# ---- calc_sequencer ----
**calc_sequencer: wiring heat map**

Bar = 20 um. The die is cut into 12 by 21 equal tiles; dark blue is low, red is high, scaled to the fullest tile. Values are wire area over tile area, all layers added.
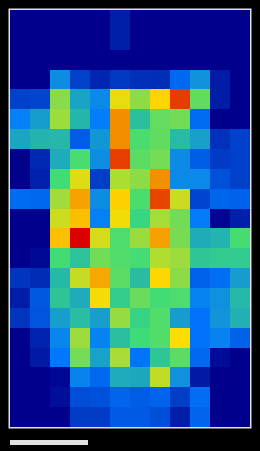

$ cat config.mk
export PLATFORM = sky130hd
export DESIGN_NAME = calc_sequencer
export DESIGN_NICKNAME = d
export VERILOG_FILES = /design/src/rtl/calc_sequencer.sv
export SDC_FILE = /design/constraint.sdc
export NUM_CORES = 1
export LEC_CHECK = 0
export CORE_ASPECT_RATIO = 2
export CORE_MARGIN = 8
export CORE_UTILIZATION = 53
export DETAILED_ROUTE_END_ITERATION = 7
export PLACE_DENSITY = 0.84
export SLEW_MARGIN = 0
export SYNTH_ARGS = -nofsm -noshare
export SYNTH_HDL_FRONTEND = slang
export SYNTH_SLANG_ARGS = --single-unit
$ cat constraint.sdc
create_clock -name clk -period 6.5 [get_ports clk]
set_input_delay 1.3 -clock clk [delete_from_list [all_inputs] [get_ports clk]]
set_output_delay 1.3 -clock clk [all_outputs]
set_load 0.05 [all_outputs]
$ cat src/rtl/calc_sequencer.sv
// calc_sequencer: keypad scanner, debouncer and operand-entry FSM for a two-operand calculator
// Ports: clk/reset (sync, active-high); row_sel scans keypad rows; key_valid/key_code come from
//   the key encoder; op_sel/start request an operation; wr_en/wr_addr/wr_data write the register
//   bank; rd_addr_a/rd_addr_b are fixed at R0/R1; alu_op selects the ALU function and
//   alu_result/alu_zero return from it; result/zero hold the last write-back; busy/done report progress.
module calc_sequencer #(
    parameter int SCAN_DIV = 16,
    parameter int DEBOUNCE = 4
) (
    input  logic       clk,
    input  logic       reset,
    output logic [1:0] row_sel,
    input  logic       key_valid,
    input  logic [3:0] key_code,
    input  logic [1:0] op_sel,
    input  logic       start,
    output logic       wr_en,
    output logic [1:0] wr_addr,
    output logic [7:0] wr_data,
    output logic [1:0] rd_addr_a,
    output logic [1:0] rd_addr_b,
    output logic [1:0] alu_op,
    input  logic [7:0] alu_result,
    input  logic       alu_zero,
    output logic [7:0] result,
    output logic       zero,
    output logic       busy,
    output logic       done
);
    localparam int SW = $clog2(SCAN_DIV + 1);
    localparam int DW = $clog2(DEBOUNCE + 1);
    typedef enum logic [2:0] {IDLE, GET_A, GET_B, READY, EXEC, WB, DONE} state_t;
    state_t state_q;
    logic [SW-1:0] scan_q, scan_d;
    logic [1:0] row_q, row_d;
    logic [DW-1:0] dcnt_q, dcnt_d, cnt_inc;
    logic [3:0] dcode_q, dcode_d, hi_q;
    logic held_q, held_d, pend_q, same, press, deb_idle, digit, clear;
    logic wr_en_q, zero_q, busy_q, done_q;
    logic [1:0] wr_addr_q, alu_op_q;
    logic [7:0] wr_data_q, result_q;
    assign cnt_inc = dcnt_q + 1'b1;
    assign same = key_valid && dcnt_q != '0 && key_code == dcode_q;
    assign press = !held_q && key_valid && (same ? cnt_inc : DW'(1)) == DW'(DEBOUNCE);
    assign digit = press && key_code != 4'hF;
    assign clear = press && key_code == 4'hF;
    // Scanning only advances when nothing is being qualified, held or even hinted at.
    assign deb_idle = !held_q && dcnt_q == '0 && !key_valid;
    always_comb begin
        held_d = held_q;
        dcnt_d = dcnt_q;
        dcode_d = dcode_q;
        if (held_q) begin
            held_d = key_valid || cnt_inc != DW'(DEBOUNCE);
            dcnt_d = (key_valid || !held_d) ? '0 : cnt_inc;
        end else if (press) begin
            held_d = 1'b1;
            dcnt_d = '0;
        end else begin
            dcnt_d = key_valid ? (same ? cnt_inc : DW'(1)) : '0;
            dcode_d = key_valid ? key_code : dcode_q;
        end
        scan_d = deb_idle ? (scan_q == SW'(SCAN_DIV - 1) ? '0 : scan_q + 1'b1) : scan_q;
        row_d = row_q + 2'(deb_idle && scan_q == SW'(SCAN_DIV - 1));
    end
    // Reset leaves the debouncer in the held state so a key still down must be released first.
    always_ff @(posedge clk) begin
        if (reset) begin
            held_q <= 1'b1;
            dcnt_q <= '0;
            dcode_q <= '0;
            scan_q <= '0;
            row_q <= '0;
        end else begin
            held_q <= held_d;
            dcnt_q <= dcnt_d;
            dcode_q <= dcode_d;
            scan_q <= scan_d;
            row_q <= row_d;
        end
    end
    always_ff @(posedge clk) begin
        if (reset) begin
            state_q <= IDLE;
            hi_q <= '0;
            pend_q <= 1'b0;
            wr_en_q <= 1'b0;
            wr_addr_q <= '0;
            wr_data_q <= '0;
            alu_op_q <= '0;
            result_q <= '0;
            zero_q <= 1'b0;
            busy_q <= 1'b0;
            done_q <= 1'b0;
        end else begin
            wr_en_q <= 1'b0;
            if (clear && state_q inside {IDLE, GET_A, GET_B, READY}) begin
                state_q <= IDLE;
                hi_q <= '0;
                pend_q <= 1'b0;
            end else begin
                case (state_q)
                    IDLE: if (digit) begin
                        hi_q <= key_code;
                        state_q <= GET_A;
                    end
                    GET_A: if (digit) begin
                        wr_en_q <= 1'b1;
                        wr_addr_q <= 2'd0;
                        wr_data_q <= {hi_q, key_code};
                        state_q <= GET_B;
                    end
                    GET_B: if (digit) begin
                        hi_q <= key_code;
                        pend_q <= !pend_q;
                        if (pend_q) begin
                            wr_en_q <= 1'b1;
                            wr_addr_q <= 2'd1;
                            wr_data_q <= {hi_q, key_code};
                            state_q <= READY;
                        end
                    end
                    READY: if (start) begin
                        alu_op_q <= op_sel;
                        busy_q <= 1'b1;
                        state_q <= EXEC;
                    end
                    // The ALU reads R0/R1 combinationally; its output is captured on leaving EXEC.
                    EXEC: begin
                        wr_en_q <= 1'b1;
                        wr_addr_q <= 2'd2;
                        wr_data_q <= alu_result;
                        result_q <= alu_result;
                        zero_q <= alu_zero;
                        state_q <= WB;
                    end
                    WB: begin
                        busy_q <= 1'b0;
                        done_q <= 1'b1;
                        state_q <= DONE;
                    end
                    DONE: begin
                        done_q <= 1'b0;
                        state_q <= IDLE;
                    end
                    default: state_q <= IDLE;
                endcase
            end
        end
    end
    assign row_sel = row_q;
    assign wr_en = wr_en_q;
    assign wr_addr = wr_addr_q;
    assign wr_data = wr_data_q;
    assign rd_addr_a = 2'd0;
    assign rd_addr_b = 2'd1;
    assign alu_op = alu_op_q;
    assign result = result_q;
    assign zero = zero_q;
    assign busy = busy_q;
    assign done = done_q;
endmodule

# ---- uart_line_rx ----
[src/rtl/uart_pkg.sv]
// Definitions shared by the UART line receiver and the TX data generator:
// line terminator codes and the line-buffer control state encoding.
package uart_pkg;

   localparam logic [7:0] ASCII_CR = 8'h0D;
   localparam logic [7:0] ASCII_LF = 8'h0A;

   typedef enum logic [1:0] {
      ST_EMPTY = 2'd0,
      ST_FILL  = 2'd1,
      ST_HOLD  = 2'd2
   } line_state_t;

   function automatic logic is_term(input logic [7:0] b);
      return (b == ASCII_CR) || (b == ASCII_LF);
   endfunction

endpackage

[src/rtl/line_buf_ram.sv]
// DEPTH x 8 simple dual-port line buffer: synchronous write port and a
// registered read port whose output register alone is cleared by reset.
module line_buf_ram #(
   parameter int DEPTH  = 32,
   parameter int ADDR_W = 5
) (
   input  logic              i_clk,
   input  logic              i_rst,
   input  logic              i_we,
   input  logic [ADDR_W-1:0] i_waddr,
   input  logic [7:0]        i_wdata,
   input  logic [ADDR_W-1:0] i_raddr,
   output logic [7:0]        o_rdata
);

   logic [7:0] r_mem [0:DEPTH-1];
   logic [7:0] r_rdata;

   localparam logic [31:0] DEPTH_U = DEPTH;

   // Storage has no reset so it maps onto plain distributed/DRM RAM.
   always_ff @(posedge i_clk) begin
      if (i_we) begin
         r_mem[i_waddr] <= i_wdata;
      end
   end

   // Addresses past the physical depth read as zero instead of indexing out of range.
   always_ff @(posedge i_clk) begin
      if (i_rst) begin
         r_rdata <= 8'h00;
      end else if (32'(i_raddr) < DEPTH_U) begin
         r_rdata <= r_mem[i_raddr];
      end else begin
         r_rdata <= 8'h00;
      end
   end

   assign o_rdata = r_rdata;

endmodule

[src/rtl/uart_line_rx.sv]
// Collects received bytes into a line buffer until CR/LF or idle timeout,
// then holds the line for a consumer to read by address and acknowledge.
module uart_line_rx
   import uart_pkg::*;
#(
   parameter int DEPTH        = 32,
   parameter int ADDR_W       = 5,
   parameter int IDLE_TIMEOUT = 27_000
) (
   input  logic              clk,
   input  logic              rst,
   input  logic [7:0]        rx_data,
   input  logic              rx_en,
   input  logic [ADDR_W-1:0] rd_addr,
   output logic [7:0]        rd_data,
   output logic              line_valid,
   output logic [7:0]        line_len,
   input  logic              line_ack,
   output logic              overflow,
   output logic              rx_drop
);

   localparam int          TMO_W    = $clog2(IDLE_TIMEOUT + 1);
   localparam logic [TMO_W-1:0] TMO_LAST = TMO_W'(IDLE_TIMEOUT - 1);
   localparam logic [7:0]  LEN_MAX  = 8'(DEPTH);

   line_state_t      r_state;
   logic [7:0]       r_len;
   logic [TMO_W-1:0] r_timer;
   logic             r_line_valid;
   logic             r_overflow;
   logic             r_rx_drop;

   logic              w_term;
   logic              w_we;
   logic [ADDR_W-1:0] w_waddr;

   assign w_term  = is_term(rx_data);
   assign w_we    = rx_en && !w_term &&
                    ((r_state == ST_EMPTY) ||
                     ((r_state == ST_FILL) && (r_len < LEN_MAX)));
   assign w_waddr = (r_state == ST_EMPTY) ? '0 : r_len[ADDR_W-1:0];

   line_buf_ram #(
      .DEPTH  (DEPTH),
      .ADDR_W (ADDR_W)
   ) u_buf (
      .i_clk   (clk),
      .i_rst   (rst),
      .i_we    (w_we),
      .i_waddr (w_waddr),
      .i_wdata (rx_data),
      .i_raddr (rd_addr),
      .o_rdata (rd_data)
   );

   always_ff @(posedge clk) begin
      if (rst) begin
         r_state      <= ST_EMPTY;
         r_len        <= 8'd0;
         r_timer      <= '0;
         r_line_valid <= 1'b0;
         r_overflow   <= 1'b0;
         r_rx_drop    <= 1'b0;
      end else begin
         r_rx_drop <= (r_state == ST_HOLD) && rx_en;
         case (r_state)
            ST_EMPTY: begin
               r_timer <= '0;
               if (rx_en && !w_term) begin
                  r_len   <= 8'd1;
                  r_state <= ST_FILL;
               end
            end
            ST_FILL: begin
               // A byte on the timeout cycle wins and restarts the timer.
               if (rx_en) begin
                  r_timer <= '0;
                  if (w_term) begin
                     r_state      <= ST_HOLD;
                     r_line_valid <= 1'b1;
                  end else if (r_len < LEN_MAX) begin
                     r_len <= r_len + 8'd1;
                  end else begin
                     r_overflow <= 1'b1;
                  end
               end else if (r_timer == TMO_LAST) begin
                  r_timer      <= '0;
                  r_state      <= ST_HOLD;
                  r_line_valid <= 1'b1;
               end else begin
                  r_timer <= r_timer + 1'b1;
               end
            end
            ST_HOLD: begin
               r_timer <= '0;
               if (line_ack) begin
                  r_state      <= ST_EMPTY;
                  r_len        <= 8'd0;
                  r_overflow   <= 1'b0;
                  r_line_valid <= 1'b0;
               end
            end
            default: begin
               r_state <= ST_EMPTY;
               r_timer <= '0;
            end
         endcase
      end
   end

   assign line_valid = r_line_valid;
   assign line_len   = r_len;
   assign overflow   = r_overflow;
   assign rx_drop    = r_rx_drop;

endmodule

[config.mk]
export PLATFORM = sky130hd
export DESIGN_NAME = uart_line_rx
export DESIGN_NICKNAME = d
export VERILOG_FILES = /design/src/rtl/uart_pkg.sv /design/src/rtl/line_buf_ram.sv /design/src/rtl/uart_line_rx.sv
export SDC_FILE = /design/constraint.sdc
export NUM_CORES = 1
export LEC_CHECK = 0
export CAP_MARGIN = 20
export CORE_UTILIZATION = 30
export CTS_CLUSTER_DIAMETER = 80
export DETAILED_ROUTE_END_ITERATION = 8
export HOLD_SLACK_MARGIN = 0.15
export PLACE_DENSITY = 0.49
export SLEW_MARGIN = 20
export SYNTH_ARGS = -nofsm -noshare
export SYNTH_HDL_FRONTEND = slang
export SYNTH_SLANG_ARGS = --single-unit
[constraint.sdc]
create_clock -name clk -period 5.26 [get_ports clk]
set_clock_uncertainty 0.2 [all_clocks]
set_input_delay 1.315 -clock clk [delete_from_list [all_inputs] [get_ports clk]]
set_output_delay 1.315 -clock clk [all_outputs]
set_load 0.02 [all_outputs]
# ---- koggstone_pipe_adder ----
$ cat src/rtl/koggstone_pipe_adder.sv
// Pipelined Kogge-Stone adder/subtractor with a valid/ready stream interface.
// The beat state moves through one generate block per operation: pg, LOG2(WIDTH) prefix levels, sum.
module koggstone_pipe_adder #(
   parameter int WIDTH   = 32,
   parameter int LATENCY = 2
) (
   input  logic             clk,
   input  logic             rst_n,
   input  logic             in_valid,
   output logic             in_ready,
   input  logic [WIDTH-1:0] a,
   input  logic [WIDTH-1:0] b,
   input  logic             ci,
   input  logic             sub,
   output logic             out_valid,
   input  logic             out_ready,
   output logic [WIDTH-1:0] s,
   output logic             co,
   output logic             ovf
);

   localparam int LVL    = $clog2(WIDTH);
   localparam int NOPS   = LVL + 2;
   localparam int NEXT   = LATENCY - 1;
   localparam int NEXT_D = (NEXT > 0) ? NEXT : 1;

   // h = half-sum (later the sum), g/pr = prefix generate/propagate, c = carry-in (later carry-out).
   // After the sum operation, g[0] carries the overflow flag.
   typedef struct packed {
      logic [WIDTH-1:0] h;
      logic [WIDTH-1:0] g;
      logic [WIDTH-1:0] pr;
      logic             c;
   } st_t;

   // Extra bank k follows operation (k*NOPS)/NEXT - 1, so the last bank always registers the outputs.
   function automatic int cut_bank(input int op);
      int res;
      res = 0;
      for (int k = 1; k <= NEXT; k++) begin
         if ((k * NOPS) / NEXT_D == op + 1) res = k;
      end
      return res;
   endfunction

   logic               w_stall;
   logic               w_en;
   logic [LATENCY-1:0] r_vld;
   logic [WIDTH-1:0]   r_a;
   logic [WIDTH-1:0]   r_b;
   logic               r_c;
   logic               w_unused;

   assign w_stall   = r_vld[LATENCY-1] & ~out_ready;
   assign w_en      = ~w_stall;
   assign in_ready  = ~w_stall;
   assign out_valid = r_vld[LATENCY-1];

   always_ff @(posedge clk or negedge rst_n) begin
      if (!rst_n) begin
         r_vld <= '0;
      end else if (w_en) begin
         r_vld[0] <= in_valid;
         for (int k = 1; k < LATENCY; k++) r_vld[k] <= r_vld[k-1];
      end
   end

   // The mode is folded into the operands here and needs no further pipelining.
   always_ff @(posedge clk or negedge rst_n) begin
      if (!rst_n) begin
         r_a <= '0;
         r_b <= '0;
         r_c <= 1'b0;
      end else if (w_en) begin
         r_a <= a;
         r_b <= sub ? ~b : b;
         r_c <= ci ^ sub;
      end
   end

   for (genvar gi = 0; gi < NOPS; gi++) begin : g_op
      localparam int BANK = cut_bank(gi);
      st_t w_src;
      st_t w_res;
      st_t w_out;

      if (gi == 0) begin : g_first
         assign w_src = '{h: r_a, g: r_b, pr: '0, c: r_c};
      end else begin : g_chain
         assign w_src = g_op[gi-1].w_out;
      end

      if (gi == 0) begin : g_pg
         // Carry-in is merged into bit 0's generate so LVL levels suffice.
         always_comb begin
            w_res      = w_src;
            w_res.h    = w_src.h ^ w_src.g;
            w_res.pr   = w_src.h ^ w_src.g;
            w_res.g    = w_src.h & w_src.g;
            w_res.g[0] = (w_src.h[0] & w_src.g[0]) | ((w_src.h[0] ^ w_src.g[0]) & w_src.c);
         end
      end else if (gi <= LVL) begin : g_lvl
         localparam int SPAN = 1 << (gi - 1);
         always_comb begin
            w_res = w_src;
            for (int i = SPAN; i < WIDTH; i++) begin
               w_res.g[i]  = w_src.g[i] | (w_src.pr[i] & w_src.g[i-SPAN]);
               w_res.pr[i] = w_src.pr[i] & w_src.pr[i-SPAN];
            end
         end
      end else begin : g_sum
         logic [WIDTH-1:0] w_cin;
         assign w_cin = {w_src.g[WIDTH-2:0], w_src.c};
         always_comb begin
            w_res      = '0;
            w_res.h    = w_src.h ^ w_cin;
            w_res.c    = w_src.g[WIDTH-1];
            w_res.g[0] = w_cin[WIDTH-1] ^ w_src.g[WIDTH-1];
         end
      end

      if (BANK != 0) begin : g_reg
         st_t r_q;
         always_ff @(posedge clk or negedge rst_n) begin
            if (!rst_n)    r_q <= '0;
            else if (w_en) r_q <= w_res;
         end
         assign w_out = r_q;
      end else begin : g_thru
         assign w_out = w_res;
      end
   end

   assign s   = g_op[NOPS-1].w_out.h;
   assign co  = g_op[NOPS-1].w_out.c;
   assign ovf = g_op[NOPS-1].w_out.g[0];

   // Fields the state carries but no later operation reads.
   assign w_unused = ^{g_op[0].w_src.pr, g_op[NOPS-1].w_src.pr,
                       g_op[NOPS-1].w_out.pr, g_op[NOPS-1].w_out.g[WIDTH-1:1]};

endmodule

$ cat config.mk
export PLATFORM = sky130hd
export DESIGN_NAME = koggstone_pipe_adder
export DESIGN_NICKNAME = d
export VERILOG_FILES = /design/src/rtl/koggstone_pipe_adder.sv
export SDC_FILE = /design/constraint.sdc
export NUM_CORES = 1
export LEC_CHECK = 0
export CAP_MARGIN = 25
export CORE_UTILIZATION = 53
export CTS_CLUSTER_DIAMETER = 60
export DETAILED_ROUTE_END_ITERATION = 10
export PLACE_DENSITY = 0.81
export SYNTH_ARGS = -nofsm -noshare
export SYNTH_HDL_FRONTEND = slang
export SYNTH_SLANG_ARGS = --single-unit
$ cat constraint.sdc
create_clock -name clk -period 4.05 [get_ports clk]
set_input_delay 0.405 -clock clk [delete_from_list [all_inputs] [get_ports clk]]
set_output_delay 0.405 -clock clk [all_outputs]
set_load 0.01 [all_outputs]
**uart_line_rx: pin placement**

Bar = 50 um. Pins as bars across the die edge, other pins in gray.
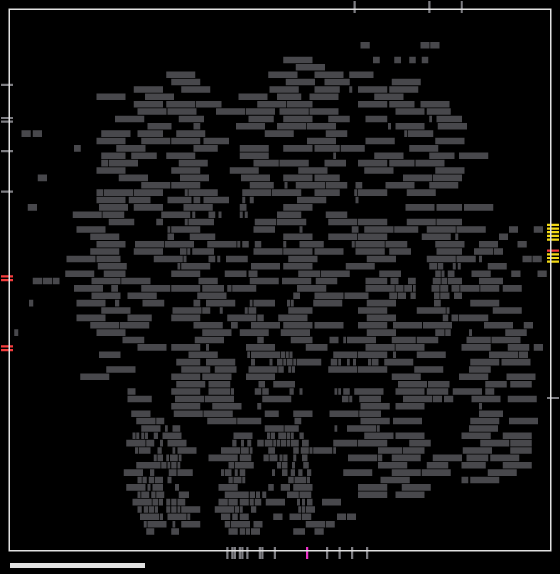
[red] `rd_addr` | pins: 5 | direction: input | edge: 4 left, 1 right
[magenta] `rx_en` | pins: 1 | direction: input | edge: bottom
[yellow] `rd_data` | pins: 8 | direction: output | edge: right

==> flow_metrics.py, uart_line_rx <==
# Flow results
metrics = {
    "global_route": {
        "grt_max_degree": 33,
    },
    "die": {
        "initial_core_util_pct": 30.7,
        "count_of_pins_on_the_block_boundary": 36,
    },
    "power_and_ir_drop": {
        "power.share.clock_pct": 39.6,
        "ir_worst_vdd_v": 0.000201,
    },
    "clocking": {
        "cts.repair_timing.setup_buffer_count": 0,
        "cts_hold_buffers": 0,
    },
    "sta": {
        "slew_viol_final": 0,
        "worst_slew_pin_slew_ns": 0.978,
    },
    "logic_synthesis": {
        "fa_ha_area_share_pct": 0.750,
        "synth-edff-count": 256,
        "synth-warning-count": 0,
    },
    "min_path": {
        "min_path_cells": 1,
    },
    "finish": {
        "top_area_cell_class": "flip-flops and latches",
    },
    "run_status": {
        "status": "complete, no violations",
    },
    "critical_path": {
        "cp-startpoint": "rx_data[2]",
        "critical_path.max_stage_delay_ns": 0.71,
        "cp_cell_sequence": "clkdlybuf4s50_1 > and3b_1 > o211ai_1 > buf_4 > nor4b_2 > nand3_1 > nor2_1",
    },
    "drt": {
        "drtIter0Drc": 633,
    },
}
[uart_line_rx: per-layer routing]
metal / global-route usage, % / up-vias
li1: - / 2657
met2: 23.5 / 179
met4: 3.25 / 0
met1: 21.7 / 3226
met5: 0 / -
met3: 2.45 / 40
[uart_line_rx: through the flow]
step	hold WS [ns]	std cells	total power [W]	setup WS, ns
2_1_floorplan	0.230	619	0.00288	1.82
3_3_place_gp	0.249	1167	0.00305	0.250
3_5_place_dp	0.278	1167	0.00305	0.479
4_1_cts	0.291	1218	0.00503	1.08
5_1_grt	0.329	1218	0.00516	0.952
6_report	0.279	1218	0.00497	1.07
**calc_sequencer: pin placement**

Bar = 20 um. Pins as bars across the die edge, other pins in gray.
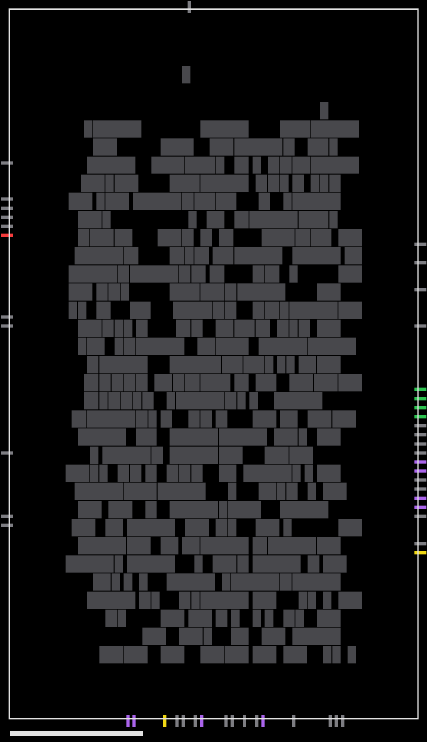
[red] `busy` | pins: 1 | direction: output | edge: left
[yellow] `wr_addr` | pins: 2 | direction: output | edge: 1 bottom, 1 right
[purple] `alu_result` | pins: 8 | direction: input | edge: 4 right, 4 bottom
[green] `key_code` | pins: 4 | direction: input | edge: right
all pins by edge: 21 right, 16 bottom, 11 left, 1 top
die span in x: 61.1 um
vertical die size: 106 um
number of buffer cells added on primary ports: 44

## Picture notes: 'wiring heat map' of calc_sequencer
densest ninth of the die: center
nearly empty tiles: 26%
fullest tile: 0.41
tiles over half the peak: 26%

==> flow_metrics.py, calc_sequencer <==
# Flow results
metrics = {
    "critical_path": {
        "endpoint": "state_q[1]",
        "worstSetupPathDepth": 6,
        "worst-setup-path-type": "in -> reg",
        "cp-startpoint": "key_code[2]",
        "worst-r2r-setup-slack_ns": 3.77,
    },
    "power_and_ir_drop": {
        "switching_power_total_w": 0.000112,
        "power.share.clock_pct": 35.4,
        "cellInternalPower_w": 0.000385,
        "comb_power_share_pct": 6.6,
        "ir_worst_vdd_v": 0.000204,
        "power_w": 0.000498,
    },
    "place": {
        "gp_routability_congestion": 0.848,
        "post_dp_cell_area_sq_um": 2580,
    },
    "logic_synthesis": {
        "synth-area-yosys_sq_um": 2160,
        "fa_ha_area_share_pct": 2.90,
        "synth-warning-count": 0,
        "yosys-dominant-comb-family": "simple AND/OR/NAND/NOR gates",
    },
    "global_route": {
        "grt.total_usage_pct": 15.8,
        "met2_track_usage_gr_pct": 25.7,
    },
    "clocking": {
        "tritoncts": "built",
        "max-clock-path-buffers": 2,
        "cts_hold_buffers": 0,
        "cts-htree-levels": 2,
    },
    "sta": {
        "slew_viol_final": 0,
    },
    "die": {
        "initial_core_util_pct": 53.9,
    },
    "min_path": {
        "hold_class": "reg -> reg",
    },
    "run_status": {
        "status": "complete, no violations",
    },
    "finish": {
        "buffers": 45,
        "fillCellCount": 352,
    },
    "job": {
        "drv.max_cap_violation_count": 0,
    },
}
==> calc_sequencer: cells in the final DEF (no fill, tap or decap), drive strengths merged, types with 2 or more instances in the layout <==
master and n:
o211a 2, o21ai 11, dfxtp 47, mux2i 10
xnor2 5, inv 7, clkbuf 6, nor2 17
xor2 2, ha 5, nand2 39, or2 2
or3 2, clkdlybuf4s50 44, a21oi 33, nand2b 10
nor4 2, a211oi 9, nand3 11, nor3 5
conb 4, nand3b 3, nor2b 5
**koggstone_pipe_adder: register map, names as in the netlist**

Bar = 20 um.
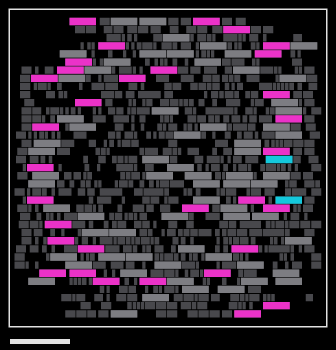
[magenta] `r_a` | placed flops: 32 | where: all over the die
[cyan] `r_vld` | placed flops: 2
not colored: 67

**koggstone_pipe_adder: pin placement**

Bar = 20 um. Pins as bars across the die edge, other pins in gray.
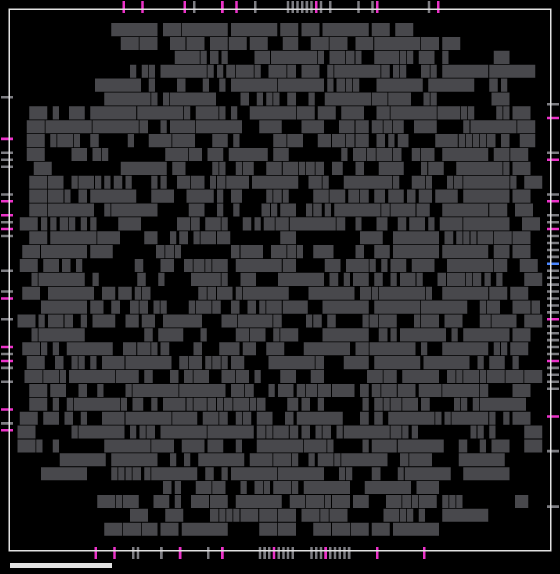
[magenta] `a` | pins: 32 | direction: input | edge: 9 left, 8 top, 8 bottom, 7 right
[blue] `co` | pins: 1 | direction: output | edge: right
all pins by edge: 35 right, 27 bottom, 23 left, 21 top

==> flow_metrics.py, koggstone_pipe_adder <==
# Flow results
metrics = {
    "run_status": {
        "status": "complete, no violations",
    },
    "logic_synthesis": {
        "net_count_after_synthesis": 744,
        "synth-area-yosys_sq_um": 5720,
        "yosys-dominant-comb-family": "AND-OR/OR-AND gates",
        "syn-mean-instance-area_sq_um": 8.92,
        "synth-warning-count": 0,
        "flop_cell": "sky130_fd_sc_hd__dfrtp_1",
        "synthMostInstantiatedCell": "sky130_fd_sc_hd__nand2_1",
    },
    "finish": {
        "ant_cells": 0,
        "layout.buffer.nonclock.area_share_pct": 15.5,
        "seq-cell-share_pct": 36.0,
        "sh_comb_area_pct": 43.3,
    },
    "global_route": {
        "grt-busiest-layer": "met2",
        "grt_pass1_wl_mm": 21.6,
    },
    "drt": {
        "drtIter0Drc": 205,
        "route.detailed.drc": 0,
        "routed_via_density": 5.51,
    },
    "critical_path": {
        "cp_cell_sequence": "fa_1 > fa_1 > a211oi_1 > o21a_1 > o21bai_4 > nor4_1 > or3_4 > o211ai_2 > and3_1 > o31ai_2",
        "critical-path-top-delay-family": "AND-OR/OR-AND gates",
        "worst-setup-path-type": "reg -> reg",
        "worst-r2r-setup-slack_ns": 0.84,
        "critical_path.startpoint_type": "flop",
    },
    "sta": {
        "grt_setup_unrepaired": "no",
        "finalClockPeriodUsage_pct": 79.3,
        "final.setup.tns_ns": 0,
        "timing.slew.headroom_pct": 31.1,
        "final.setup_skew_ns": 0.00464,
    },
    "clocking": {
        "cts.repair_timing.setup_buffer_count": 0,
    },
    "power_and_ir_drop": {
        "power_frac_seq_pct": 38.6,
        "switching_share_pct": 37.4,
    },
    "die": {
        "placeableCoreArea_sq_um": 10400,
        "initial_core_util_pct": 55.1,
        "die.size.x_um": 106,
        "taps": 136,
    },
    "job": {
        "drv.max_cap_violation_count": 0,
    },
    "place": {
        "post-place-cells": 850,
        "gp_routability_congestion": 0.860,
    },
}
==> koggstone_pipe_adder: per-stage QoR <==
| step | util [%] | worst slack (ns) | area [sq um] |
|---|---|---|---|
| 5_1_grt | 67.6 | 0.679 | 7010 |
| 4_1_cts | 67.4 | 0.826 | 6990 |
| 3_5_place_dp | 65.8 | 0.862 | 6830 |
| 6_report | 67.6 | 0.838 | 7010 |
| 3_3_place_gp | 65.8 | 1.02 | 6830 |
| 2_1_floorplan | - | 1.22 | 5720 |

==> layout pictures side by side <==
Clock wiring as the flow saved it.
image #1
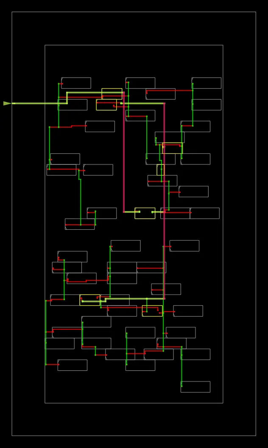
image #2
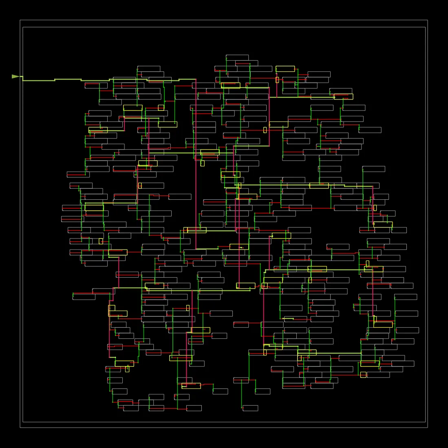
image #3
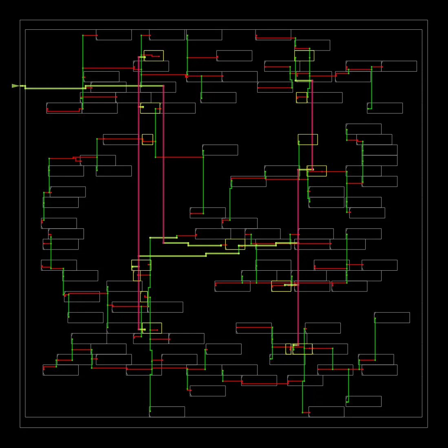
| from | picture |
|---|---|
| calc_sequencer | image #1 |
| uart_line_rx | image #2 |
| koggstone_pipe_adder | image #3 |
- most clock buffers: image #2


# ---- pattern_sequencer ----
**pattern_sequencer: register map, names as in the netlist**

Bar = 50 um.
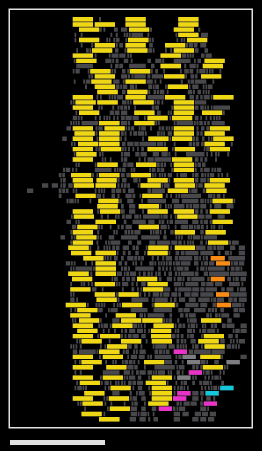

## src/rtl/pattern_sequencer.sv

```systemverilog
// Programmable step sequencer feeding the notes ROM.
// A DEPTH-entry pattern of note indices (0 = rest) is stepped through on each
// tempo strobe. Each step load drives the note index, a gate for the envelope
// generator and a one-cycle note-start pulse for every non-rest step.
//
// Interface semantics: strb_i is a one-cycle pulse and is acted on only in
// PLAY; wr_en_i is a fire-and-forget write, always accepted with no back
// pressure in any state. play_i and loop_i are levels sampled on every edge.
// All outputs are registered. state_o exposes the FSM state for debug.
module pattern_sequencer #(
   parameter int IDX_W  = 6,
   parameter int ADDR_W = 5
) (
   input  logic              clk_i,
   input  logic              rst_i,
   input  logic              strb_i,
   input  logic              wr_en_i,
   input  logic [ADDR_W-1:0] wr_addr_i,
   input  logic [IDX_W-1:0]  wr_data_i,
   input  logic              play_i,
   input  logic              loop_i,
   input  logic [ADDR_W-1:0] len_i,
   output logic [IDX_W-1:0]  noteIndex_o,
   output logic              note_on_o,
   output logic              gate_o,
   output logic [ADDR_W-1:0] step_o,
   output logic              busy_o,
   output logic              done_o,
   output logic [1:0]        state_o
);

   localparam int DEPTH = 2 ** ADDR_W;

   typedef enum logic [1:0] {
      IDLE = 2'd0,
      PLAY = 2'd1,
      DONE = 2'd2
   } state_t;

   state_t             state;
   logic [IDX_W-1:0]   mem [DEPTH];
   logic [ADDR_W-1:0]  next_step;
   logic [IDX_W-1:0]   next_note;
   logic               at_end;

   // Address of the step a strobe would load: advance, or wrap to 0 at/after
   // the last step (>= so a shrinking len_i wraps at the next strobe).
   always_comb begin
      at_end    = (step_o >= len_i);
      next_step = at_end ? '0 : step_o + ADDR_W'(1);
      next_note = mem[next_step];
   end

   assign state_o = state;

   // Sequencer FSM, pattern memory and all registered outputs. Memory reads
   // here see the pre-write contents, giving read-before-write on collisions.
   always_ff @(posedge clk_i) begin
      if (rst_i) begin
         state       <= IDLE;
         noteIndex_o <= '0;
         note_on_o   <= 1'b0;
         gate_o      <= 1'b0;
         step_o      <= '0;
         busy_o      <= 1'b0;
         done_o      <= 1'b0;
         for (int i = 0; i < DEPTH; i++) begin
            mem[i] <= '0;
         end
      end else begin
         note_on_o <= 1'b0;
         done_o    <= 1'b0;

         if (wr_en_i) begin
            mem[wr_addr_i] <= wr_data_i;
         end

         case (state)
            IDLE: begin
               if (play_i) begin
                  state       <= PLAY;
                  busy_o      <= 1'b1;
                  step_o      <= '0;
                  noteIndex_o <= mem[0];
                  gate_o      <= (mem[0] != '0);
                  note_on_o   <= (mem[0] != '0);
               end else begin
                  noteIndex_o <= '0;
                  gate_o      <= 1'b0;
                  busy_o      <= 1'b0;
                  step_o      <= '0;
               end
            end

            PLAY: begin
               if (!play_i) begin
                  // Stop wins over a simultaneous strobe; no done pulse.
                  state       <= IDLE;
                  noteIndex_o <= '0;
                  gate_o      <= 1'b0;
                  step_o      <= '0;
                  busy_o      <= 1'b0;
               end else if (strb_i) begin
                  if (!at_end || loop_i) begin
                     step_o      <= next_step;
                     noteIndex_o <= next_note;
                     gate_o      <= (next_note != '0);
                     note_on_o   <= (next_note != '0);
                  end else begin
                     state       <= DONE;
                     done_o      <= 1'b1;
                     noteIndex_o <= '0;
                     gate_o      <= 1'b0;
                     busy_o      <= 1'b0;
                     step_o      <= '0;
                  end
               end
            end

            DONE: begin
               // Hold until play_i drops so a held play_i cannot restart.
               noteIndex_o <= '0;
               gate_o      <= 1'b0;
               busy_o      <= 1'b0;
               step_o      <= '0;
               if (!play_i) begin
                  state <= IDLE;
               end
            end

            default: begin
               state       <= IDLE;
               noteIndex_o <= '0;
               gate_o      <= 1'b0;
               busy_o      <= 1'b0;
               step_o      <= '0;
            end
         endcase
      end
   end

endmodule

```

## config.mk

```make
export PLATFORM = sky130hd
export DESIGN_NAME = pattern_sequencer
export DESIGN_NICKNAME = d
export VERILOG_FILES = /design/src/rtl/pattern_sequencer.sv
export SDC_FILE = /design/constraint.sdc
export NUM_CORES = 1
export LEC_CHECK = 0
export ABC_AREA = 1
export CORE_ASPECT_RATIO = 1.75
export CORE_MARGIN = 2
export CORE_UTILIZATION = 40
export DETAILED_ROUTE_END_ITERATION = 12
export PLACE_DENSITY = 0.68
export SLEW_MARGIN = 25
export SYNTH_ARGS = -nofsm -noshare
export SYNTH_HDL_FRONTEND = slang
export SYNTH_SLANG_ARGS = --single-unit
```

## constraint.sdc

```tcl
create_clock -name clk_i -period 2.79 [get_ports clk_i]
set_input_delay 0.558 -clock clk_i [delete_from_list [all_inputs] [get_ports clk_i]]
set_output_delay 0.558 -clock clk_i [all_outputs]
set_load 0.02 [all_outputs]
```

# ---- counter_mod_n ----
## src/rtl/counter_pkg.sv

```systemverilog
// Shared constants and the elaboration-time legality check for counter_mod_n.
package counter_pkg;
  localparam int BCD_W       = 4;
  localparam int MAX_MODULUS = 100;

  // True when MODULUS is in range and the binary count can represent MODULUS-1.
  function automatic bit width_ok(input int w, input int m);
    return (m >= 2) && (m <= MAX_MODULUS) && ((longint'(1) << w) >= longint'(m));
  endfunction
endpackage

```

## src/rtl/bcd_split.sv

```systemverilog
// Combinational binary-to-BCD conversion (double-dabble); hundreds digit is dropped since counts stay <= 99.
module bcd_split
  import counter_pkg::*;
#(
  parameter int WIDTH = 6
) (
  input  logic [WIDTH-1:0] bin_i,
  output logic [BCD_W-1:0] ten_o,
  output logic [BCD_W-1:0] one_o
);
  localparam int SW = WIDTH + 3*BCD_W;

  always_comb begin
    logic [SW-1:0] s;
    s = {{(3*BCD_W){1'b0}}, bin_i};
    for (int i = 0; i < WIDTH; i++) begin
      for (int d = 0; d < 3; d++) begin
        if (s[WIDTH + d*BCD_W +: BCD_W] >= 4'd5)
          s[WIDTH + d*BCD_W +: BCD_W] = s[WIDTH + d*BCD_W +: BCD_W] + 4'd3;
      end
      s = s << 1;
    end
    ten_o = s[WIDTH + BCD_W +: BCD_W];
    one_o = s[WIDTH +: BCD_W];
  end
endmodule

```

## src/rtl/counter_mod_n.sv

```systemverilog
// Modulo-N up/down counter with sync clear/load, load saturation flag and registered BCD digits.
module counter_mod_n
  import counter_pkg::*;
#(
  parameter int MODULUS = 60,
  parameter int WIDTH   = 6
) (
  input  logic             clk,
  input  logic             rstn,
  input  logic             en,
  input  logic             up,
  input  logic             clr,
  input  logic             ld,
  input  logic [WIDTH-1:0] ld_val,
  output logic [WIDTH-1:0] nums,
  output logic [BCD_W-1:0] bcd_ten,
  output logic [BCD_W-1:0] bcd_one,
  output logic             cout,
  output logic             ld_err
);
  if (!width_ok(WIDTH, MODULUS)) begin : g_bad_param
    $error("counter_mod_n: illegal MODULUS/WIDTH combination");
  end

  localparam logic [WIDTH-1:0] MAX_V = WIDTH'(MODULUS - 1);
  localparam logic [WIDTH-1:0] ONE   = WIDTH'(1);

  logic [WIDTH-1:0] nums_q, nums_d;
  logic [BCD_W-1:0] ten_q, one_q, ten_d, one_d;
  logic             ld_err_q, ld_err_d;

  always_comb begin
    nums_d   = nums_q;
    ld_err_d = 1'b0;
    if (clr) begin
      nums_d = '0;
    end else if (ld) begin
      if (ld_val > MAX_V) begin
        nums_d   = MAX_V;
        ld_err_d = 1'b1;
      end else begin
        nums_d = ld_val;
      end
    end else if (en) begin
      if (up) nums_d = (nums_q == MAX_V) ? '0    : nums_q + ONE;
      else    nums_d = (nums_q == '0)    ? MAX_V : nums_q - ONE;
    end
  end

  // Digits come from the next-state count so they land on the same edge as nums.
  bcd_split #(.WIDTH(WIDTH)) u_bcd (
    .bin_i (nums_d),
    .ten_o (ten_d),
    .one_o (one_d)
  );

  always_ff @(posedge clk or negedge rstn) begin
    if (!rstn) begin
      nums_q   <= '0;
      ten_q    <= '0;
      one_q    <= '0;
      ld_err_q <= 1'b0;
    end else begin
      nums_q   <= nums_d;
      ten_q    <= ten_d;
      one_q    <= one_d;
      ld_err_q <= ld_err_d;
    end
  end

  assign cout    = rstn & en & ~clr & ~ld & (up ? (nums_q == MAX_V) : (nums_q == '0));
  assign nums    = nums_q;
  assign bcd_ten = ten_q;
  assign bcd_one = one_q;
  assign ld_err  = ld_err_q;
endmodule

```

## config.mk

```make
export PLATFORM = sky130hd
export DESIGN_NAME = counter_mod_n
export DESIGN_NICKNAME = d
export VERILOG_FILES = /design/src/rtl/counter_pkg.sv /design/src/rtl/bcd_split.sv /design/src/rtl/counter_mod_n.sv
export SDC_FILE = /design/constraint.sdc
export NUM_CORES = 1
export LEC_CHECK = 0
export CAP_MARGIN = 20
export CORE_ASPECT_RATIO = 0.5
export CORE_UTILIZATION = 45
export DETAILED_ROUTE_END_ITERATION = 16
export HOLD_SLACK_MARGIN = 0.08
export PLACE_DENSITY = 0.76
export SKIP_CTS_REPAIR_TIMING = 1
export SLEW_MARGIN = 20
export SYNTH_ARGS = -nofsm -noshare
export SYNTH_HDL_FRONTEND = slang
export SYNTH_SLANG_ARGS = --single-unit
```

## constraint.sdc

```tcl
create_clock -name clk -period 4.5 [get_ports clk]
set_clock_uncertainty 0.05 [all_clocks]
set_input_delay 1.125 -clock clk [delete_from_list [all_inputs] [get_ports clk]]
set_output_delay 1.125 -clock clk [all_outputs]
set_load 0.01 [all_outputs]
```

# ---- vect_relu_argmax ----
<file path="config.mk">
export PLATFORM = sky130hd
export DESIGN_NAME = vect_relu_argmax
export DESIGN_NICKNAME = d
export VERILOG_FILES = /design/src/rtl/bb_pkg.sv /design/src/rtl/fp32_relu.sv /design/src/rtl/vect_relu_argmax.sv
export SDC_FILE = /design/constraint.sdc
export NUM_CORES = 1
export LEC_CHECK = 0
export CAP_MARGIN = 5
export CORE_MARGIN = 2
export CORE_UTILIZATION = 40
export CTS_BUF_LIST = sky130_fd_sc_hd__clkbuf_4
export CTS_CLUSTER_DIAMETER = 30
export DETAILED_ROUTE_END_ITERATION = 12
export GPL_ROUTABILITY_DRIVEN = 0
export HOLD_SLACK_MARGIN = 0.02
export PLACE_DENSITY = 0.88
export SYNTH_ARGS = -nofsm -noshare
export SYNTH_HDL_FRONTEND = slang
export SYNTH_SLANG_ARGS = --single-unit
</file>
<file path="constraint.sdc">
create_clock -name clk -period 4.1 [get_ports clk]
set_input_delay 1.23 -clock clk [delete_from_list [all_inputs] [get_ports clk]]
set_output_delay 1.23 -clock clk [all_outputs]
set_load 0.02 [all_outputs]
</file>
<file path="src/rtl/bb_pkg.sv">
// Shared types and constants for the post-layer activation blocks:
// run-state encoding, fp32 special words and pl_status bit positions.
package bb_pkg;

  typedef enum logic [1:0] {IDLE, RUN, DRAIN, DONE} state_t;

  localparam logic [31:0] FP32_ZERO = 32'h0000_0000;
  localparam logic [31:0] FP32_QNAN = 32'h7FC0_0000;

  localparam int STAT_DONE    = 0;
  localparam int STAT_BUSY    = 1;
  localparam int STAT_IDX_LSB = 16;

endpackage

</file>
<file path="src/rtl/fp32_relu.sv">
// Bit-level fp32 ReLU: negatives (incl. -0, negative denormals) become +0,
// positive NaNs collapse to the canonical quiet NaN, everything else passes.
module fp32_relu
  import bb_pkg::*;
(
  input  logic [31:0] w,
  output logic [31:0] res,
  output logic        is_nan
);

  assign is_nan = !w[31] && (w[30:23] == 8'hFF) && (w[22:0] != 23'd0);
  assign res    = w[31] ? FP32_ZERO : (is_nan ? FP32_QNAN : w);

endmodule

</file>
<file path="src/rtl/vect_relu_argmax.sv">
// Streams y out of its BRAM, applies ReLU and writes the result BRAM.
// Define VECT_RELU_ARGMAX_EN to build the argmax tracker reported in pl_status[31:16].
module vect_relu_argmax
  import bb_pkg::*;
#(
  parameter int addr_y_size = 12,
  parameter int addr_o_size = 12,
  parameter int length_M    = 128
) (
  input  logic                   clk,
  input  logic                   reset,
  input  logic [31:0]            ps_control,
  output logic [31:0]            pl_status,
  output logic [addr_y_size-1:0] bram_addr_y,
  input  logic [31:0]            bram_rddata_y,
  output logic [31:0]            bram_wrdata_y,
  output logic [3:0]             bram_we_y,
  output logic [addr_o_size-1:0] bram_addr_o,
  input  logic [31:0]            bram_rddata_o,
  output logic [31:0]            bram_wrdata_o,
  output logic [3:0]             bram_we_o
);

  localparam int IDX_W = 12;
  localparam logic [IDX_W-1:0] LAST_IDX = IDX_W'(length_M - 1);

  state_t           state;
  logic [IDX_W-1:0] cnt_p0, cnt_nxt, idx_p1, idx_stat;
  logic             vld_p0, vld_p1;
  logic             drain_cnt;
  logic             done_r, busy_r;
  logic [31:0]      relu_w;
  logic             nan_w;
  logic             unused_bits;

  assign bram_wrdata_y = 32'h0;
  assign bram_we_y     = 4'h0;
  assign cnt_nxt       = cnt_p0 + IDX_W'(1);
  assign unused_bits   = ^{bram_rddata_o, ps_control[31:1], nan_w};

  fp32_relu u_relu (
    .w      (bram_rddata_y),
    .res    (relu_w),
    .is_nan (nan_w)
  );

  always_ff @(posedge clk) begin
    if (reset) begin
      state         <= IDLE;
      cnt_p0        <= '0;
      vld_p0        <= 1'b0;
      vld_p1        <= 1'b0;
      idx_p1        <= '0;
      drain_cnt     <= 1'b0;
      done_r        <= 1'b0;
      busy_r        <= 1'b0;
      bram_addr_y   <= '0;
      bram_addr_o   <= '0;
      bram_wrdata_o <= '0;
      bram_we_o     <= 4'h0;
    end else begin
      // p0 -> p1: address is in the BRAM, data arrives during this stage
      vld_p1 <= vld_p0;
      idx_p1 <= cnt_p0;
      // p1 -> write: activated word goes straight to the output port
      bram_we_o <= vld_p1 ? 4'hF : 4'h0;
      if (vld_p1) begin
        bram_addr_o   <= addr_o_size'({idx_p1, 2'b00});
        bram_wrdata_o <= relu_w;
      end
      case (state)
        IDLE: if (ps_control[0]) begin
          state       <= RUN;
          cnt_p0      <= '0;
          vld_p0      <= 1'b1;
          busy_r      <= 1'b1;
          bram_addr_y <= '0;
        end
        RUN: if (cnt_p0 == LAST_IDX) begin
          state     <= DRAIN;
          vld_p0    <= 1'b0;
          drain_cnt <= 1'b0;
        end else begin
          cnt_p0      <= cnt_nxt;
          bram_addr_y <= addr_y_size'({cnt_nxt, 2'b00});
        end
        DRAIN: if (drain_cnt) begin
          state  <= DONE;
          busy_r <= 1'b0;
          done_r <= 1'b1;
        end else begin
          drain_cnt <= 1'b1;
        end
        DONE: if (!ps_control[0]) begin
          state  <= IDLE;
          done_r <= 1'b0;
        end
        default: state <= IDLE;
      endcase
    end
  end

`ifdef VECT_RELU_ARGMAX_EN
  logic [IDX_W-1:0] best_idx;
  logic [30:0]      best_val;

  // Non-negative IEEE words order like unsigned ints; strict > keeps the lowest index on ties.
  always_ff @(posedge clk) begin
    if (reset || (state == IDLE && ps_control[0])) begin
      best_idx <= '0;
      best_val <= '0;
    end else if (vld_p1 && !nan_w && (relu_w[30:0] > best_val)) begin
      best_idx <= idx_p1;
      best_val <= relu_w[30:0];
    end
  end

  assign idx_stat = best_idx;
`else
  assign idx_stat = '0;
`endif

  always_comb begin
    pl_status                       = 32'h0;
    pl_status[STAT_DONE]            = done_r;
    pl_status[STAT_BUSY]            = busy_r;
    pl_status[STAT_IDX_LSB +: 16]   = 16'(idx_stat);
  end

endmodule

</file>
**pattern_sequencer: signal wires on met1**

Bar = 50 um.
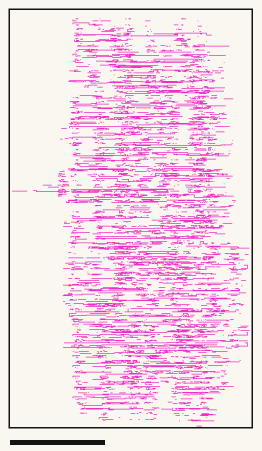
longest straight run: 56.6 um
main direction: horizontal
wire length on this layer: 10,800 um
nets with wire on the layer: 1,272
share of all routed wire: 34%
total number of vias: 9,001
global routing met1 resource utilization: 23.8%

Notes on 'register map, names as in the netlist' of pattern_sequencer above:
[cyan] `state_o` | placed flops: 2
[orange] `step_o` | placed flops: 5
[yellow] `mem` | placed flops: 192
[magenta] `noteIndex_o` | placed flops: 6
not colored: 4
fraction of standard cell area that is sequential: 44.7%
register area: 6110 sq um

==> flow_metrics.py, pattern_sequencer <==
# Flow results
metrics = {
    "run_status": {
        "status": "complete, no violations",
    },
    "drt": {
        "finalWirelength_mm": 32.0,
        "drtAntennaViolNets": 0,
        "route.met3.wl_mm": 1.93,
    },
    "finish": {
        "final.signal_inverter_count": 161,
        "largest_register_ff_count": 192,
        "areaGrowthSynthToFinish_pct": 30.3,
        "ant_cells": 0,
        "largest_registers": "mem x192, noteIndex_o x6, step_o x5",
        "layout.buffer.nonclock.area_share_pct": 13.3,
        "comb.multi_input.count": 766,
    },
    "clocking": {
        "tritoncts": "built",
        "cts.clk_slew.worst_paths_ns": 0.07,
        "max-clock-path-buffers": 3,
        "cts_hold_buffers": 0,
        "cts_inserted_buffers": 19,
    },
    "global_route": {
        "grt_max_degree": 105,
    },
    "critical_path": {
        "critical_path.startpoint_type": "flop",
        "r2r_end": "gate_o",
        "worst-r2r-setup-slack_ns": 0.06,
    },
    "sta": {
        "slew_viol_final": 0,
        "finalHoldViolations": 0,
        "final.setup.tns_ns": 0,
        "setup_slack_after_layout_ns": 0.0571,
        "maxClockFrequency_ghz": 0.366,
    },
    "logic_synthesis": {
        "synthMostInstantiatedCell": "sky130_fd_sc_hd__nor2_1",
        "synth.top_cells.by_count": "251 x sky130_fd_sc_hd__nor2_1, 221 x sky130_fd_sc_hd__nand2_1, 192 x sky130_fd_sc_hd__edfxtp_1",
        "netlist_instances": 1210,
        "flop_cell": "sky130_fd_sc_hd__edfxtp_1",
        "yosys_cells": 1210,
        "yosys-dominant-comb-family": "simple AND/OR/NAND/NOR gates",
        "netlist.top_cell.by_area": "sky130_fd_sc_hd__edfxtp_1",
        "yosys.area_share.xor_xnor_pct": 0.167,
        "async_reset_ff_share_pct": 0,
    },
    "power_and_ir_drop": {
        "switching_power_total_w": 0.00173,
        "cellInternalPower_w": 0.00543,
        "pwr.group.clock_w": 0.00264,
    },
    "die": {
        "count_of_pins_on_the_block_boundary": 39,
        "chip_area_sq_um": 27600,
        "die_y_um": 218,
    },
}
## pattern_sequencer: repair_timing
item | 4_1_cts | 5_1_grt
pin swaps | 30 | 55
resized | 63 | 149
setup endpoints to repair | 8 | 8
buffers inserted | 13 | 15
gates cloned | 7 | 3
## pattern_sequencer: worst max-delay path by stage
stage	depth (start not counted)	slack, ns	startpoint	endpoint
finish	19	0.06	step_o[4]	gate_o
global route	21	-0.07	step_o[2]	gate_o
CTS	23	-0.04	len_i[1]	noteIndex_o[3]
detailed placement	22	-0.65	len_i[4]	gate_o
global placement	22	-0.60	len_i[4]	gate_o
floorplan	22	0.04	step_o[0]	gate_o
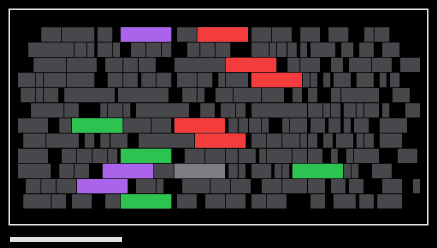
**Above:** counter_mod_n (register map, names as in the netlist).
Bar = 20 um.
[green] `bcd_one` | placed flops: 4
[red] `nums` | placed flops: 5
[purple] `bcd_ten` | placed flops: 3

**counter_mod_n: pin placement**

Bar = 20 um. Pins as bars across the die edge, other pins in gray.
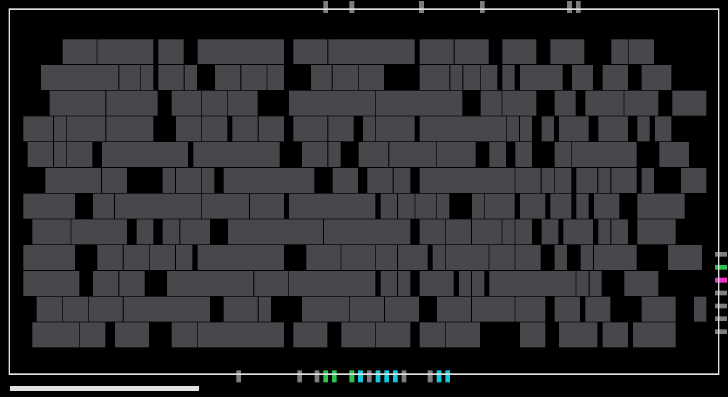
[green] `bcd_one` | pins: 4 | direction: output | edge: 3 bottom, 1 right
[cyan] `ld_val` | pins: 6 | direction: input | edge: bottom
[magenta] `en` | pins: 1 | direction: input | edge: right
all pins by edge: 15 bottom, 7 right, 6 top
number of buffer cells added on primary ports: 26
vertical die size: 38.4 um
die span in x: 74.8 um

==> flow_metrics.py, counter_mod_n <==
# Flow results
metrics = {
    "die": {
        "fp-row-count": 12,
        "placeableCoreArea_sq_um": 2360,
        "chip_area_sq_um": 2870,
    },
    "logic_synthesis": {
        "postSynthRegisterBits": 13,
        "synth-edff-count": 0,
        "synth_cell_type_count": 55,
        "ys_seq_share_pct": 27.3,
        "post_synth_instance_area_sq_um": 1190,
        "synth.cellmix.compoundShare_pct": 28.5,
        "yosys_cells": 137,
        "synth-area-yosys_sq_um": 1190,
        "net_count_after_synthesis": 157,
    },
    "critical_path": {
        "worst-setup-path-type": "in -> reg",
        "worstSetupPathDepth": 18,
        "reg2reg_depth": 19,
        "critical_path.max_stage_delay_ns": 0.52,
        "cp-startpoint": "up",
        "critical_path.startpoint_type": "primary input",
    },
    "power_and_ir_drop": {
        "switching_share_pct": 36.2,
        "powerDensity_nw_per_um2": 290,
        "pwr.group.clock_w": 0.000109,
    },
    "job": {
        "openroad.warnings": 32,
        "drv.max_cap_violation_count": 0,
    },
    "run_status": {
        "failed_checks": "setup timing",
        "status": "complete, but fails checks",
    },
    "global_route": {
        "grt_pass1_wl_mm": 5.66,
        "antenna_found_initial": 0,
        "grt_pass1_vias": 1169,
        "met2_track_usage_gr_pct": 45.0,
        "use_met3_pct": 3.16,
        "grt-busiest-layer": "met2",
    },
    "finish": {
        "final_cell_mix": "33 x sky130_fd_sc_hd__buf_4, 22 x sky130_fd_sc_hd__clkdlybuf4s50_1, 13 x sky130_fd_sc_hd__nand2_1, 13 x sky130_fd_sc_hd__dfrtp_1, 10 x sky130_fd_sc_hd__inv_1",
        "mostFrequentLayoutCell": "sky130_fd_sc_hd__buf_4",
        "areaGrowthSynthToFinish_pct": 62.4,
        "largest_register_ff_count": 5,
        "layout.cells.non_filler": 230,
    },
    "sta": {
        "final.setup.tns_ns": -0.350,
        "timing.slew.headroom_pct": 63.0,
        "finalSetupViolations": 2,
        "post-route-min-period_ns": 4.68,
        "maxClockFrequency_ghz": 0.214,
        "slew_viol_final": 0,
        "setup_slack_after_layout_ns": -0.178,
        "grt_setup_unrepaired": "yes",
    },
    "clocking": {
        "tritoncts": "built",
        "cts_sink_count": 13,
        "cts.clk_slew.worst_paths_ns": 0.06,
    },
    "min_path": {
        "hold_class": "reg -> reg",
    },
    "place": {
        "post-place-cells": 219,
    },
}
## counter_mod_n: per-stage QoR
step / utilization, % / area (sq um)
after floorplan: - / 1300
after global placement: 74.6 / 1760
after detailed placement: 74.6 / 1760
after CTS: 76.5 / 1800
after global routing: 82.2 / 1940
final: 82.2 / 1940
## counter_mod_n: area by class of cell
cell class	instances	area share, %
Tap cell	35	2.26
Clock inverter	1	0.258
Clock buffer	3	2.13
Inverter	13	2.65
Sequential cell	13	16.8
Multi-Input combinational cell	104	48.1
Timing Repair Buffer	61	27.8
**vect_relu_argmax: pin placement**

Bar = 20 um. Pins as bars across the die edge, other pins in gray.
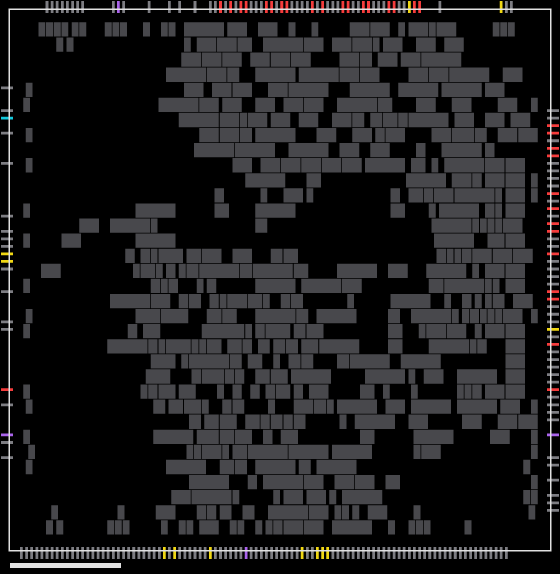
[cyan] `clk` | pins: 1 | direction: input | edge: left
[yellow] `bram_addr_y` | pins: 12 | direction: output | edge: 7 bottom, 2 top, 2 left, 1 right
[purple] `bram_we_y` | pins: 4 | direction: output | edge: 1 left, 1 bottom, 1 top, 1 right
[red] `bram_wrdata_o` | pins: 32 | direction: output | edge: 18 top, 13 right, 1 left
die span in x: 97.4 um
vertical die size: 97.4 um
number of buffer cells added on primary ports: 91

==> flow_metrics.py, vect_relu_argmax <==
# Flow results
metrics = {
    "sta": {
        "timing.slew.headroom_pct": 62.9,
        "maxClockFrequency_ghz": 0.344,
        "final.setup.tns_ns": 0,
    },
    "drt": {
        "metal_1_wl_mm": 3.13,
        "detailroute.via_count": 2808,
        "drtIter0Drc": 159,
        "drt_first_pass_iters": 5,
        "dr.max_layer_used": "met4",
        "routed_via_density": 4.93,
    },
    "global_route": {
        "grt-busiest-layer": "met2",
        "overflow": 0,
        "use_met3_pct": 6.62,
        "grt_pass1_vias": 2541,
    },
    "logic_synthesis": {
        "postSynthRegisterBits": 71,
        "synthMuxAreaShare_pct": 3.16,
        "synth-edff-count": 0,
        "syn-mean-instance-area_sq_um": 9.08,
        "yosys.area_share.xor_xnor_pct": 0,
    },
    "finish": {
        "area.sequential_sq_um": 1420,
        "comb.multi_input.count": 271,
        "layout-drive-gt1-share_pct": 6.06,
        "final_design_area_no_fill_sq_um": 4230,
    },
    "min_path": {
        "min_path_cells": 2,
        "hold_class": "reg -> reg",
    },
    "power_and_ir_drop": {
        "ir_worst_vdd_v": 0.000149,
        "power.leakage_nw": 1.59,
        "powerDensity_nw_per_um2": 397,
    },
    "critical_path": {
        "cp_data_required_time_ns": 4.40,
        "critical_path_buf_inv_count": 2,
        "cp-end-kind": "flop",
        "critical-path-top-delay-family": "buffers and inverters",
        "endpoint": "bram_wrdata_o[19]",
    },
    "run_status": {
        "status": "complete, no violations",
    },
    "place": {
        "detailed_place_hpwl_mm": 5.58,
        "post-place-cells": 553,
    },
    "clocking": {
        "root_buffer": "sky130_fd_sc_hd__clkbuf_4",
        "clkLatencyLatePin_ns": 0.40,
        "cts_hold_buffers": 0,
    },
    "die": {
        "fp-row-count": 34,
        "placeableCoreArea_sq_um": 8590,
    },
}
[vect_relu_argmax: flip-flops by register name (all words and copies together), names as in the netlist]
| name | cells |
|---|---|
| cnt_p0 | 12 |
| done_r | 1 |
| vld_p1 | 1 |
| bram_wrdata_o | 31 |
| drain_cnt | 1 |
| state | 2 |
| vld_p0 | 1 |
| busy_r | 1 |
| bram_we_o | 1 |
| bram_addr_o | 10 |
| idx_p1 | 10 |
[vect_relu_argmax: power by group]
part / switching [W] / total (W) / internal, W
sequential: 0.0000348 / 0.000770 / 0.000735
combinational: 0.000336 / 0.000537 / 0.000202
clock: 0.000231 / 0.000374 / 0.000143

# ---- uart_frame_loader ----
**uart_frame_loader: pin placement**

Bar = 20 um. Pins as bars across the die edge, other pins in gray.
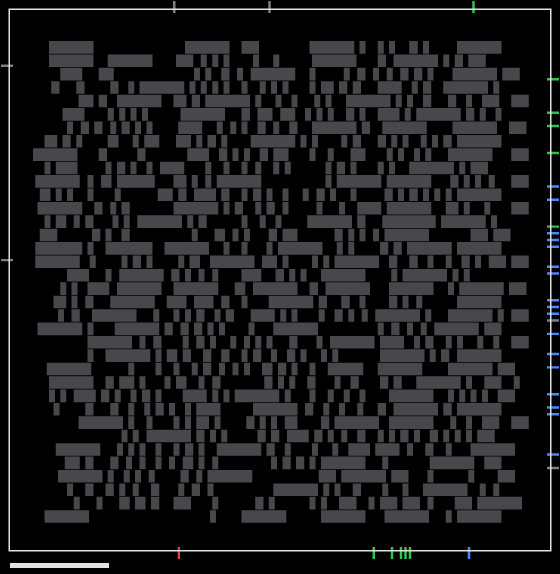

===== src/rtl/uart_frame_loader_pkg.sv =====
// Shared constants and types for the UART pixel loader.
//   Panel geometry, colour depth, packet sync marker, derived address widths,
//   receiver and packet FSM state types, and the colour-extraction helper.
package uart_frame_loader_pkg;

    localparam int unsigned COLUMNS    = 64;
    localparam int unsigned ROWS       = 32;
    localparam int unsigned COLOR_BITS = 6;
    localparam logic [7:0]  SYNC_BYTE  = 8'hA5;

    localparam int unsigned COL_W  = $clog2(COLUMNS);
    localparam int unsigned ROW_W  = $clog2(ROWS);
    localparam int unsigned ADDR_W = ROW_W + COL_W;
    localparam int unsigned DATA_W = 3 * COLOR_BITS;

    typedef enum logic [1:0] {
        RX_IDLE,
        RX_START,
        RX_DATA,
        RX_STOP
    } rx_state_t;

    typedef enum logic [2:0] {
        ST_IDLE,
        ST_ROW,
        ST_COL,
        ST_COUNT,
        ST_RED,
        ST_GREEN,
        ST_BLUE
    } pkt_state_t;

    // Sub-pixel value is the top COLOR_BITS of the received byte.
    function automatic logic [COLOR_BITS-1:0] color_of(input logic [7:0] b);
        return b[7 -: COLOR_BITS];
    endfunction

endpackage


===== src/rtl/uart_frame_loader_uart_rx_byte.sv =====
// 8N1 UART byte receiver.
//   clk_in      : system clock
//   reset       : asynchronous active-high reset
//   uart_rx     : raw line, idle high, asynchronous to clk_in
//   data        : last received byte (valid while byte_valid is high, held after)
//   byte_valid  : one-cycle pulse, stop bit was 1
//   framing_err : one-cycle pulse, stop bit was 0 (byte discarded)
module uart_rx_byte
    import uart_frame_loader_pkg::*;
#(
    parameter int unsigned CLKS_PER_BIT = 61
) (
    input  logic       clk_in,
    input  logic       reset,
    input  logic       uart_rx,
    output logic [7:0] data,
    output logic       byte_valid,
    output logic       framing_err
);

    localparam int unsigned TW = $clog2(CLKS_PER_BIT + 1);
    localparam logic [TW-1:0] HALF_M1 = TW'(CLKS_PER_BIT / 2 - 1);
    localparam logic [TW-1:0] FULL_M1 = TW'(CLKS_PER_BIT - 1);

    logic          sync1, sync2;
    rx_state_t     state, state_n;
    logic [TW-1:0] timer, timer_n;
    logic [2:0]    bit_idx, bit_idx_n;
    logic [7:0]    shift, shift_n;
    logic          valid_n, ferr_n;

    always_ff @(posedge clk_in or posedge reset) begin
        if (reset) begin
            // Synchroniser resets to the idle line level so release never looks like a start bit.
            sync1       <= 1'b1;
            sync2       <= 1'b1;
            state       <= RX_IDLE;
            timer       <= '0;
            bit_idx     <= '0;
            shift       <= '0;
            byte_valid  <= 1'b0;
            framing_err <= 1'b0;
        end else begin
            sync1       <= uart_rx;
            sync2       <= sync1;
            state       <= state_n;
            timer       <= timer_n;
            bit_idx     <= bit_idx_n;
            shift       <= shift_n;
            byte_valid  <= valid_n;
            framing_err <= ferr_n;
        end
    end

    always_comb begin
        state_n   = state;
        timer_n   = timer;
        bit_idx_n = bit_idx;
        shift_n   = shift;
        valid_n   = 1'b0;
        ferr_n    = 1'b0;
        case (state)
            RX_IDLE: begin
                timer_n = '0;
                if (!sync2) state_n = RX_START;
            end
            RX_START: begin
                if (timer == HALF_M1) begin
                    timer_n   = '0;
                    bit_idx_n = '0;
                    // Line back high at mid start bit: a glitch, not a frame.
                    state_n   = sync2 ? RX_IDLE : RX_DATA;
                end else begin
                    timer_n = timer + 1'b1;
                end
            end
            RX_DATA: begin
                if (timer == FULL_M1) begin
                    timer_n = '0;
                    shift_n = {sync2, shift[7:1]};
                    if (bit_idx == 3'd7) state_n = RX_STOP;
                    else bit_idx_n = bit_idx + 1'b1;
                end else begin
                    timer_n = timer + 1'b1;
                end
            end
            RX_STOP: begin
                if (timer == FULL_M1) begin
                    timer_n = '0;
                    state_n = RX_IDLE;
                    if (sync2) valid_n = 1'b1;
                    else ferr_n = 1'b1;
                end else begin
                    timer_n = timer + 1'b1;
                end
            end
            default: state_n = RX_IDLE;
        endcase
    end

    assign data = shift;

endmodule


===== src/rtl/uart_frame_loader.sv =====
// UART packet to framebuffer pixel writer.
//   clk_in     : system clock
//   reset      : asynchronous active-high reset
//   uart_rx    : raw UART line (8N1, idle high)
//   fb_wr_en   : one-cycle framebuffer write strobe
//   fb_wr_addr : {row, col}
//   fb_wr_data : {red, green, blue}, red in MSBs
//   frame_done : pulse with the last pixel write of a packet
//   rx_error   : pulse on framing error, timeout or out-of-range header
//   busy       : high while a packet is being parsed
// Packet: SYNC_BYTE, ROW, COL, COUNT, COUNT x (R, G, B); COUNT=0 means 256.
module uart_frame_loader
    import uart_frame_loader_pkg::*;
#(
    parameter int unsigned CLKS_PER_BIT = 61,
    parameter int unsigned TIMEOUT_CLKS = 20 * CLKS_PER_BIT
) (
    input  logic              clk_in,
    input  logic              reset,
    input  logic              uart_rx,
    output logic              fb_wr_en,
    output logic [ADDR_W-1:0] fb_wr_addr,
    output logic [DATA_W-1:0] fb_wr_data,
    output logic              frame_done,
    output logic              rx_error,
    output logic              busy
);

    localparam int unsigned TCW = $clog2(TIMEOUT_CLKS + 1);

    logic [7:0] rx_data;
    logic       byte_valid, framing_err;

    uart_rx_byte #(.CLKS_PER_BIT(CLKS_PER_BIT)) u_rx (
        .clk_in      (clk_in),
        .reset       (reset),
        .uart_rx     (uart_rx),
        .data        (rx_data),
        .byte_valid  (byte_valid),
        .framing_err (framing_err)
    );

    pkt_state_t            state, state_n;
    logic [ROW_W-1:0]      row;
    logic [COL_W-1:0]      col;
    logic [7:0]            remaining;
    logic [COLOR_BITS-1:0] red, green;
    logic [TCW-1:0]        tcnt;
    logic                  timeout_hit;
    logic                  wr_n, done_n, err_n;

    assign timeout_hit = (tcnt == TCW'(TIMEOUT_CLKS - 1));
    assign busy        = (state != ST_IDLE);

    always_comb begin
        state_n = state;
        wr_n    = 1'b0;
        done_n  = 1'b0;
        err_n   = 1'b0;
        if (framing_err) begin
            err_n   = 1'b1;
            state_n = ST_IDLE;
        end else if (byte_valid) begin
            // A byte arriving on the timeout cycle is consumed; the timeout is ignored.
            case (state)
                ST_IDLE:  if (rx_data == SYNC_BYTE) state_n = ST_ROW;
                ST_ROW: begin
                    if (int'(rx_data) >= ROWS) begin
                        err_n   = 1'b1;
                        state_n = ST_IDLE;
                    end else begin
                        state_n = ST_COL;
                    end
                end
                ST_COL: begin
                    if (int'(rx_data) >= COLUMNS) begin
                        err_n   = 1'b1;
                        state_n = ST_IDLE;
                    end else begin
                        state_n = ST_COUNT;
                    end
                end
                ST_COUNT: state_n = ST_RED;
                ST_RED:   state_n = ST_GREEN;
                ST_GREEN: state_n = ST_BLUE;
                ST_BLUE: begin
                    wr_n = 1'b1;
                    // COUNT=0 decrements through 255 and so yields 256 pixels.
                    if (remaining == 8'd1) begin
                        done_n  = 1'b1;
                        state_n = ST_IDLE;
                    end else begin
                        state_n = ST_RED;
                    end
                end
                default: state_n = ST_IDLE;
            endcase
        end else if (state != ST_IDLE && timeout_hit) begin
            err_n   = 1'b1;
            state_n = ST_IDLE;
        end
    end

    always_ff @(posedge clk_in or posedge reset) begin
        if (reset) begin
            state      <= ST_IDLE;
            fb_wr_en   <= 1'b0;
            fb_wr_addr <= '0;
            fb_wr_data <= '0;
            frame_done <= 1'b0;
            rx_error   <= 1'b0;
            row        <= '0;
            col        <= '0;
            remaining  <= '0;
            red        <= '0;
            green      <= '0;
            tcnt       <= '0;
        end else begin
            state      <= state_n;
            fb_wr_en   <= wr_n;
            frame_done <= done_n;
            rx_error   <= err_n;

            if (byte_valid || state == ST_IDLE) tcnt <= '0;
            else tcnt <= tcnt + 1'b1;

            if (byte_valid) begin
                case (state)
                    ST_ROW:   row       <= rx_data[ROW_W-1:0];
                    ST_COL:   col       <= rx_data[COL_W-1:0];
                    ST_COUNT: remaining <= rx_data;
                    ST_RED:   red       <= color_of(rx_data);
                    ST_GREEN: green     <= color_of(rx_data);
                    default: ;
                endcase
            end

            if (wr_n) begin
                fb_wr_addr <= {row, col};
                fb_wr_data <= {red, green, color_of(rx_data)};
                remaining  <= remaining - 1'b1;
                if (col == COL_W'(COLUMNS - 1)) begin
                    col <= '0;
                    row <= (row == ROW_W'(ROWS - 1)) ? '0 : row + 1'b1;
                end else begin
                    col <= col + 1'b1;
                end
            end
        end
    end

endmodule

===== config.mk =====
export PLATFORM = sky130hd
export DESIGN_NAME = uart_frame_loader
export DESIGN_NICKNAME = d
export VERILOG_FILES = /design/src/rtl/uart_frame_loader_pkg.sv /design/src/rtl/uart_frame_loader_uart_rx_byte.sv /design/src/rtl/uart_frame_loader.sv
export SDC_FILE = /design/constraint.sdc
export NUM_CORES = 1
export LEC_CHECK = 0
export ABC_AREA = 1
export CELL_PAD_IN_SITES_DETAIL_PLACEMENT = 1
export CELL_PAD_IN_SITES_GLOBAL_PLACEMENT = 1
export CORE_MARGIN = 4
export CORE_UTILIZATION = 47
export DETAILED_ROUTE_END_ITERATION = 8
export PLACE_DENSITY_LB_ADDON = 0.1
export SLEW_MARGIN = 20
export SYNTH_ARGS = -nofsm -noshare
export SYNTH_HDL_FRONTEND = slang
export SYNTH_HIERARCHICAL = 1
export SYNTH_SLANG_ARGS = --single-unit
export TNS_END_PERCENT = 5

===== constraint.sdc =====
create_clock -name clk_in -period 5.2 [get_ports clk_in]
set_input_delay 1.04 -clock clk_in [delete_from_list [all_inputs] [get_ports clk_in]]
set_output_delay 1.04 -clock clk_in [all_outputs]
set_load 0.1 [all_outputs]

# ---- wb_sequencer ----
**config.mk**
```make
export PLATFORM = sky130hd
export DESIGN_NAME = wb_sequencer
export DESIGN_NICKNAME = d
export VERILOG_FILES = /design/src/rtl/wb_pkg.sv /design/src/rtl/wb_timeout_counter.sv /design/src/rtl/wb_sequencer.sv
export SDC_FILE = /design/constraint.sdc
export NUM_CORES = 1
export LEC_CHECK = 0
export CAP_MARGIN = 20
export CORE_MARGIN = 4
export CORE_UTILIZATION = 40
export DETAILED_ROUTE_END_ITERATION = 8
export GPL_TIMING_DRIVEN = 0
export PLACE_DENSITY = 0.76
export SYNTH_ARGS = -nofsm -noshare
export SYNTH_HDL_FRONTEND = slang
export SYNTH_SLANG_ARGS = --single-unit
export TNS_END_PERCENT = 30
```
**constraint.sdc**
```tcl
create_clock -name clk -period 3.5 [get_ports clk]
set_input_delay 1.05 -clock clk [delete_from_list [all_inputs] [get_ports clk]]
set_output_delay 1.05 -clock clk [all_outputs]
set_load 0.005 [all_outputs]
```
**src/rtl/wb_pkg.sv**
```systemverilog
// Shared types for the writeback sequencer and the writeback select mux.
package wb_pkg;

    typedef enum logic [2:0] {IDLE, REQ, WAIT, WB, ERR} wb_state_e;

    typedef enum logic [1:0] {
        WB_ALU = 2'b00,
        WB_MEM = 2'b01,
        WB_PC4 = 2'b10
    } wb_sel_e;

endpackage

```
**src/rtl/wb_timeout_counter.sv**
```systemverilog
// Cycle counter bounding how long a memory access may stay outstanding.
module wb_timeout_counter #(
    parameter int unsigned TIMEOUT_CYCLES = 255
) (
    input  logic clk,
    input  logic rst,
    input  logic clear,
    input  logic enable,
    output logic expired
);

    localparam int unsigned CNT_W = $clog2(TIMEOUT_CYCLES + 1);

    logic [CNT_W-1:0] count;

    always_ff @(posedge clk or posedge rst) begin
        if (rst) begin
            count <= '0;
        end else if (clear) begin
            count <= '0;
        end else if (enable) begin
            count <= count + 1'b1;
        end
    end

    // Asserted during the last permitted cycle; the FSM decides if an exit event overrides it.
    assign expired = (count == CNT_W'(TIMEOUT_CYCLES - 1));

endmodule

```
**src/rtl/wb_sequencer.sv**
```systemverilog
// Regfile writeback sequencer: stalls across variable-latency loads/stores and
// writes captured load data back in a single cycle.
module wb_sequencer
    import wb_pkg::*;
#(
    parameter int unsigned TIMEOUT_CYCLES = 255
) (
    input  logic          clk,
    input  logic          rst,
    input  logic          instr_valid,
    input  logic [1:0]    wb_sel_in,
    input  logic          reg_wr_in,
    input  logic [4:0]    rd_in,
    input  logic          is_load,
    input  logic          is_store,
    input  logic          mem_gnt,
    input  logic          mem_rvalid,
    input  logic [31:0]   mem_rdata,
    output logic          mem_req,
    output logic          stall,
    output wb_sel_e       wb_sel,
    output logic          reg_wr,
    output logic [4:0]    rd_out,
    output logic [31:0]   rdata_q,
    output logic          bus_err
);

    wb_state_e  state;
    logic [4:0] rd_q;
    logic       load_q;
    logic       expired;
    logic       mem_access;

    assign mem_access = instr_valid && (is_load || is_store);

    wb_timeout_counter #(
        .TIMEOUT_CYCLES (TIMEOUT_CYCLES)
    ) u_timeout (
        .clk     (clk),
        .rst     (rst),
        .clear   (state == IDLE),
        .enable  ((state == REQ) || (state == WAIT)),
        .expired (expired)
    );

    always_ff @(posedge clk or posedge rst) begin
        if (rst) begin
            state   <= IDLE;
            rd_q    <= '0;
            load_q  <= 1'b0;
            rdata_q <= '0;
        end else begin
            case (state)
                IDLE: begin
                    if (mem_access) begin
                        rd_q   <= rd_in;
                        load_q <= is_load;
                        if (!mem_gnt) begin
                            state <= REQ;
                        end else if (!is_load) begin
                            state <= WB;
                        end else if (mem_rvalid) begin
                            rdata_q <= mem_rdata;
                            state   <= WB;
                        end else begin
                            state <= WAIT;
                        end
                    end
                end
                REQ: begin
                    // A grant in the final cycle beats the timeout.
                    if (mem_gnt) begin
                        if (!load_q) begin
                            state <= WB;
                        end else if (mem_rvalid) begin
                            rdata_q <= mem_rdata;
                            state   <= WB;
                        end else begin
                            state <= WAIT;
                        end
                    end else if (expired) begin
                        state <= ERR;
                    end
                end
                WAIT: begin
                    if (mem_rvalid) begin
                        rdata_q <= mem_rdata;
                        state   <= WB;
                    end else if (expired) begin
                        state <= ERR;
                    end
                end
                WB:      state <= IDLE;
                ERR:     state <= IDLE;
                default: state <= IDLE;
            endcase
        end
    end

    always_comb begin
        mem_req = 1'b0;
        stall   = 1'b0;
        wb_sel  = WB_ALU;
        reg_wr  = 1'b0;
        rd_out  = '0;
        bus_err = 1'b0;
        // IDLE outputs follow the inputs directly, so they must be gated during reset.
        if (!rst) begin
            case (state)
                IDLE: begin
                    if (mem_access) begin
                        mem_req = 1'b1;
                        stall   = 1'b1;
                    end else if (instr_valid) begin
                        wb_sel = wb_sel_e'(wb_sel_in);
                        reg_wr = reg_wr_in && (rd_in != 5'd0);
                        rd_out = rd_in;
                    end
                end
                REQ: begin
                    mem_req = 1'b1;
                    stall   = 1'b1;
                end
                WAIT: stall = 1'b1;
                WB: begin
                    if (load_q) begin
                        wb_sel = WB_MEM;
                        reg_wr = (rd_q != 5'd0);
                        rd_out = rd_q;
                    end
                end
                ERR:     bus_err = 1'b1;
                default: ;
            endcase
        end
    end

endmodule

```
# ---- led_pattern_gen ----
==> src/rtl/led_pattern_gen.sv <==
// LED pattern animator: plays one of four 3-LED patterns, one step per 1 s tick.
// It restarts on every load and pulses wrap each time a pattern period completes.
module led_pattern_gen #(
    parameter int LED_W      = 3,
    parameter bit ACTIVE_LOW = 1'b1
) (
    input  logic             clk,
    input  logic             rst_n,
    input  logic             delay_1s,
    input  logic             led_load_en,
    input  logic [1:0]       led_sel,
    output logic [LED_W-1:0] led,
    output logic [1:0]       cur_sel,
    output logic             wrap
);

    localparam logic [1:0] SEL_OFF   = 2'd0;
    localparam logic [1:0] SEL_RUN   = 2'd1;
    localparam logic [1:0] SEL_BLINK = 2'd2;
    localparam logic [1:0] SEL_COUNT = 2'd3;

    logic [2:0]       step;
    logic [2:0]       step_next;
    logic [LED_W-1:0] pat;

    // Last valid step index of each pattern (period - 1).
    function automatic logic [2:0] last_step(input logic [1:0] sel);
        case (sel)
            SEL_OFF:   last_step = 3'd0;
            SEL_RUN:   last_step = 3'd2;
            SEL_BLINK: last_step = 3'd1;
            default:   last_step = 3'd7;
        endcase
    endfunction

    // Logical LED vector (1 = lit) for a given pattern and step.
    function automatic logic [LED_W-1:0] pattern(input logic [1:0] sel, input logic [2:0] s);
        case (sel)
            SEL_OFF:   pattern = '0;
            SEL_RUN:   pattern = LED_W'(1) << s;
            SEL_BLINK: pattern = (s == 3'd0) ? {LED_W{1'b1}} : '0;
            SEL_COUNT: pattern = LED_W'(s);
            default:   pattern = '0;
        endcase
    endfunction

    always_comb begin
        step_next = (step == last_step(cur_sel)) ? 3'd0 : step + 3'd1;
    end

    // Load has priority over a coincident tick; reset has priority over both.
    always_ff @(posedge clk) begin
        // NOTE: non-blocking assignments so every register samples pre-edge values.
        if (!rst_n) begin
            cur_sel <= SEL_RUN;
            step    <= 3'd0;
            pat     <= pattern(SEL_RUN, 3'd0);
            wrap    <= 1'b0;
        end else begin
            wrap <= 1'b0;
            if (led_load_en) begin
                cur_sel <= led_sel;
                step    <= 3'd0;
                pat     <= pattern(led_sel, 3'd0);
            end else if (delay_1s) begin
                step <= step_next;
                pat  <= pattern(cur_sel, step_next);
                wrap <= (step_next == 3'd0);
            end
        end
    end

    assign led = ACTIVE_LOW ? ~pat : pat;

endmodule

==> config.mk <==
export PLATFORM = sky130hd
export DESIGN_NAME = led_pattern_gen
export DESIGN_NICKNAME = d
export VERILOG_FILES = /design/src/rtl/led_pattern_gen.sv
export SDC_FILE = /design/constraint.sdc
export NUM_CORES = 1
export LEC_CHECK = 0
export CORE_MARGIN = 10
export CORE_UTILIZATION = 45
export CTS_CLUSTER_DIAMETER = 40
export DETAILED_ROUTE_END_ITERATION = 7
export PLACE_DENSITY_LB_ADDON = 0.12
export SETUP_SLACK_MARGIN = 0.15
export SYNTH_ARGS = -nofsm -noshare
export SYNTH_HDL_FRONTEND = slang
export SYNTH_SLANG_ARGS = --single-unit
==> constraint.sdc <==
create_clock -name clk -period 5.05 [get_ports clk]
set_clock_uncertainty 0.15 [all_clocks]
set_input_delay 1.01 -clock clk [delete_from_list [all_inputs] [get_ports clk]]
set_output_delay 1.01 -clock clk [all_outputs]
set_load 0.01 [all_outputs]
# ---- control_sequencer ----
**config.mk**
```make
export PLATFORM = sky130hd
export DESIGN_NAME = control_sequencer
export DESIGN_NICKNAME = d
export VERILOG_FILES = /design/src/rtl/cs_pkg.sv /design/src/rtl/cs_mem_wait.sv /design/src/rtl/control_sequencer.sv
export SDC_FILE = /design/constraint.sdc
export NUM_CORES = 1
export LEC_CHECK = 0
export ABC_AREA = 1
export CAP_MARGIN = 5
export CORE_AREA = 4 4 91 93
export CTS_BUF_LIST = sky130_fd_sc_hd__clkbuf_4
export DETAILED_ROUTE_END_ITERATION = 16
export DIE_AREA = 0 0 95 97
export GPL_ROUTABILITY_DRIVEN = 0
export PLACE_DENSITY = 0.64
export SYNTH_ARGS = -nofsm -noshare
export SYNTH_HDL_FRONTEND = slang
export SYNTH_SLANG_ARGS = --single-unit
```
**constraint.sdc**
```tcl
create_clock -name clock -period 3.1 [get_ports clock]
set_clock_uncertainty 0.2 [all_clocks]
set_input_delay 0.465 -clock clock [delete_from_list [all_inputs] [get_ports clock]]
set_output_delay 0.465 -clock clock [all_outputs]
set_load 0.1 [all_outputs]
```
**src/rtl/cs_pkg.sv**
```systemverilog
// Shared types and constants for the control sequencer.
// Build option MUL_DIV_EN makes opcodes 14 (mul) and 15 (div) legal.
package cs_pkg;

    typedef enum logic [3:0] {
        S_T0   = 4'h0,
        S_T1   = 4'h1,
        S_T2   = 4'h2,
        S_T3   = 4'h3,
        S_T4   = 4'h4,
        S_T5   = 4'h5,
        S_T6   = 4'h6,
        S_T7   = 4'h7,
        S_HALT = 4'h8,
        S_IDLE = 4'hF
    } state_t;

    typedef enum logic [3:0] {
        C_LD,
        C_LDI,
        C_ST,
        C_ALU,
        C_ALUI,
        C_MULDIV,
        C_BR,
        C_HALT,
        C_ILLEGAL
    } cls_t;

    localparam int unsigned OP_LD   = 0;
    localparam int unsigned OP_LDI  = 1;
    localparam int unsigned OP_ST   = 2;
    localparam int unsigned OP_ADD  = 3;
    localparam int unsigned OP_ROL  = 10;
    localparam int unsigned OP_ADDI = 11;
    localparam int unsigned OP_ANDI = 12;
    localparam int unsigned OP_ORI  = 13;
    localparam int unsigned OP_MUL  = 14;
    localparam int unsigned OP_DIV  = 15;
    localparam int unsigned OP_BR   = 18;
    localparam int unsigned OP_HALT = 27;

    localparam int unsigned ALU_ADD = 0;
    localparam int unsigned ALU_SUB = 1;
    localparam int unsigned ALU_AND = 2;
    localparam int unsigned ALU_OR  = 3;
    localparam int unsigned ALU_SHR = 4;
    localparam int unsigned ALU_SHL = 5;
    localparam int unsigned ALU_ROR = 6;
    localparam int unsigned ALU_ROL = 7;
    localparam int unsigned ALU_MUL = 8;
    localparam int unsigned ALU_DIV = 9;

    localparam int unsigned REG_HI   = 16;
    localparam int unsigned REG_LO   = 17;
    localparam int unsigned REG_ZHI  = 18;
    localparam int unsigned REG_ZLOW = 19;
    localparam int unsigned REG_PC   = 20;
    localparam int unsigned REG_IR   = 21;
    localparam int unsigned REG_MDR  = 22;
    localparam int unsigned REG_MAR  = 23;
    localparam int unsigned REG_Y    = 24;
    localparam int unsigned REG_C    = 25;

    // Map an opcode onto the execute sequence it uses.
    function automatic cls_t classify(input int unsigned op);
        cls_t c;
        c = C_ILLEGAL;
        if (op == OP_LD)                         c = C_LD;
        else if (op == OP_LDI)                   c = C_LDI;
        else if (op == OP_ST)                    c = C_ST;
        else if (op >= OP_ADD && op <= OP_ROL)   c = C_ALU;
        else if (op >= OP_ADDI && op <= OP_ORI)  c = C_ALUI;
        else if (op == OP_BR)                    c = C_BR;
        else if (op == OP_HALT)                  c = C_HALT;
`ifdef MUL_DIV_EN
        else if (op == OP_MUL || op == OP_DIV)   c = C_MULDIV;
`endif
        return c;
    endfunction

    // ALU operation used by the instruction's arithmetic step.
    function automatic int unsigned alu_op(input int unsigned op);
        int unsigned a;
        a = ALU_ADD;
        if (op >= OP_ADD && op <= OP_ROL) a = op - OP_ADD;
        else if (op == OP_ANDI)           a = ALU_AND;
        else if (op == OP_ORI)            a = ALU_OR;
        else if (op == OP_MUL)            a = ALU_MUL;
        else if (op == OP_DIV)            a = ALU_DIV;
        return a;
    endfunction

endpackage

```
**src/rtl/cs_mem_wait.sv**
```systemverilog
// Memory-ready wait counter; flags a timeout on the last allowed wait cycle.
module cs_mem_wait #(
    parameter int unsigned MEM_TIMEOUT = 15
) (
    input  logic clock,
    input  logic clr,
    input  logic active,
    input  logic mem_rdy,
    output logic timeout_c
);

    localparam int unsigned CNT_W = $clog2(MEM_TIMEOUT + 1);

    logic [CNT_W-1:0] cnt;

    // Counts held cycles; clears whenever the step is left or completes.
    always_ff @(posedge clock or posedge clr) begin
        if (clr)                     cnt <= '0;
        else if (!active || mem_rdy) cnt <= '0;
        else                         cnt <= cnt + CNT_W'(1);
    end

    assign timeout_c = active && !mem_rdy && (cnt == CNT_W'(MEM_TIMEOUT - 1));

endmodule

```
**src/rtl/control_sequencer.sv**
```systemverilog
// Hardwired fetch/execute control sequencer with Moore-decoded datapath controls.
// Build option MUL_DIV_EN (see cs_pkg) enables the mul/div execute sequence.
module control_sequencer
    import cs_pkg::*;
#(
    parameter int unsigned SEL_W       = 32,
    parameter int unsigned OPC_W       = 5,
    parameter int unsigned ALU_W       = 6,
    parameter int unsigned MEM_TIMEOUT = 15
) (
    input  logic             clock,
    input  logic             clr,
    input  logic             run,
    input  logic [OPC_W-1:0] opcode,
    input  logic             mem_rdy,
    input  logic             con_ff,
    output logic [SEL_W-1:0] enc_sel,
    output logic [SEL_W-1:0] reg_en,
    output logic             inc_pc,
    output logic             read,
    output logic             write,
    output logic             gra,
    output logic             grb,
    output logic             grc,
    output logic             r_in,
    output logic             r_out,
    output logic             ba_out,
    output logic             con_in,
    output logic [ALU_W-1:0] alu_sel,
    output logic [3:0]       step,
    output logic             halted,
    output logic             fault
);

    state_t           state, state_d;
    cls_t             cls_q, dec_c;
    logic [ALU_W-1:0] alu_q;
    logic             con_q;
    logic             fault_q, fault_d;
    logic             mem_active_c, timeout_c;
    state_t           done_c;

    function automatic logic [SEL_W-1:0] bit_of(input int unsigned idx);
        return SEL_W'(1) << idx;
    endfunction

    assign dec_c  = classify(32'(opcode));
    assign done_c = run ? S_T0 : S_IDLE;
    assign mem_active_c = (state == S_T1)
                       || (state == S_T6 && cls_q == C_LD)
                       || (state == S_T7 && cls_q == C_ST);

    cs_mem_wait #(.MEM_TIMEOUT(MEM_TIMEOUT)) u_mem_wait (
        .clock     (clock),
        .clr       (clr),
        .active    (mem_active_c),
        .mem_rdy   (mem_rdy),
        .timeout_c (timeout_c)
    );

    // State, latched instruction class, and the branch condition sampled before T6.
    always_ff @(posedge clock or posedge clr) begin
        if (clr) begin
            state   <= S_IDLE;
            cls_q   <= C_LD;
            alu_q   <= '0;
            con_q   <= 1'b0;
            fault_q <= 1'b0;
        end else begin
            state   <= state_d;
            fault_q <= fault_d;
            if (state == S_T2) begin
                cls_q <= dec_c;
                alu_q <= ALU_W'(alu_op(32'(opcode)));
            end
            if (state == S_T5) con_q <= con_ff;
        end
    end

    always_comb begin
        state_d = state;
        fault_d = fault_q;
        case (state)
            S_IDLE: if (run) state_d = S_T0;
            S_T0:   state_d = S_T1;
            S_T1: begin
                if (mem_rdy)        state_d = S_T2;
                else if (timeout_c) begin state_d = S_HALT; fault_d = 1'b1; end
            end
            S_T2: begin
                if (dec_c == C_ILLEGAL)   begin state_d = S_HALT; fault_d = 1'b1; end
                else if (dec_c == C_HALT) state_d = S_HALT;
                else                      state_d = S_T3;
            end
            S_T3: state_d = S_T4;
            S_T4: state_d = S_T5;
            S_T5: begin
                if (cls_q == C_LDI || cls_q == C_ALU || cls_q == C_ALUI) state_d = done_c;
                else                                                     state_d = S_T6;
            end
            S_T6: begin
                if (cls_q == C_ST) state_d = S_T7;
                else if (cls_q == C_LD) begin
                    if (mem_rdy)        state_d = S_T7;
                    else if (timeout_c) begin state_d = S_HALT; fault_d = 1'b1; end
                end else state_d = done_c;
            end
            S_T7: begin
                if (cls_q != C_ST || mem_rdy) state_d = done_c;
                else if (timeout_c)           begin state_d = S_HALT; fault_d = 1'b1; end
            end
            S_HALT:  state_d = S_HALT;
            default: state_d = S_IDLE;
        endcase
    end

    assign step   = state;
    assign halted = (state == S_HALT);
    assign fault  = fault_q;

    // Per-step control decode; depends only on state and latched instruction.
    always_comb begin
        enc_sel = '0;
        reg_en  = '0;
        inc_pc  = 1'b0;
        read    = 1'b0;
        write   = 1'b0;
        gra     = 1'b0;
        grb     = 1'b0;
        grc     = 1'b0;
        r_in    = 1'b0;
        r_out   = 1'b0;
        ba_out  = 1'b0;
        con_in  = 1'b0;
        alu_sel = '0;
        case (state)
            S_T0: begin
                enc_sel = bit_of(REG_PC);
                reg_en  = bit_of(REG_MAR) | bit_of(REG_ZLOW);
                inc_pc  = 1'b1;
            end
            S_T1: begin
                enc_sel = bit_of(REG_ZLOW);
                reg_en  = bit_of(REG_PC) | bit_of(REG_MDR);
                read    = 1'b1;
            end
            S_T2: begin
                enc_sel = bit_of(REG_MDR);
                reg_en  = bit_of(REG_IR);
            end
            S_T3: begin
                case (cls_q)
                    C_MULDIV: begin gra = 1'b1; r_out = 1'b1; reg_en = bit_of(REG_Y); end
                    C_BR:     begin gra = 1'b1; r_out = 1'b1; con_in = 1'b1; end
                    default:  begin grb = 1'b1; r_out = 1'b1; reg_en = bit_of(REG_Y); end
                endcase
            end
            S_T4: begin
                case (cls_q)
                    C_ALU: begin
                        grc = 1'b1; r_out = 1'b1; alu_sel = alu_q; reg_en = bit_of(REG_ZLOW);
                    end
                    C_ALUI: begin
                        enc_sel = bit_of(REG_C); alu_sel = alu_q; reg_en = bit_of(REG_ZLOW);
                    end
                    C_MULDIV: begin
                        grb = 1'b1; r_out = 1'b1; alu_sel = alu_q; reg_en = bit_of(REG_ZLOW);
                    end
                    C_BR: begin
                        enc_sel = bit_of(REG_PC); reg_en = bit_of(REG_Y);
                    end
                    default: begin
                        enc_sel = bit_of(REG_C); alu_sel = ALU_W'(ALU_ADD); reg_en = bit_of(REG_ZLOW);
                    end
                endcase
            end
            S_T5: begin
                case (cls_q)
                    C_LD, C_ST: begin enc_sel = bit_of(REG_ZLOW); reg_en = bit_of(REG_MAR); end
                    C_MULDIV:   begin enc_sel = bit_of(REG_ZLOW); reg_en = bit_of(REG_LO); end
                    C_BR: begin
                        enc_sel = bit_of(REG_C); alu_sel = ALU_W'(ALU_ADD); reg_en = bit_of(REG_ZLOW);
                    end
                    default: begin enc_sel = bit_of(REG_ZLOW); gra = 1'b1; r_in = 1'b1; end
                endcase
            end
            S_T6: begin
                case (cls_q)
                    C_LD:     begin read = 1'b1; reg_en = bit_of(REG_MDR); end
                    C_ST:     begin gra = 1'b1; r_out = 1'b1; reg_en = bit_of(REG_MDR); end
                    C_MULDIV: begin enc_sel = bit_of(REG_ZHI); reg_en = bit_of(REG_HI); end
                    C_BR: begin
                        enc_sel = bit_of(REG_ZLOW);
                        if (con_q) reg_en = bit_of(REG_PC);
                    end
                    default: ;
                endcase
            end
            S_T7: begin
                case (cls_q)
                    C_LD:    begin enc_sel = bit_of(REG_MDR); gra = 1'b1; r_in = 1'b1; end
                    C_ST:    write = 1'b1;
                    default: ;
                endcase
            end
            default: ;
        endcase
    end

endmodule

```
**uart_frame_loader: layout detail**

Bar = 20 um. Window x 30 to 80, y 52 to 102 um. Cells in gray, sequential cells in the stronger gray; small squares are vias.
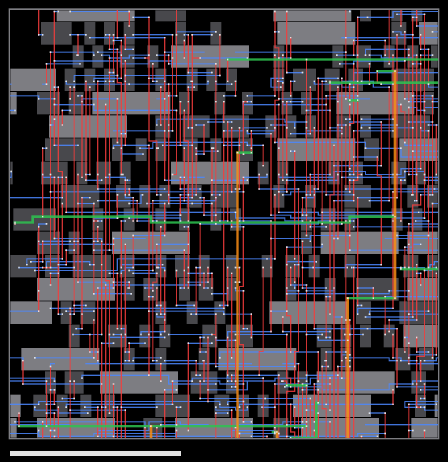
[orange] M4
[green] M3
[blue] M1
[red] M2
netlist names of flops here include: `remaining` (7), `u_rx/data` (6), `col` (3)
sequential cells in the window: 21
cells with their middle in the window: 175
most frequent: nand2_1 (53), inv_1 (25), dfrtp_1 (21)

**uart_frame_loader: signal wires on met1**

Bar = 20 um.
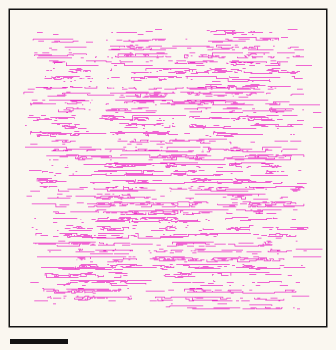
main direction: horizontal
share of all routed wire: 44%
longest straight run: 30.8 um
wire length on this layer: 5,290 um
nets with wire on the layer: 605
total number of vias: 4,062
total wire length: 11.9 mm

## Picture notes: 'pin placement' of uart_frame_loader
[blue] `fb_wr_data` | pins: 18 | direction: output | edge: 17 right, 1 bottom
[red] `busy` | pins: 1 | direction: output | edge: bottom
[green] `fb_wr_addr` | pins: 11 | direction: output | edge: 5 right, 5 bottom, 1 top

==> flow_metrics.py, uart_frame_loader <==
# Flow results
metrics = {
    "drt": {
        "wl_per_cell_um": 15.3,
        "routed_via_density": 5.24,
        "route.met3.wl_um": 412,
    },
    "critical_path": {
        "cp_data_required_time_ns": 4.16,
        "r2r_end": "col[0]",
        "worstSetupPathDepth": 3,
    },
    "run_status": {
        "status": "complete, no violations",
    },
    "job": {
        "drv.max_cap_violation_count": 0,
    },
    "clocking": {
        "clkLatencyLatePin_ns": 0.37,
        "cts_sink_count": 100,
    },
    "logic_synthesis": {
        "synth-warning-count": 6,
    },
    "finish": {
        "seq-cell-share_pct": 45.7,
        "registers.top_by_ff_count": "fb_wr_data",
        "design.seq.count": 100,
    },
    "power_and_ir_drop": {
        "sequential_cell_power_consumption_w": 0.000815,
        "ir_worst_vdd_v": 0.000172,
    },
    "place": {
        "detailed_place_hpwl_mm": 8.55,
    },
    "global_route": {
        "overflow": 0,
        "grt_max_degree": 59,
    },
}
[uart_frame_loader: cells by family (layout without fill, tap and decap cells)]
| group | after synthesis | count (layout) | share of synthesized area (%) |
|---|---|---|---|
| compound gates | 84 | 84 | 9.24 |
| xor+xnor | 8 | 8 | 1.44 |
| fa+ha+maj | 11 | 11 | 2.84 |
| buf+inv | 86 | 125 | 7.48 |
| flops | 100 | 100 | 51.7 |
| simple gates | 314 | 314 | 27.3 |
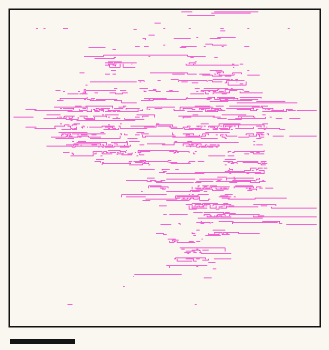
**Above:** control_sequencer (signal wires on met1).
Bar = 20 um.
wire length on this layer: 2,200 um
longest straight run: 25.8 um
nets with wire on the layer: 303
total number of vias: 1,894
global routing met1 resource utilization: 14.2%
total wire length: 4.99 mm

==> flow_metrics.py, control_sequencer <==
# Flow results
metrics = {
    "run_status": {
        "status": "complete, no violations",
    },
    "finish": {
        "design.seq.count": 20,
        "seq-cell-share_pct": 19.9,
        "n_clock_buffer": 4,
        "layout.buffer.nonclock.area_share_pct": 18.4,
        "combGateArea_sq_um": 1280,
        "buffers": 44,
        "registers.top_by_ff_count": "alu_q",
        "area.sequential_sq_um": 517,
    },
    "logic_synthesis": {
        "post_synth_instance_area_sq_um": 2070,
        "fa_ha_area_share_pct": 3.63,
        "synth.cellmix.compoundShare_pct": 9.85,
        "netlist.top_cell.by_area": "sky130_fd_sc_hd__dfrtp_1",
    },
    "power_and_ir_drop": {
        "comb_power_share_pct": 75.4,
        "leading_power_group": "combinational logic",
        "sequential_cell_power_consumption_w": 0.000509,
        "ir_worst_vdd_v": 0.000207,
        "powerDensity_nw_per_um2": 1010,
        "cellInternalPower_w": 0.000871,
    },
    "place": {
        "post_dp_cell_area_sq_um": 2560,
    },
    "critical_path": {
        "worst-endpoint-arrival_ns": 2.16,
        "regToRegStartpoint": "step[1]",
    },
    "die": {
        "taps": 102,
    },
    "sta": {
        "finalSetupViolations": 0,
    },
}
## control_sequencer: routing by layer
metal  wire length [um]  vias to the layer above
met5                  0                        -
met4                 54                        0
met3                271                        2
met2               2460                       61
met1               2200                      848
li1                   -                      983
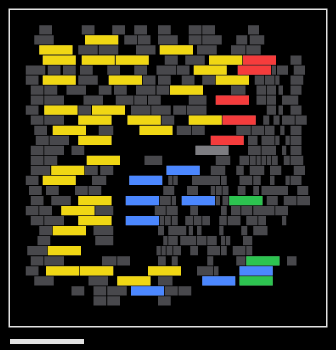
**Above:** wb_sequencer (register map, names as in the netlist).
Bar = 20 um.
[red] `rd_q` | placed flops: 5
[green] `state` | placed flops: 3
[blue] `u_timeout.count` | placed flops: 8
[yellow] `rdata_q` | placed flops: 32
not colored: 1

==> flow_metrics.py, wb_sequencer <==
# Flow results
metrics = {
    "global_route": {
        "grt-busiest-layer": "met2",
        "met2_track_usage_gr_pct": 26.4,
        "use_met3_pct": 5.19,
        "antenna_found_initial": 0,
    },
    "clocking": {
        "tritoncts": "built",
    },
    "sta": {
        "setup_slack_after_layout_ns": 0.0711,
        "worst_slew_pin_slew_ns": 0.547,
        "slew_viol_final": 0,
        "finalHoldViolations": 0,
    },
    "logic_synthesis": {
        "yosys-dominant-comb-family": "multiplexers",
        "synth_cell_type_count": 41,
        "ys_seq_share_pct": 50.9,
        "synthTopCellsByArea": "sky130_fd_sc_hd__dfrtp_1 51%, sky130_fd_sc_hd__mux2_4 19%, sky130_fd_sc_hd__mux2_2 3.7%, sky130_fd_sc_hd__nor2_1 3.3%, sky130_fd_sc_hd__buf_6 2.3%",
        "synth-edff-count": 0,
    },
    "power_and_ir_drop": {
        "power.leakage_nw": 1.56,
        "power_frac_seq_pct": 36.8,
        "power.share.clock_pct": 12.5,
        "pwr.group.clock_w": 0.000338,
    },
    "finish": {
        "ant_cells": 0,
        "mostFrequentLayoutCell": "sky130_fd_sc_hd__clkdlybuf4s50_1",
    },
    "critical_path": {
        "critical_path.startpoint_type": "primary input",
        "worst-setup-path-type": "in -> out",
        "cp_cell_sequence": "dlygate4sd2_1 > or4_1 > o211ai_1 > a21oi_1 > dlygate4sd2_1",
    },
    "drt": {
        "detailroute.via_count": 1823,
    },
    "place": {
        "detailed_place_hpwl_mm": 4.18,
        "gp_routability_congestion": 0.808,
    },
    "min_path": {
        "hold_path_end": "rdata_q[8]",
    },
    "job": {
        "drv.max_cap_violation_count": 0,
    },
    "run_status": {
        "status": "complete, no violations",
    },
}
wb_sequencer: area by class of cell:
class	instances	area [sq um]
fill	522	2370
sequential	49	1230
multi-input combinational	124	1090
timing repair buffer	91	902
tap	75	93.8
buffer	10	90.1
clock buffer	6	82.6
inverter	4	15.0
clock inverter	1	7.51
wb_sequencer: flip-flops by register name, summed over array words and instances (netlist names):
signal           count
state                3
load_q               1
rd_q                 5
u_timeout.count      8
rdata_q             32
**led_pattern_gen: wiring heat map**

Bar = 20 um. The die is cut into 12 by 12 equal tiles; dark blue is low, red is high, scaled to the fullest tile. Values are wire area over tile area, all layers added.
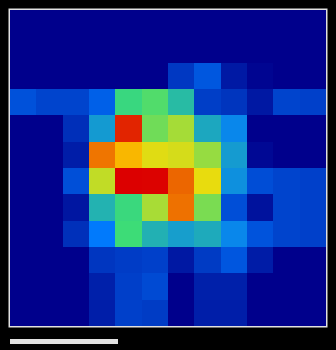
nearly empty tiles: 47%
densest ninth of the die: center
tiles over half the peak: 13%
GRT Total Usage: 8.94%
total number of vias: 600
average wire length per cell after detail routing: 14.0 um
total wire length: 1.49 mm

==> flow_metrics.py, led_pattern_gen <==
# Flow results
metrics = {
    "sta": {
        "grt_setup_unrepaired": "no",
        "finalSetupViolations": 0,
        "post-route-min-period_ns": 2.62,
        "worst_slew_pin_slew_ns": 0.446,
    },
    "finish": {
        "design.seq.count": 9,
        "ant_cells": 0,
        "final_cell_mix": "12 x sky130_fd_sc_hd__nand2_1, 11 x sky130_fd_sc_hd__clkdlybuf4s50_1, 9 x sky130_fd_sc_hd__dfxtp_1",
        "areaGrowthSynthToFinish_pct": 16.3,
        "comb.multi_input.count": 59,
        "final_design_area_no_fill_sq_um": 776,
        "area.sequential_sq_um": 180,
        "layout-drive-gt1-share_pct": 8.79,
    },
    "logic_synthesis": {
        "synthTopCellsByArea": "sky130_fd_sc_hd__dfxtp_1 27%, sky130_fd_sc_hd__nand2_1 6.8%, sky130_fd_sc_hd__a21oi_1 4.5%, sky130_fd_sc_hd__mux2i_1 4.5%, sky130_fd_sc_hd__inv_1 4.5%",
        "synth.top_cells.by_count": "12 x sky130_fd_sc_hd__nand2_1, 9 x sky130_fd_sc_hd__dfxtp_1, 8 x sky130_fd_sc_hd__inv_1",
        "syn-mean-instance-area_sq_um": 8.23,
        "yosys_cells": 81,
        "postSynthRegisterBits": 9,
        "post_synth_instance_area_sq_um": 667,
        "synth-area-yosys_sq_um": 667,
    },
    "power_and_ir_drop": {
        "power.leakage_nw": 0.278,
        "ir_worst_vdd_v": 0.000180,
    },
    "drt": {
        "drt_first_pass_iters": 4,
        "route.detailed.drc": 0,
        "dr.max_layer_used": "met4",
    },
    "critical_path": {
        "endpoint": "cur_sel[1]",
        "worst-endpoint-arrival_ns": 1.46,
        "cpMaxStageDelayCell": "sky130_fd_sc_hd__clkdlybuf4s50_1",
        "critical_path.startpoint_type": "flop",
        "r2r_end": "pat[2]",
        "cp_cell_sequence": "clkdlybuf4s50_1",
        "cp-startpoint": "cur_sel[1]",
        "worstSetupPathDepth": 1,
    },
    "global_route": {
        "grt_pass1_wl_mm": 2.44,
        "antenna_found_initial": 0,
    },
    "place": {
        "place_ws_ns": 2.35,
    },
    "run_status": {
        "status": "complete, no violations",
    },
    "die": {
        "die.size.x_um": 58.5,
    },
}
## led_pattern_gen: routing by layer
metal,vias up,track usage (%)
li1,313,-
met1,266,12.1
met2,19,12.0
met3,2,4.72
met4,0,2.01
met5,-,0
## led_pattern_gen: through the flow
step                      instances  total power (W)
final                           106         0.000171
after CTS                       106         0.000172
after detailed placement        102         0.000114
after floorplan                  81         0.000102
after global routing            106         0.000180
after global placement          102         0.000114
## led_pattern_gen: state kept, by name, indices dropped and copies added (netlist names)
name and cells:
cur_sel 2, pat 3, step 3, wrap 1

==> gallery <==
Clock wiring as the flow saved it.
shot_01.png
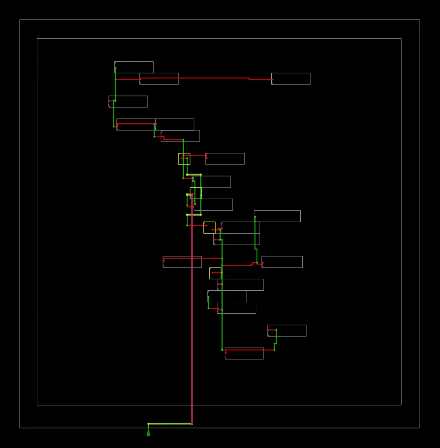
shot_02.png
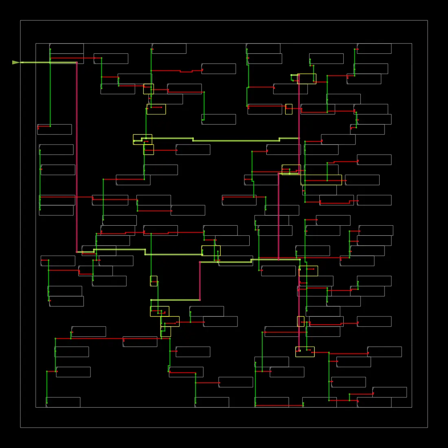
shot_03.png
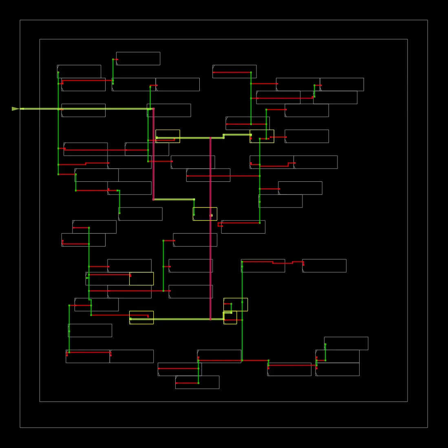
The one with the most sequential cells is shot_02.png.
The one with the most clock buffers is shot_02.png.
shot_03.png: wb_sequencer
shot_01.png: control_sequencer
shot_02.png: uart_frame_loader


# ---- univ_shift_reg ----
**univ_shift_reg: clock wiring as the flow saved it**

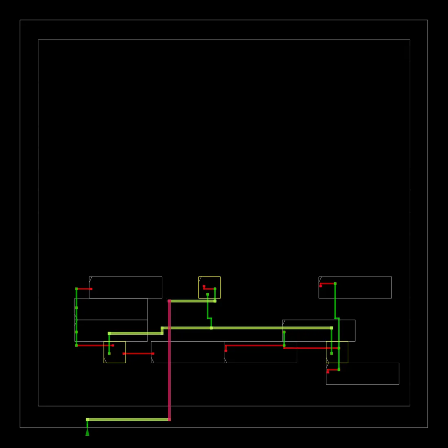

File: config.mk
export PLATFORM = sky130hd
export DESIGN_NAME = univ_shift_reg
export DESIGN_NICKNAME = d
export VERILOG_FILES = /design/src/rtl/usr_pkg.sv /design/src/rtl/univ_shift_reg_dff_cell.sv /design/src/rtl/univ_shift_reg.sv
export SDC_FILE = /design/constraint.sdc
export NUM_CORES = 1
export LEC_CHECK = 0
export ABC_AREA = 0
export CORE_MARGIN = 2
export CORE_UTILIZATION = 50
export CTS_CLUSTER_DIAMETER = 150
export CTS_CLUSTER_SIZE = 40
export DETAILED_ROUTE_END_ITERATION = 10
export GPL_ROUTABILITY_DRIVEN = 0
export PLACE_DENSITY = 0.94
export SYNTH_ARGS = -nofsm -noshare
export SYNTH_HDL_FRONTEND = slang
export SYNTH_SLANG_ARGS = --single-unit
File: constraint.sdc
create_clock -name c -period 4.49 [get_ports c]
set_input_delay 1.347 -clock c [delete_from_list [all_inputs] [get_ports c]]
set_output_delay 1.347 -clock c [all_outputs]
set_load 0.005 [all_outputs]
File: src/rtl/usr_pkg.sv
// Shared definitions for the universal shift register: mode field type and encodings.
package usr_pkg;

    typedef logic [2:0] mode_t;

    localparam mode_t MODE_HOLD   = 3'b000;
    localparam mode_t MODE_SHR    = 3'b001;
    localparam mode_t MODE_SHL    = 3'b010;
    localparam mode_t MODE_LOAD   = 3'b011;
    localparam mode_t MODE_ROR    = 3'b100;
    localparam mode_t MODE_ROL    = 3'b101;
    localparam mode_t MODE_CNT_UP = 3'b110;
    localparam mode_t MODE_CNT_DN = 3'b111;

endpackage

File: src/rtl/univ_shift_reg_dff_cell.sv
// Single-bit rising-edge storage cell with asynchronous active-high reset
// and true/complement outputs.
module dff_cell #(
    parameter logic RST_VAL = 1'b0
) (
    input  logic c,
    input  logic rst,
    input  logic d,
    output logic q,
    output logic qp
);

    logic q_q;

    // Capture d on each rising edge; rst forces the reset value immediately.
    always_ff @(posedge c or posedge rst) begin
        if (rst) q_q <= RST_VAL;
        else     q_q <= d;
    end

    assign q  = q_q;
    assign qp = ~q_q;

endmodule

File: src/rtl/univ_shift_reg.sv
// Universal register: hold / shift / rotate / load / count up-down, built from
// WIDTH dff_cell instances. Next-state selection and the counter live here.
module univ_shift_reg
    import usr_pkg::*;
#(
    parameter int               WIDTH     = 8,
    parameter logic [WIDTH-1:0] RESET_VAL = '0
) (
    input  logic             c,
    input  logic             rst,
    input  logic             en,
    input  mode_t            mode,
    input  logic [WIDTH-1:0] d,
    input  logic             sir,
    input  logic             sil,
    output logic [WIDTH-1:0] q,
    output logic [WIDTH-1:0] qp,
    output logic             sor,
    output logic             sol,
    output logic             tc
);

    logic [WIDTH-1:0] q_q;
    logic [WIDTH-1:0] qp_q;
    logic [WIDTH-1:0] q_d;

    // Next-state select; en=0 or HOLD feeds the current value back so the
    // cells simply reload themselves. Serial inputs only reach q in SHR/SHL.
    always_comb begin
        q_d = q_q;
        if (en) begin
            unique case (mode)
                MODE_HOLD:   q_d = q_q;
                MODE_SHR:    q_d = {sir, q_q[WIDTH-1:1]};
                MODE_SHL:    q_d = {q_q[WIDTH-2:0], sil};
                MODE_LOAD:   q_d = d;
                MODE_ROR:    q_d = {q_q[0], q_q[WIDTH-1:1]};
                MODE_ROL:    q_d = {q_q[WIDTH-2:0], q_q[WIDTH-1]};
                MODE_CNT_UP: q_d = q_q + WIDTH'(1);
                MODE_CNT_DN: q_d = q_q - WIDTH'(1);
                default:     q_d = q_q;
            endcase
        end
    end

    for (genvar i = 0; i < WIDTH; i++) begin : g_cell
        dff_cell #(.RST_VAL(RESET_VAL[i])) u_cell (
            .c   (c),
            .rst (rst),
            .d   (q_d[i]),
            .q   (q_q[i]),
            .qp  (qp_q[i])
        );
    end

    assign q   = q_q;
    assign qp  = qp_q;
    assign sor = q_q[0];
    assign sol = q_q[WIDTH-1];

    // Terminal count depends only on mode and q, not on en.
    always_comb begin
        tc = 1'b0;
        if (mode == MODE_CNT_UP && (&q_q))  tc = 1'b1;
        if (mode == MODE_CNT_DN && !(|q_q)) tc = 1'b1;
    end

endmodule

# ---- divider_control_flat ----
===== src/rtl/div_pkg.sv =====
// Shared constants, state encoding and control decode for the divider control.
// Optional macro DIV_ZERO_DETECT_EN is handled in the interface and top.
package div_pkg;

   localparam int DIV_WIDTH = 32;
   localparam int CNT_WIDTH = 6;

   typedef enum logic [2:0] {
      IDLE,
      INIT,
      ITER,
      FIX,
      DONE
   } div_state_t;

   // Per-state control bits held in flops alongside the state.
   typedef struct packed {
      logic srl;
      logic sll;
      logic w_init;
      logic iter;
      logic busy;
      logic ready;
   } div_ctrl_t;

   function automatic div_ctrl_t ctrl_of(div_state_t s);
      div_ctrl_t c;
      c = '0;
      unique case (s)
         INIT: begin
            c.w_init = 1'b1;
            c.sll    = 1'b1;
            c.busy   = 1'b1;
         end
         ITER: begin
            c.iter = 1'b1;
            c.sll  = 1'b1;
            c.busy = 1'b1;
         end
         FIX: begin
            c.srl  = 1'b1;
            c.busy = 1'b1;
         end
         DONE: c.ready = 1'b1;
         default: c = '0;
      endcase
      return c;
   endfunction

endpackage


===== src/rtl/divider_control_if.sv =====
// Handshake/control bundle between requester, divisor ALU and Remainder register.
// With DIV_ZERO_DETECT_EN defined, adds divisor_zero and div_zero.
interface divider_control_if;

   logic run;
   logic ALU_Carry;
   logic srl_ctrl;
   logic sll_ctrl;
   logic w_ctrl;
   logic alu_sub;
   logic busy;
   logic ready;
`ifdef DIV_ZERO_DETECT_EN
   logic divisor_zero;
   logic div_zero;

   modport master (
      output run, ALU_Carry, divisor_zero,
      input  srl_ctrl, sll_ctrl, w_ctrl,
      input  alu_sub, busy, ready, div_zero
   );

   modport slave (
      input  run, ALU_Carry, divisor_zero,
      output srl_ctrl, sll_ctrl, w_ctrl,
      output alu_sub, busy, ready, div_zero
   );
`else
   modport master (
      output run, ALU_Carry,
      input  srl_ctrl, sll_ctrl, w_ctrl,
      input  alu_sub, busy, ready
   );

   modport slave (
      input  run, ALU_Carry,
      output srl_ctrl, sll_ctrl, w_ctrl,
      output alu_sub, busy, ready
   );
`endif

endinterface


===== src/rtl/div_iter_counter.sv =====
// Iteration counter: cleared while loading, counts during iterations,
// flags the last iteration (DIV_WIDTH-1).
module div_iter_counter
   import div_pkg::*;
#(
   parameter int DW = DIV_WIDTH,
   parameter int CW = CNT_WIDTH
) (
   input  logic clk,
   input  logic reset,
   input  logic clr_i,
   input  logic en_i,
   output logic tc_o
);

   logic [CW-1:0] cnt_q;
   logic [CW-1:0] cnt_d;

   localparam logic [CW-1:0] LAST = CW'(DW - 1);

   // Next count: clear has priority, otherwise step when enabled.
   always_comb begin
      cnt_d = cnt_q;
      if (clr_i) begin
         cnt_d = '0;
      end else if (en_i) begin
         cnt_d = cnt_q + 1'b1;
      end
   end

   // Count register with synchronous active-low reset.
   always_ff @(posedge clk) begin
      if (!reset) begin
         cnt_q <= '0;
      end else begin
         cnt_q <= cnt_d;
      end
   end

   assign tc_o = (cnt_q == LAST);

endmodule


===== src/rtl/divider_control.sv =====
// Control FSM for the sequential restoring divider (load, iterate, fix, done).
// Optional macro DIV_ZERO_DETECT_EN: zero divisor short-circuits to DONE.
module divider_control
   import div_pkg::*;
#(
   parameter int DIV_WIDTH = div_pkg::DIV_WIDTH,
   parameter int CNT_WIDTH = div_pkg::CNT_WIDTH
) (
   input logic              clk,
   input logic              reset,
   divider_control_if.slave bus
);

   div_state_t state_q;
   div_state_t state_d;
   div_ctrl_t  ctrl_q;
   div_ctrl_t  ctrl_d;
   logic       run_d_q;
   logic       start;
   logic       tc;
   logic       dz_q;
   logic       dz_d;

   assign start = bus.run & ~run_d_q;

   div_iter_counter #(
      .DW (DIV_WIDTH),
      .CW (CNT_WIDTH)
   ) u_cnt (
      .clk   (clk),
      .reset (reset),
      .clr_i (state_q == INIT),
      .en_i  (state_q == ITER),
      .tc_o  (tc)
   );

   // Next state; control bits are decoded from it so they register with it.
   always_comb begin
      state_d = state_q;
      dz_d    = dz_q;
      unique case (state_q)
         IDLE, DONE: begin
            if (start) begin
               state_d = INIT;
               dz_d    = 1'b0;
`ifdef DIV_ZERO_DETECT_EN
               if (bus.divisor_zero) begin
                  state_d = DONE;
                  dz_d    = 1'b1;
               end
`endif
            end
         end
         INIT: state_d = ITER;
         ITER: if (tc) state_d = FIX;
         FIX:  state_d = DONE;
         default: state_d = IDLE;
      endcase
      ctrl_d = ctrl_of(state_d);
   end

   // State, control and run-edge registers.
   always_ff @(posedge clk) begin
      if (!reset) begin
         state_q <= IDLE;
         ctrl_q  <= '0;
         run_d_q <= 1'b0;
         dz_q    <= 1'b0;
      end else begin
         state_q <= state_d;
         ctrl_q  <= ctrl_d;
         run_d_q <= bus.run;
         dz_q    <= dz_d;
      end
   end

   // w_ctrl follows the borrow-free flag directly during iterations.
   assign bus.srl_ctrl = ctrl_q.srl;
   assign bus.sll_ctrl = ctrl_q.sll;
   assign bus.w_ctrl   = ctrl_q.w_init
                       | (ctrl_q.iter & bus.ALU_Carry);
   assign bus.alu_sub  = ctrl_q.iter;
   assign bus.busy     = ctrl_q.busy;
   assign bus.ready    = ctrl_q.ready;
`ifdef DIV_ZERO_DETECT_EN
   assign bus.div_zero = dz_q;
`else
   logic unused_dz;
   assign unused_dz = dz_q;
`endif

endmodule


===== src/flat_wrapper.sv =====
// flat-port wrapper written by rule: the top's interface ports become plain ports
module divider_control_flat import div_pkg::*;
#(
   parameter int DIV_WIDTH = div_pkg::DIV_WIDTH,
   parameter int CNT_WIDTH = div_pkg::CNT_WIDTH
)
  (clk, reset, bus_run, bus_ALU_Carry, bus_srl_ctrl, bus_sll_ctrl, bus_w_ctrl, bus_alu_sub, bus_busy, bus_ready);
  divider_control_if bus_i ();
  input logic clk;
  input logic reset;
  input wire logic [$bits(bus_i.run)-1:0] bus_run;
  input wire logic [$bits(bus_i.ALU_Carry)-1:0] bus_ALU_Carry;
  output wire logic [$bits(bus_i.srl_ctrl)-1:0] bus_srl_ctrl;
  output wire logic [$bits(bus_i.sll_ctrl)-1:0] bus_sll_ctrl;
  output wire logic [$bits(bus_i.w_ctrl)-1:0] bus_w_ctrl;
  output wire logic [$bits(bus_i.alu_sub)-1:0] bus_alu_sub;
  output wire logic [$bits(bus_i.busy)-1:0] bus_busy;
  output wire logic [$bits(bus_i.ready)-1:0] bus_ready;
  assign bus_i.run = bus_run;
  assign bus_i.ALU_Carry = bus_ALU_Carry;
  assign bus_srl_ctrl = bus_i.srl_ctrl;
  assign bus_sll_ctrl = bus_i.sll_ctrl;
  assign bus_w_ctrl = bus_i.w_ctrl;
  assign bus_alu_sub = bus_i.alu_sub;
  assign bus_busy = bus_i.busy;
  assign bus_ready = bus_i.ready;
  divider_control #(.DIV_WIDTH(DIV_WIDTH), .CNT_WIDTH(CNT_WIDTH)) u_core (.clk(clk), .reset(reset), .bus(bus_i));
endmodule

===== config.mk =====
export PLATFORM = sky130hd
export DESIGN_NAME = divider_control_flat
export DESIGN_NICKNAME = d
export VERILOG_FILES = /design/src/rtl/div_pkg.sv /design/src/rtl/divider_control_if.sv /design/src/rtl/div_iter_counter.sv /design/src/rtl/divider_control.sv /design/src/flat_wrapper.sv
export SDC_FILE = /design/constraint.sdc
export NUM_CORES = 1
export LEC_CHECK = 0
export CORE_MARGIN = 2
export CORE_UTILIZATION = 51
export CTS_BUF_LIST = sky130_fd_sc_hd__clkbuf_4 sky130_fd_sc_hd__clkbuf_8 sky130_fd_sc_hd__clkbuf_16
export CTS_CLUSTER_DIAMETER = 80
export CTS_CLUSTER_SIZE = 40
export DETAILED_ROUTE_END_ITERATION = 16
export GPL_ROUTABILITY_DRIVEN = 1
export GPL_TIMING_DRIVEN = 0
export HOLD_SLACK_MARGIN = 0.08
export MAX_ROUTING_LAYER = met4
export PLACE_DENSITY = 0.75
export SETUP_SLACK_MARGIN = 0.1
export SYNTH_ARGS = -nofsm -noshare
export SYNTH_HDL_FRONTEND = slang
export SYNTH_SLANG_ARGS = --single-unit
export TNS_END_PERCENT = 30

===== constraint.sdc =====
create_clock -name clk -period 1.43 [get_ports clk]
set_input_delay 0.2145 -clock clk [delete_from_list [all_inputs] [get_ports clk]]
set_output_delay 0.2145 -clock clk [all_outputs]
set_load 0.05 [all_outputs]

**univ_shift_reg: signal wires on met1**

Bar = 20 um.
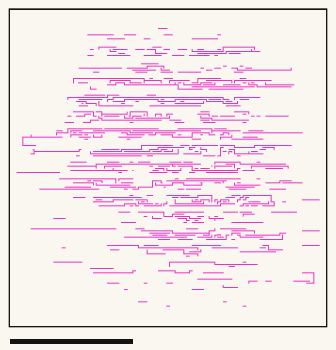
nets with wire on the layer: 153
share of all routed wire: 38%
wire length on this layer: 1,210 um
main direction: horizontal

## Picture notes: 'clock wiring as the flow saved it' of univ_shift_reg
clock-net power: 0.0000538 W
TritonCTS buffer count: 3
number of sequential cells: 8
CTS sink count: 8

==> flow_metrics.py, univ_shift_reg <==
# Flow results
metrics = {
    "critical_path": {
        "regToRegStartpoint": "g_cell[1].u_cell.q",
        "critical-path-top-delay-family": "buffers and inverters",
    },
    "sta": {
        "finalSetupViolations": 0,
        "finalClockPeriodUsage_pct": 98.3,
        "maxClockFrequency_ghz": 0.227,
        "post-route-min-period_ns": 4.41,
    },
    "logic_synthesis": {
        "postSynthRegisterBits": 8,
        "synth_cell_type_count": 52,
    },
    "global_route": {
        "grt_pass1_wl_mm": 5.15,
    },
    "run_status": {
        "status": "complete, no violations",
    },
    "finish": {
        "layout-drive-gt1-share_pct": 10.6,
    },
    "power_and_ir_drop": {
        "cellInternalPower_w": 0.000260,
        "power.combinational.total_w": 0.000234,
    },
    "drt": {
        "route.detailed.drc": 0,
    },
    "die": {
        "die.size.x_um": 51.5,
        "fp-row-count": 17,
    },
}
-- univ_shift_reg: per-layer routing --
layer	up-vias	wire (um)	global-route usage (%)
li1	562	-	-
met1	572	1210	31.7
met2	93	1500	43.4
met3	24	309	7.31
met4	0	155	11.4
met5	-	0	0
-- univ_shift_reg: cell type report --
type                       instances  area, sq um  area share (%)
clock buffer                       3         22.5            1.61
sequential                         8          200            14.3
multi-input combinational        101          723            51.7
timing repair buffer              40          385            27.5
tap                               28         35.0            2.50
inverter                           9         33.8            2.41
**divider_control_flat: signal wires on met1**

Bar = 10 um.
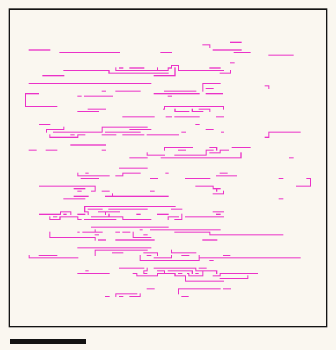
main direction: horizontal
nets with wire on the layer: 77
longest straight run: 16.1 um
share of all routed wire: 41%

==> flow_metrics.py, divider_control_flat <==
# Flow results
metrics = {
    "critical_path": {
        "cp_cell_sequence": "dlygate4sd2_1",
        "r2r_end": "u_core.bus.sll_ctrl",
        "cpMaxStageDelayCell": "sky130_fd_sc_hd__dlygate4sd2_1",
        "endpoint": "bus_srl_ctrl",
        "worst-r2r-setup-slack_ns": 0.17,
    },
    "logic_synthesis": {
        "netlist.area_leader.share_pct": 43.8,
        "yosys.area_share.xor_xnor_pct": 4.79,
        "synth.cellmix.compoundShare_pct": 12.8,
        "synth-edff-count": 0,
    },
    "place": {
        "post-place-cells": 96,
    },
    "power_and_ir_drop": {
        "comb_power_share_pct": 18.3,
    },
    "drt": {
        "wl_per_cell_um": 12.9,
    },
    "sta": {
        "finalHoldViolations": 0,
        "slew_viol_final": 0,
        "worst_slew_pin_slew_ns": 0.483,
        "final.setup_skew_ns": 0.000715,
    },
    "finish": {
        "largest_register_ff_count": 6,
        "mostFrequentLayoutCell": "sky130_fd_sc_hd__dfxtp_1",
    },
    "die": {
        "initial_core_util_pct": 55.5,
    },
    "run_status": {
        "status": "complete, no violations",
    },
}
==> divider_control_flat: repair_timing <==
action	4_1_cts	5_1_grt
gates resized	13	5
cloned	0	0
setup buffers	0	0
endpoints found under the setup margin	9	9
hold buffers	0	0
==> divider_control_flat: layout make-up <==
type                            instances  area, sq um  area share, %
Multi-Input combinational cell         50          382           43.1
Sequential cell                        16          323           36.5
Timing Repair Buffer                    9         83.8           9.48
Clock buffer                            4         36.3           4.10
Buffer                                  3         30.0           3.39
Tap cell                               15         18.8           2.12
Inverter                                3         11.3           1.27


==> gallery <==
Layout detail.
panel A
Bar = 20 um. Window x 28 to 78, y 49 to 99 um. Cells in gray, sequential cells in the stronger gray; small squares are vias.
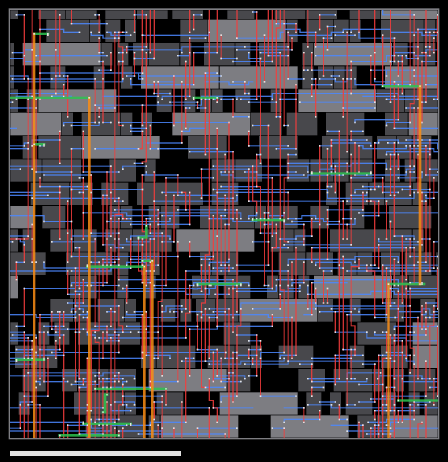
panel B
Bar = 20 um. Window x 18 to 68, y 35 to 85 um. Cells in gray, sequential cells in the stronger gray; small squares are vias.
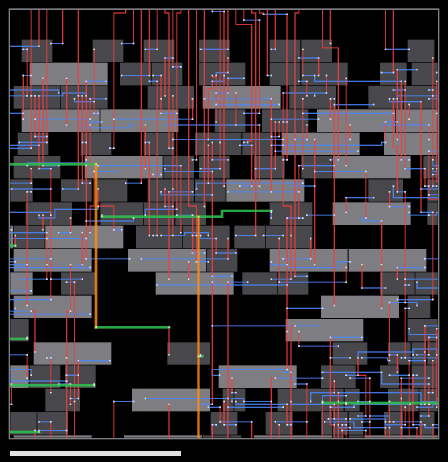
panel C
Bar = 20 um. Window x 24 to 74, y 43 to 93 um. Cells in gray, sequential cells in the stronger gray; small squares are vias.
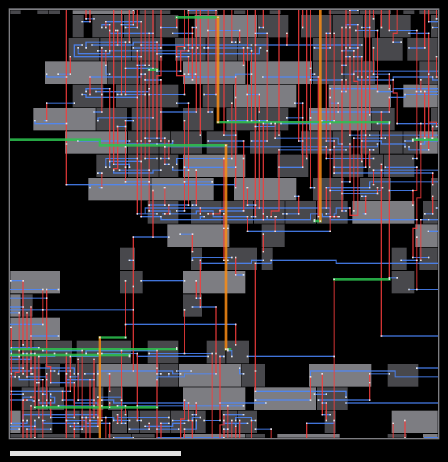
panel D
Bar = 20 um. Window x 22 to 72, y 43 to 93 um. Cells in gray, sequential cells in the stronger gray; small squares are vias.
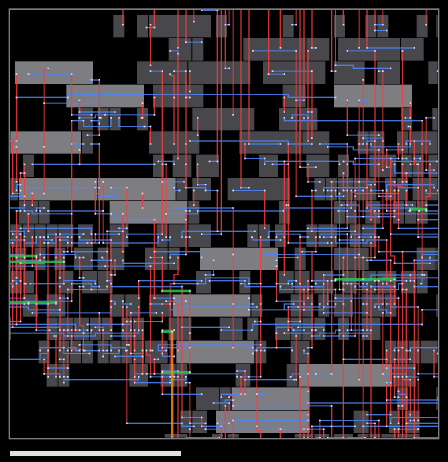
panel E
Bar = 20 um. Window x 75 to 125, y 115 to 165 um. Cells in gray, sequential cells in the stronger gray; small squares are vias.
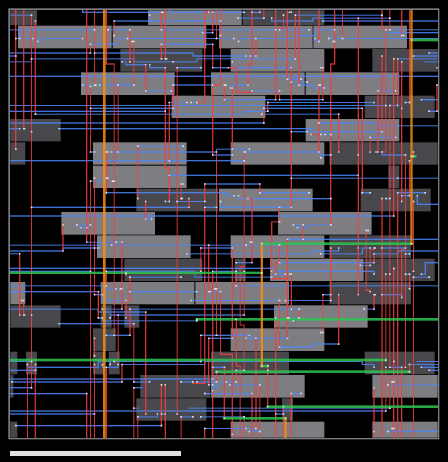
panel F
Bar = 20 um. Window x 38 to 88, y 128 to 178 um. Cells in gray, sequential cells in the stronger gray; small squares are vias.
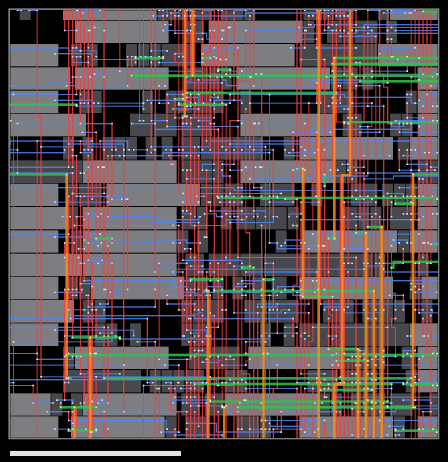
wb_sequencer: panel B
koggstone_pipe_adder: panel A
pattern_sequencer: panel F
vect_relu_argmax: panel C
uart_line_rx: panel E
control_sequencer: panel D
The one with the smallest die is panel B.

Key to panel E:
[orange] M4
[blue] M1
[green] M3
[red] M2
cells with their middle in the window: 54
sequential cells in the window: 28
most frequent: edfxtp_1 (28), mux4_1 (8), mux4_2 (7)
netlist names of flops here include: `u_buf.r_mem` (28)


==> gallery <==
Register map, names as in the netlist.
Plate I
Bar = 10 um.
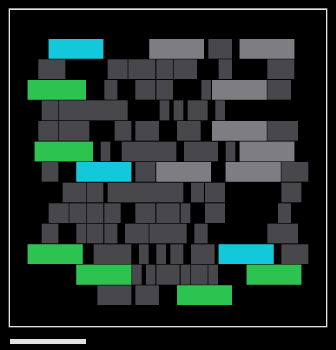
Plate II
Bar = 20 um.
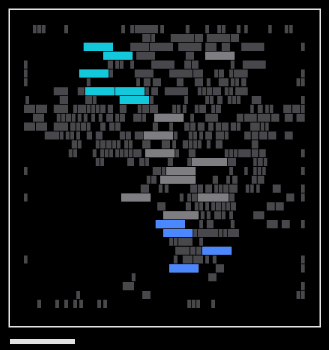
Plate III
Bar = 20 um.
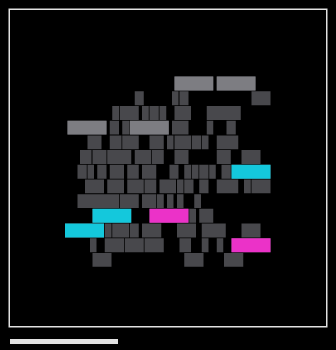
Plate IV
Bar = 20 um.
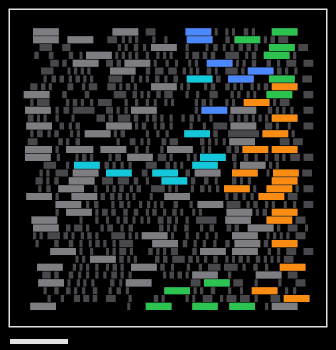
Plate V
Bar = 20 um.
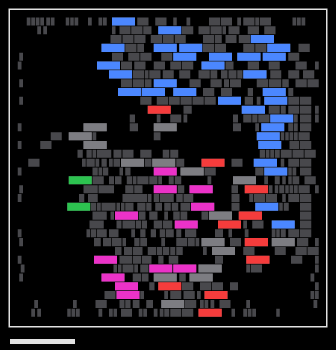
Plate VI
Bar = 50 um.
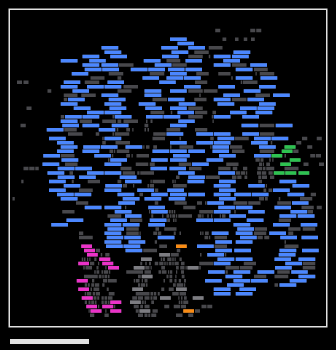
Plate II is control_sequencer.
Plate III is led_pattern_gen.
Plate VI is uart_line_rx.
Plate V is vect_relu_argmax.
Plate I is divider_control_flat.
Plate IV is uart_frame_loader.
Of these, largest die: Plate VI
Of these, fewest sequential cells: Plate III

Key to Plate VI:
[blue] `u_buf.r_mem` | placed flops: 256
[green] `u_buf.o_rdata` | placed flops: 8 | where: middle right
[magenta] `r_timer` | placed flops: 15 | where: lower left
[orange] `r_state` | placed flops: 2

Power and IR drop assume default switching activity.
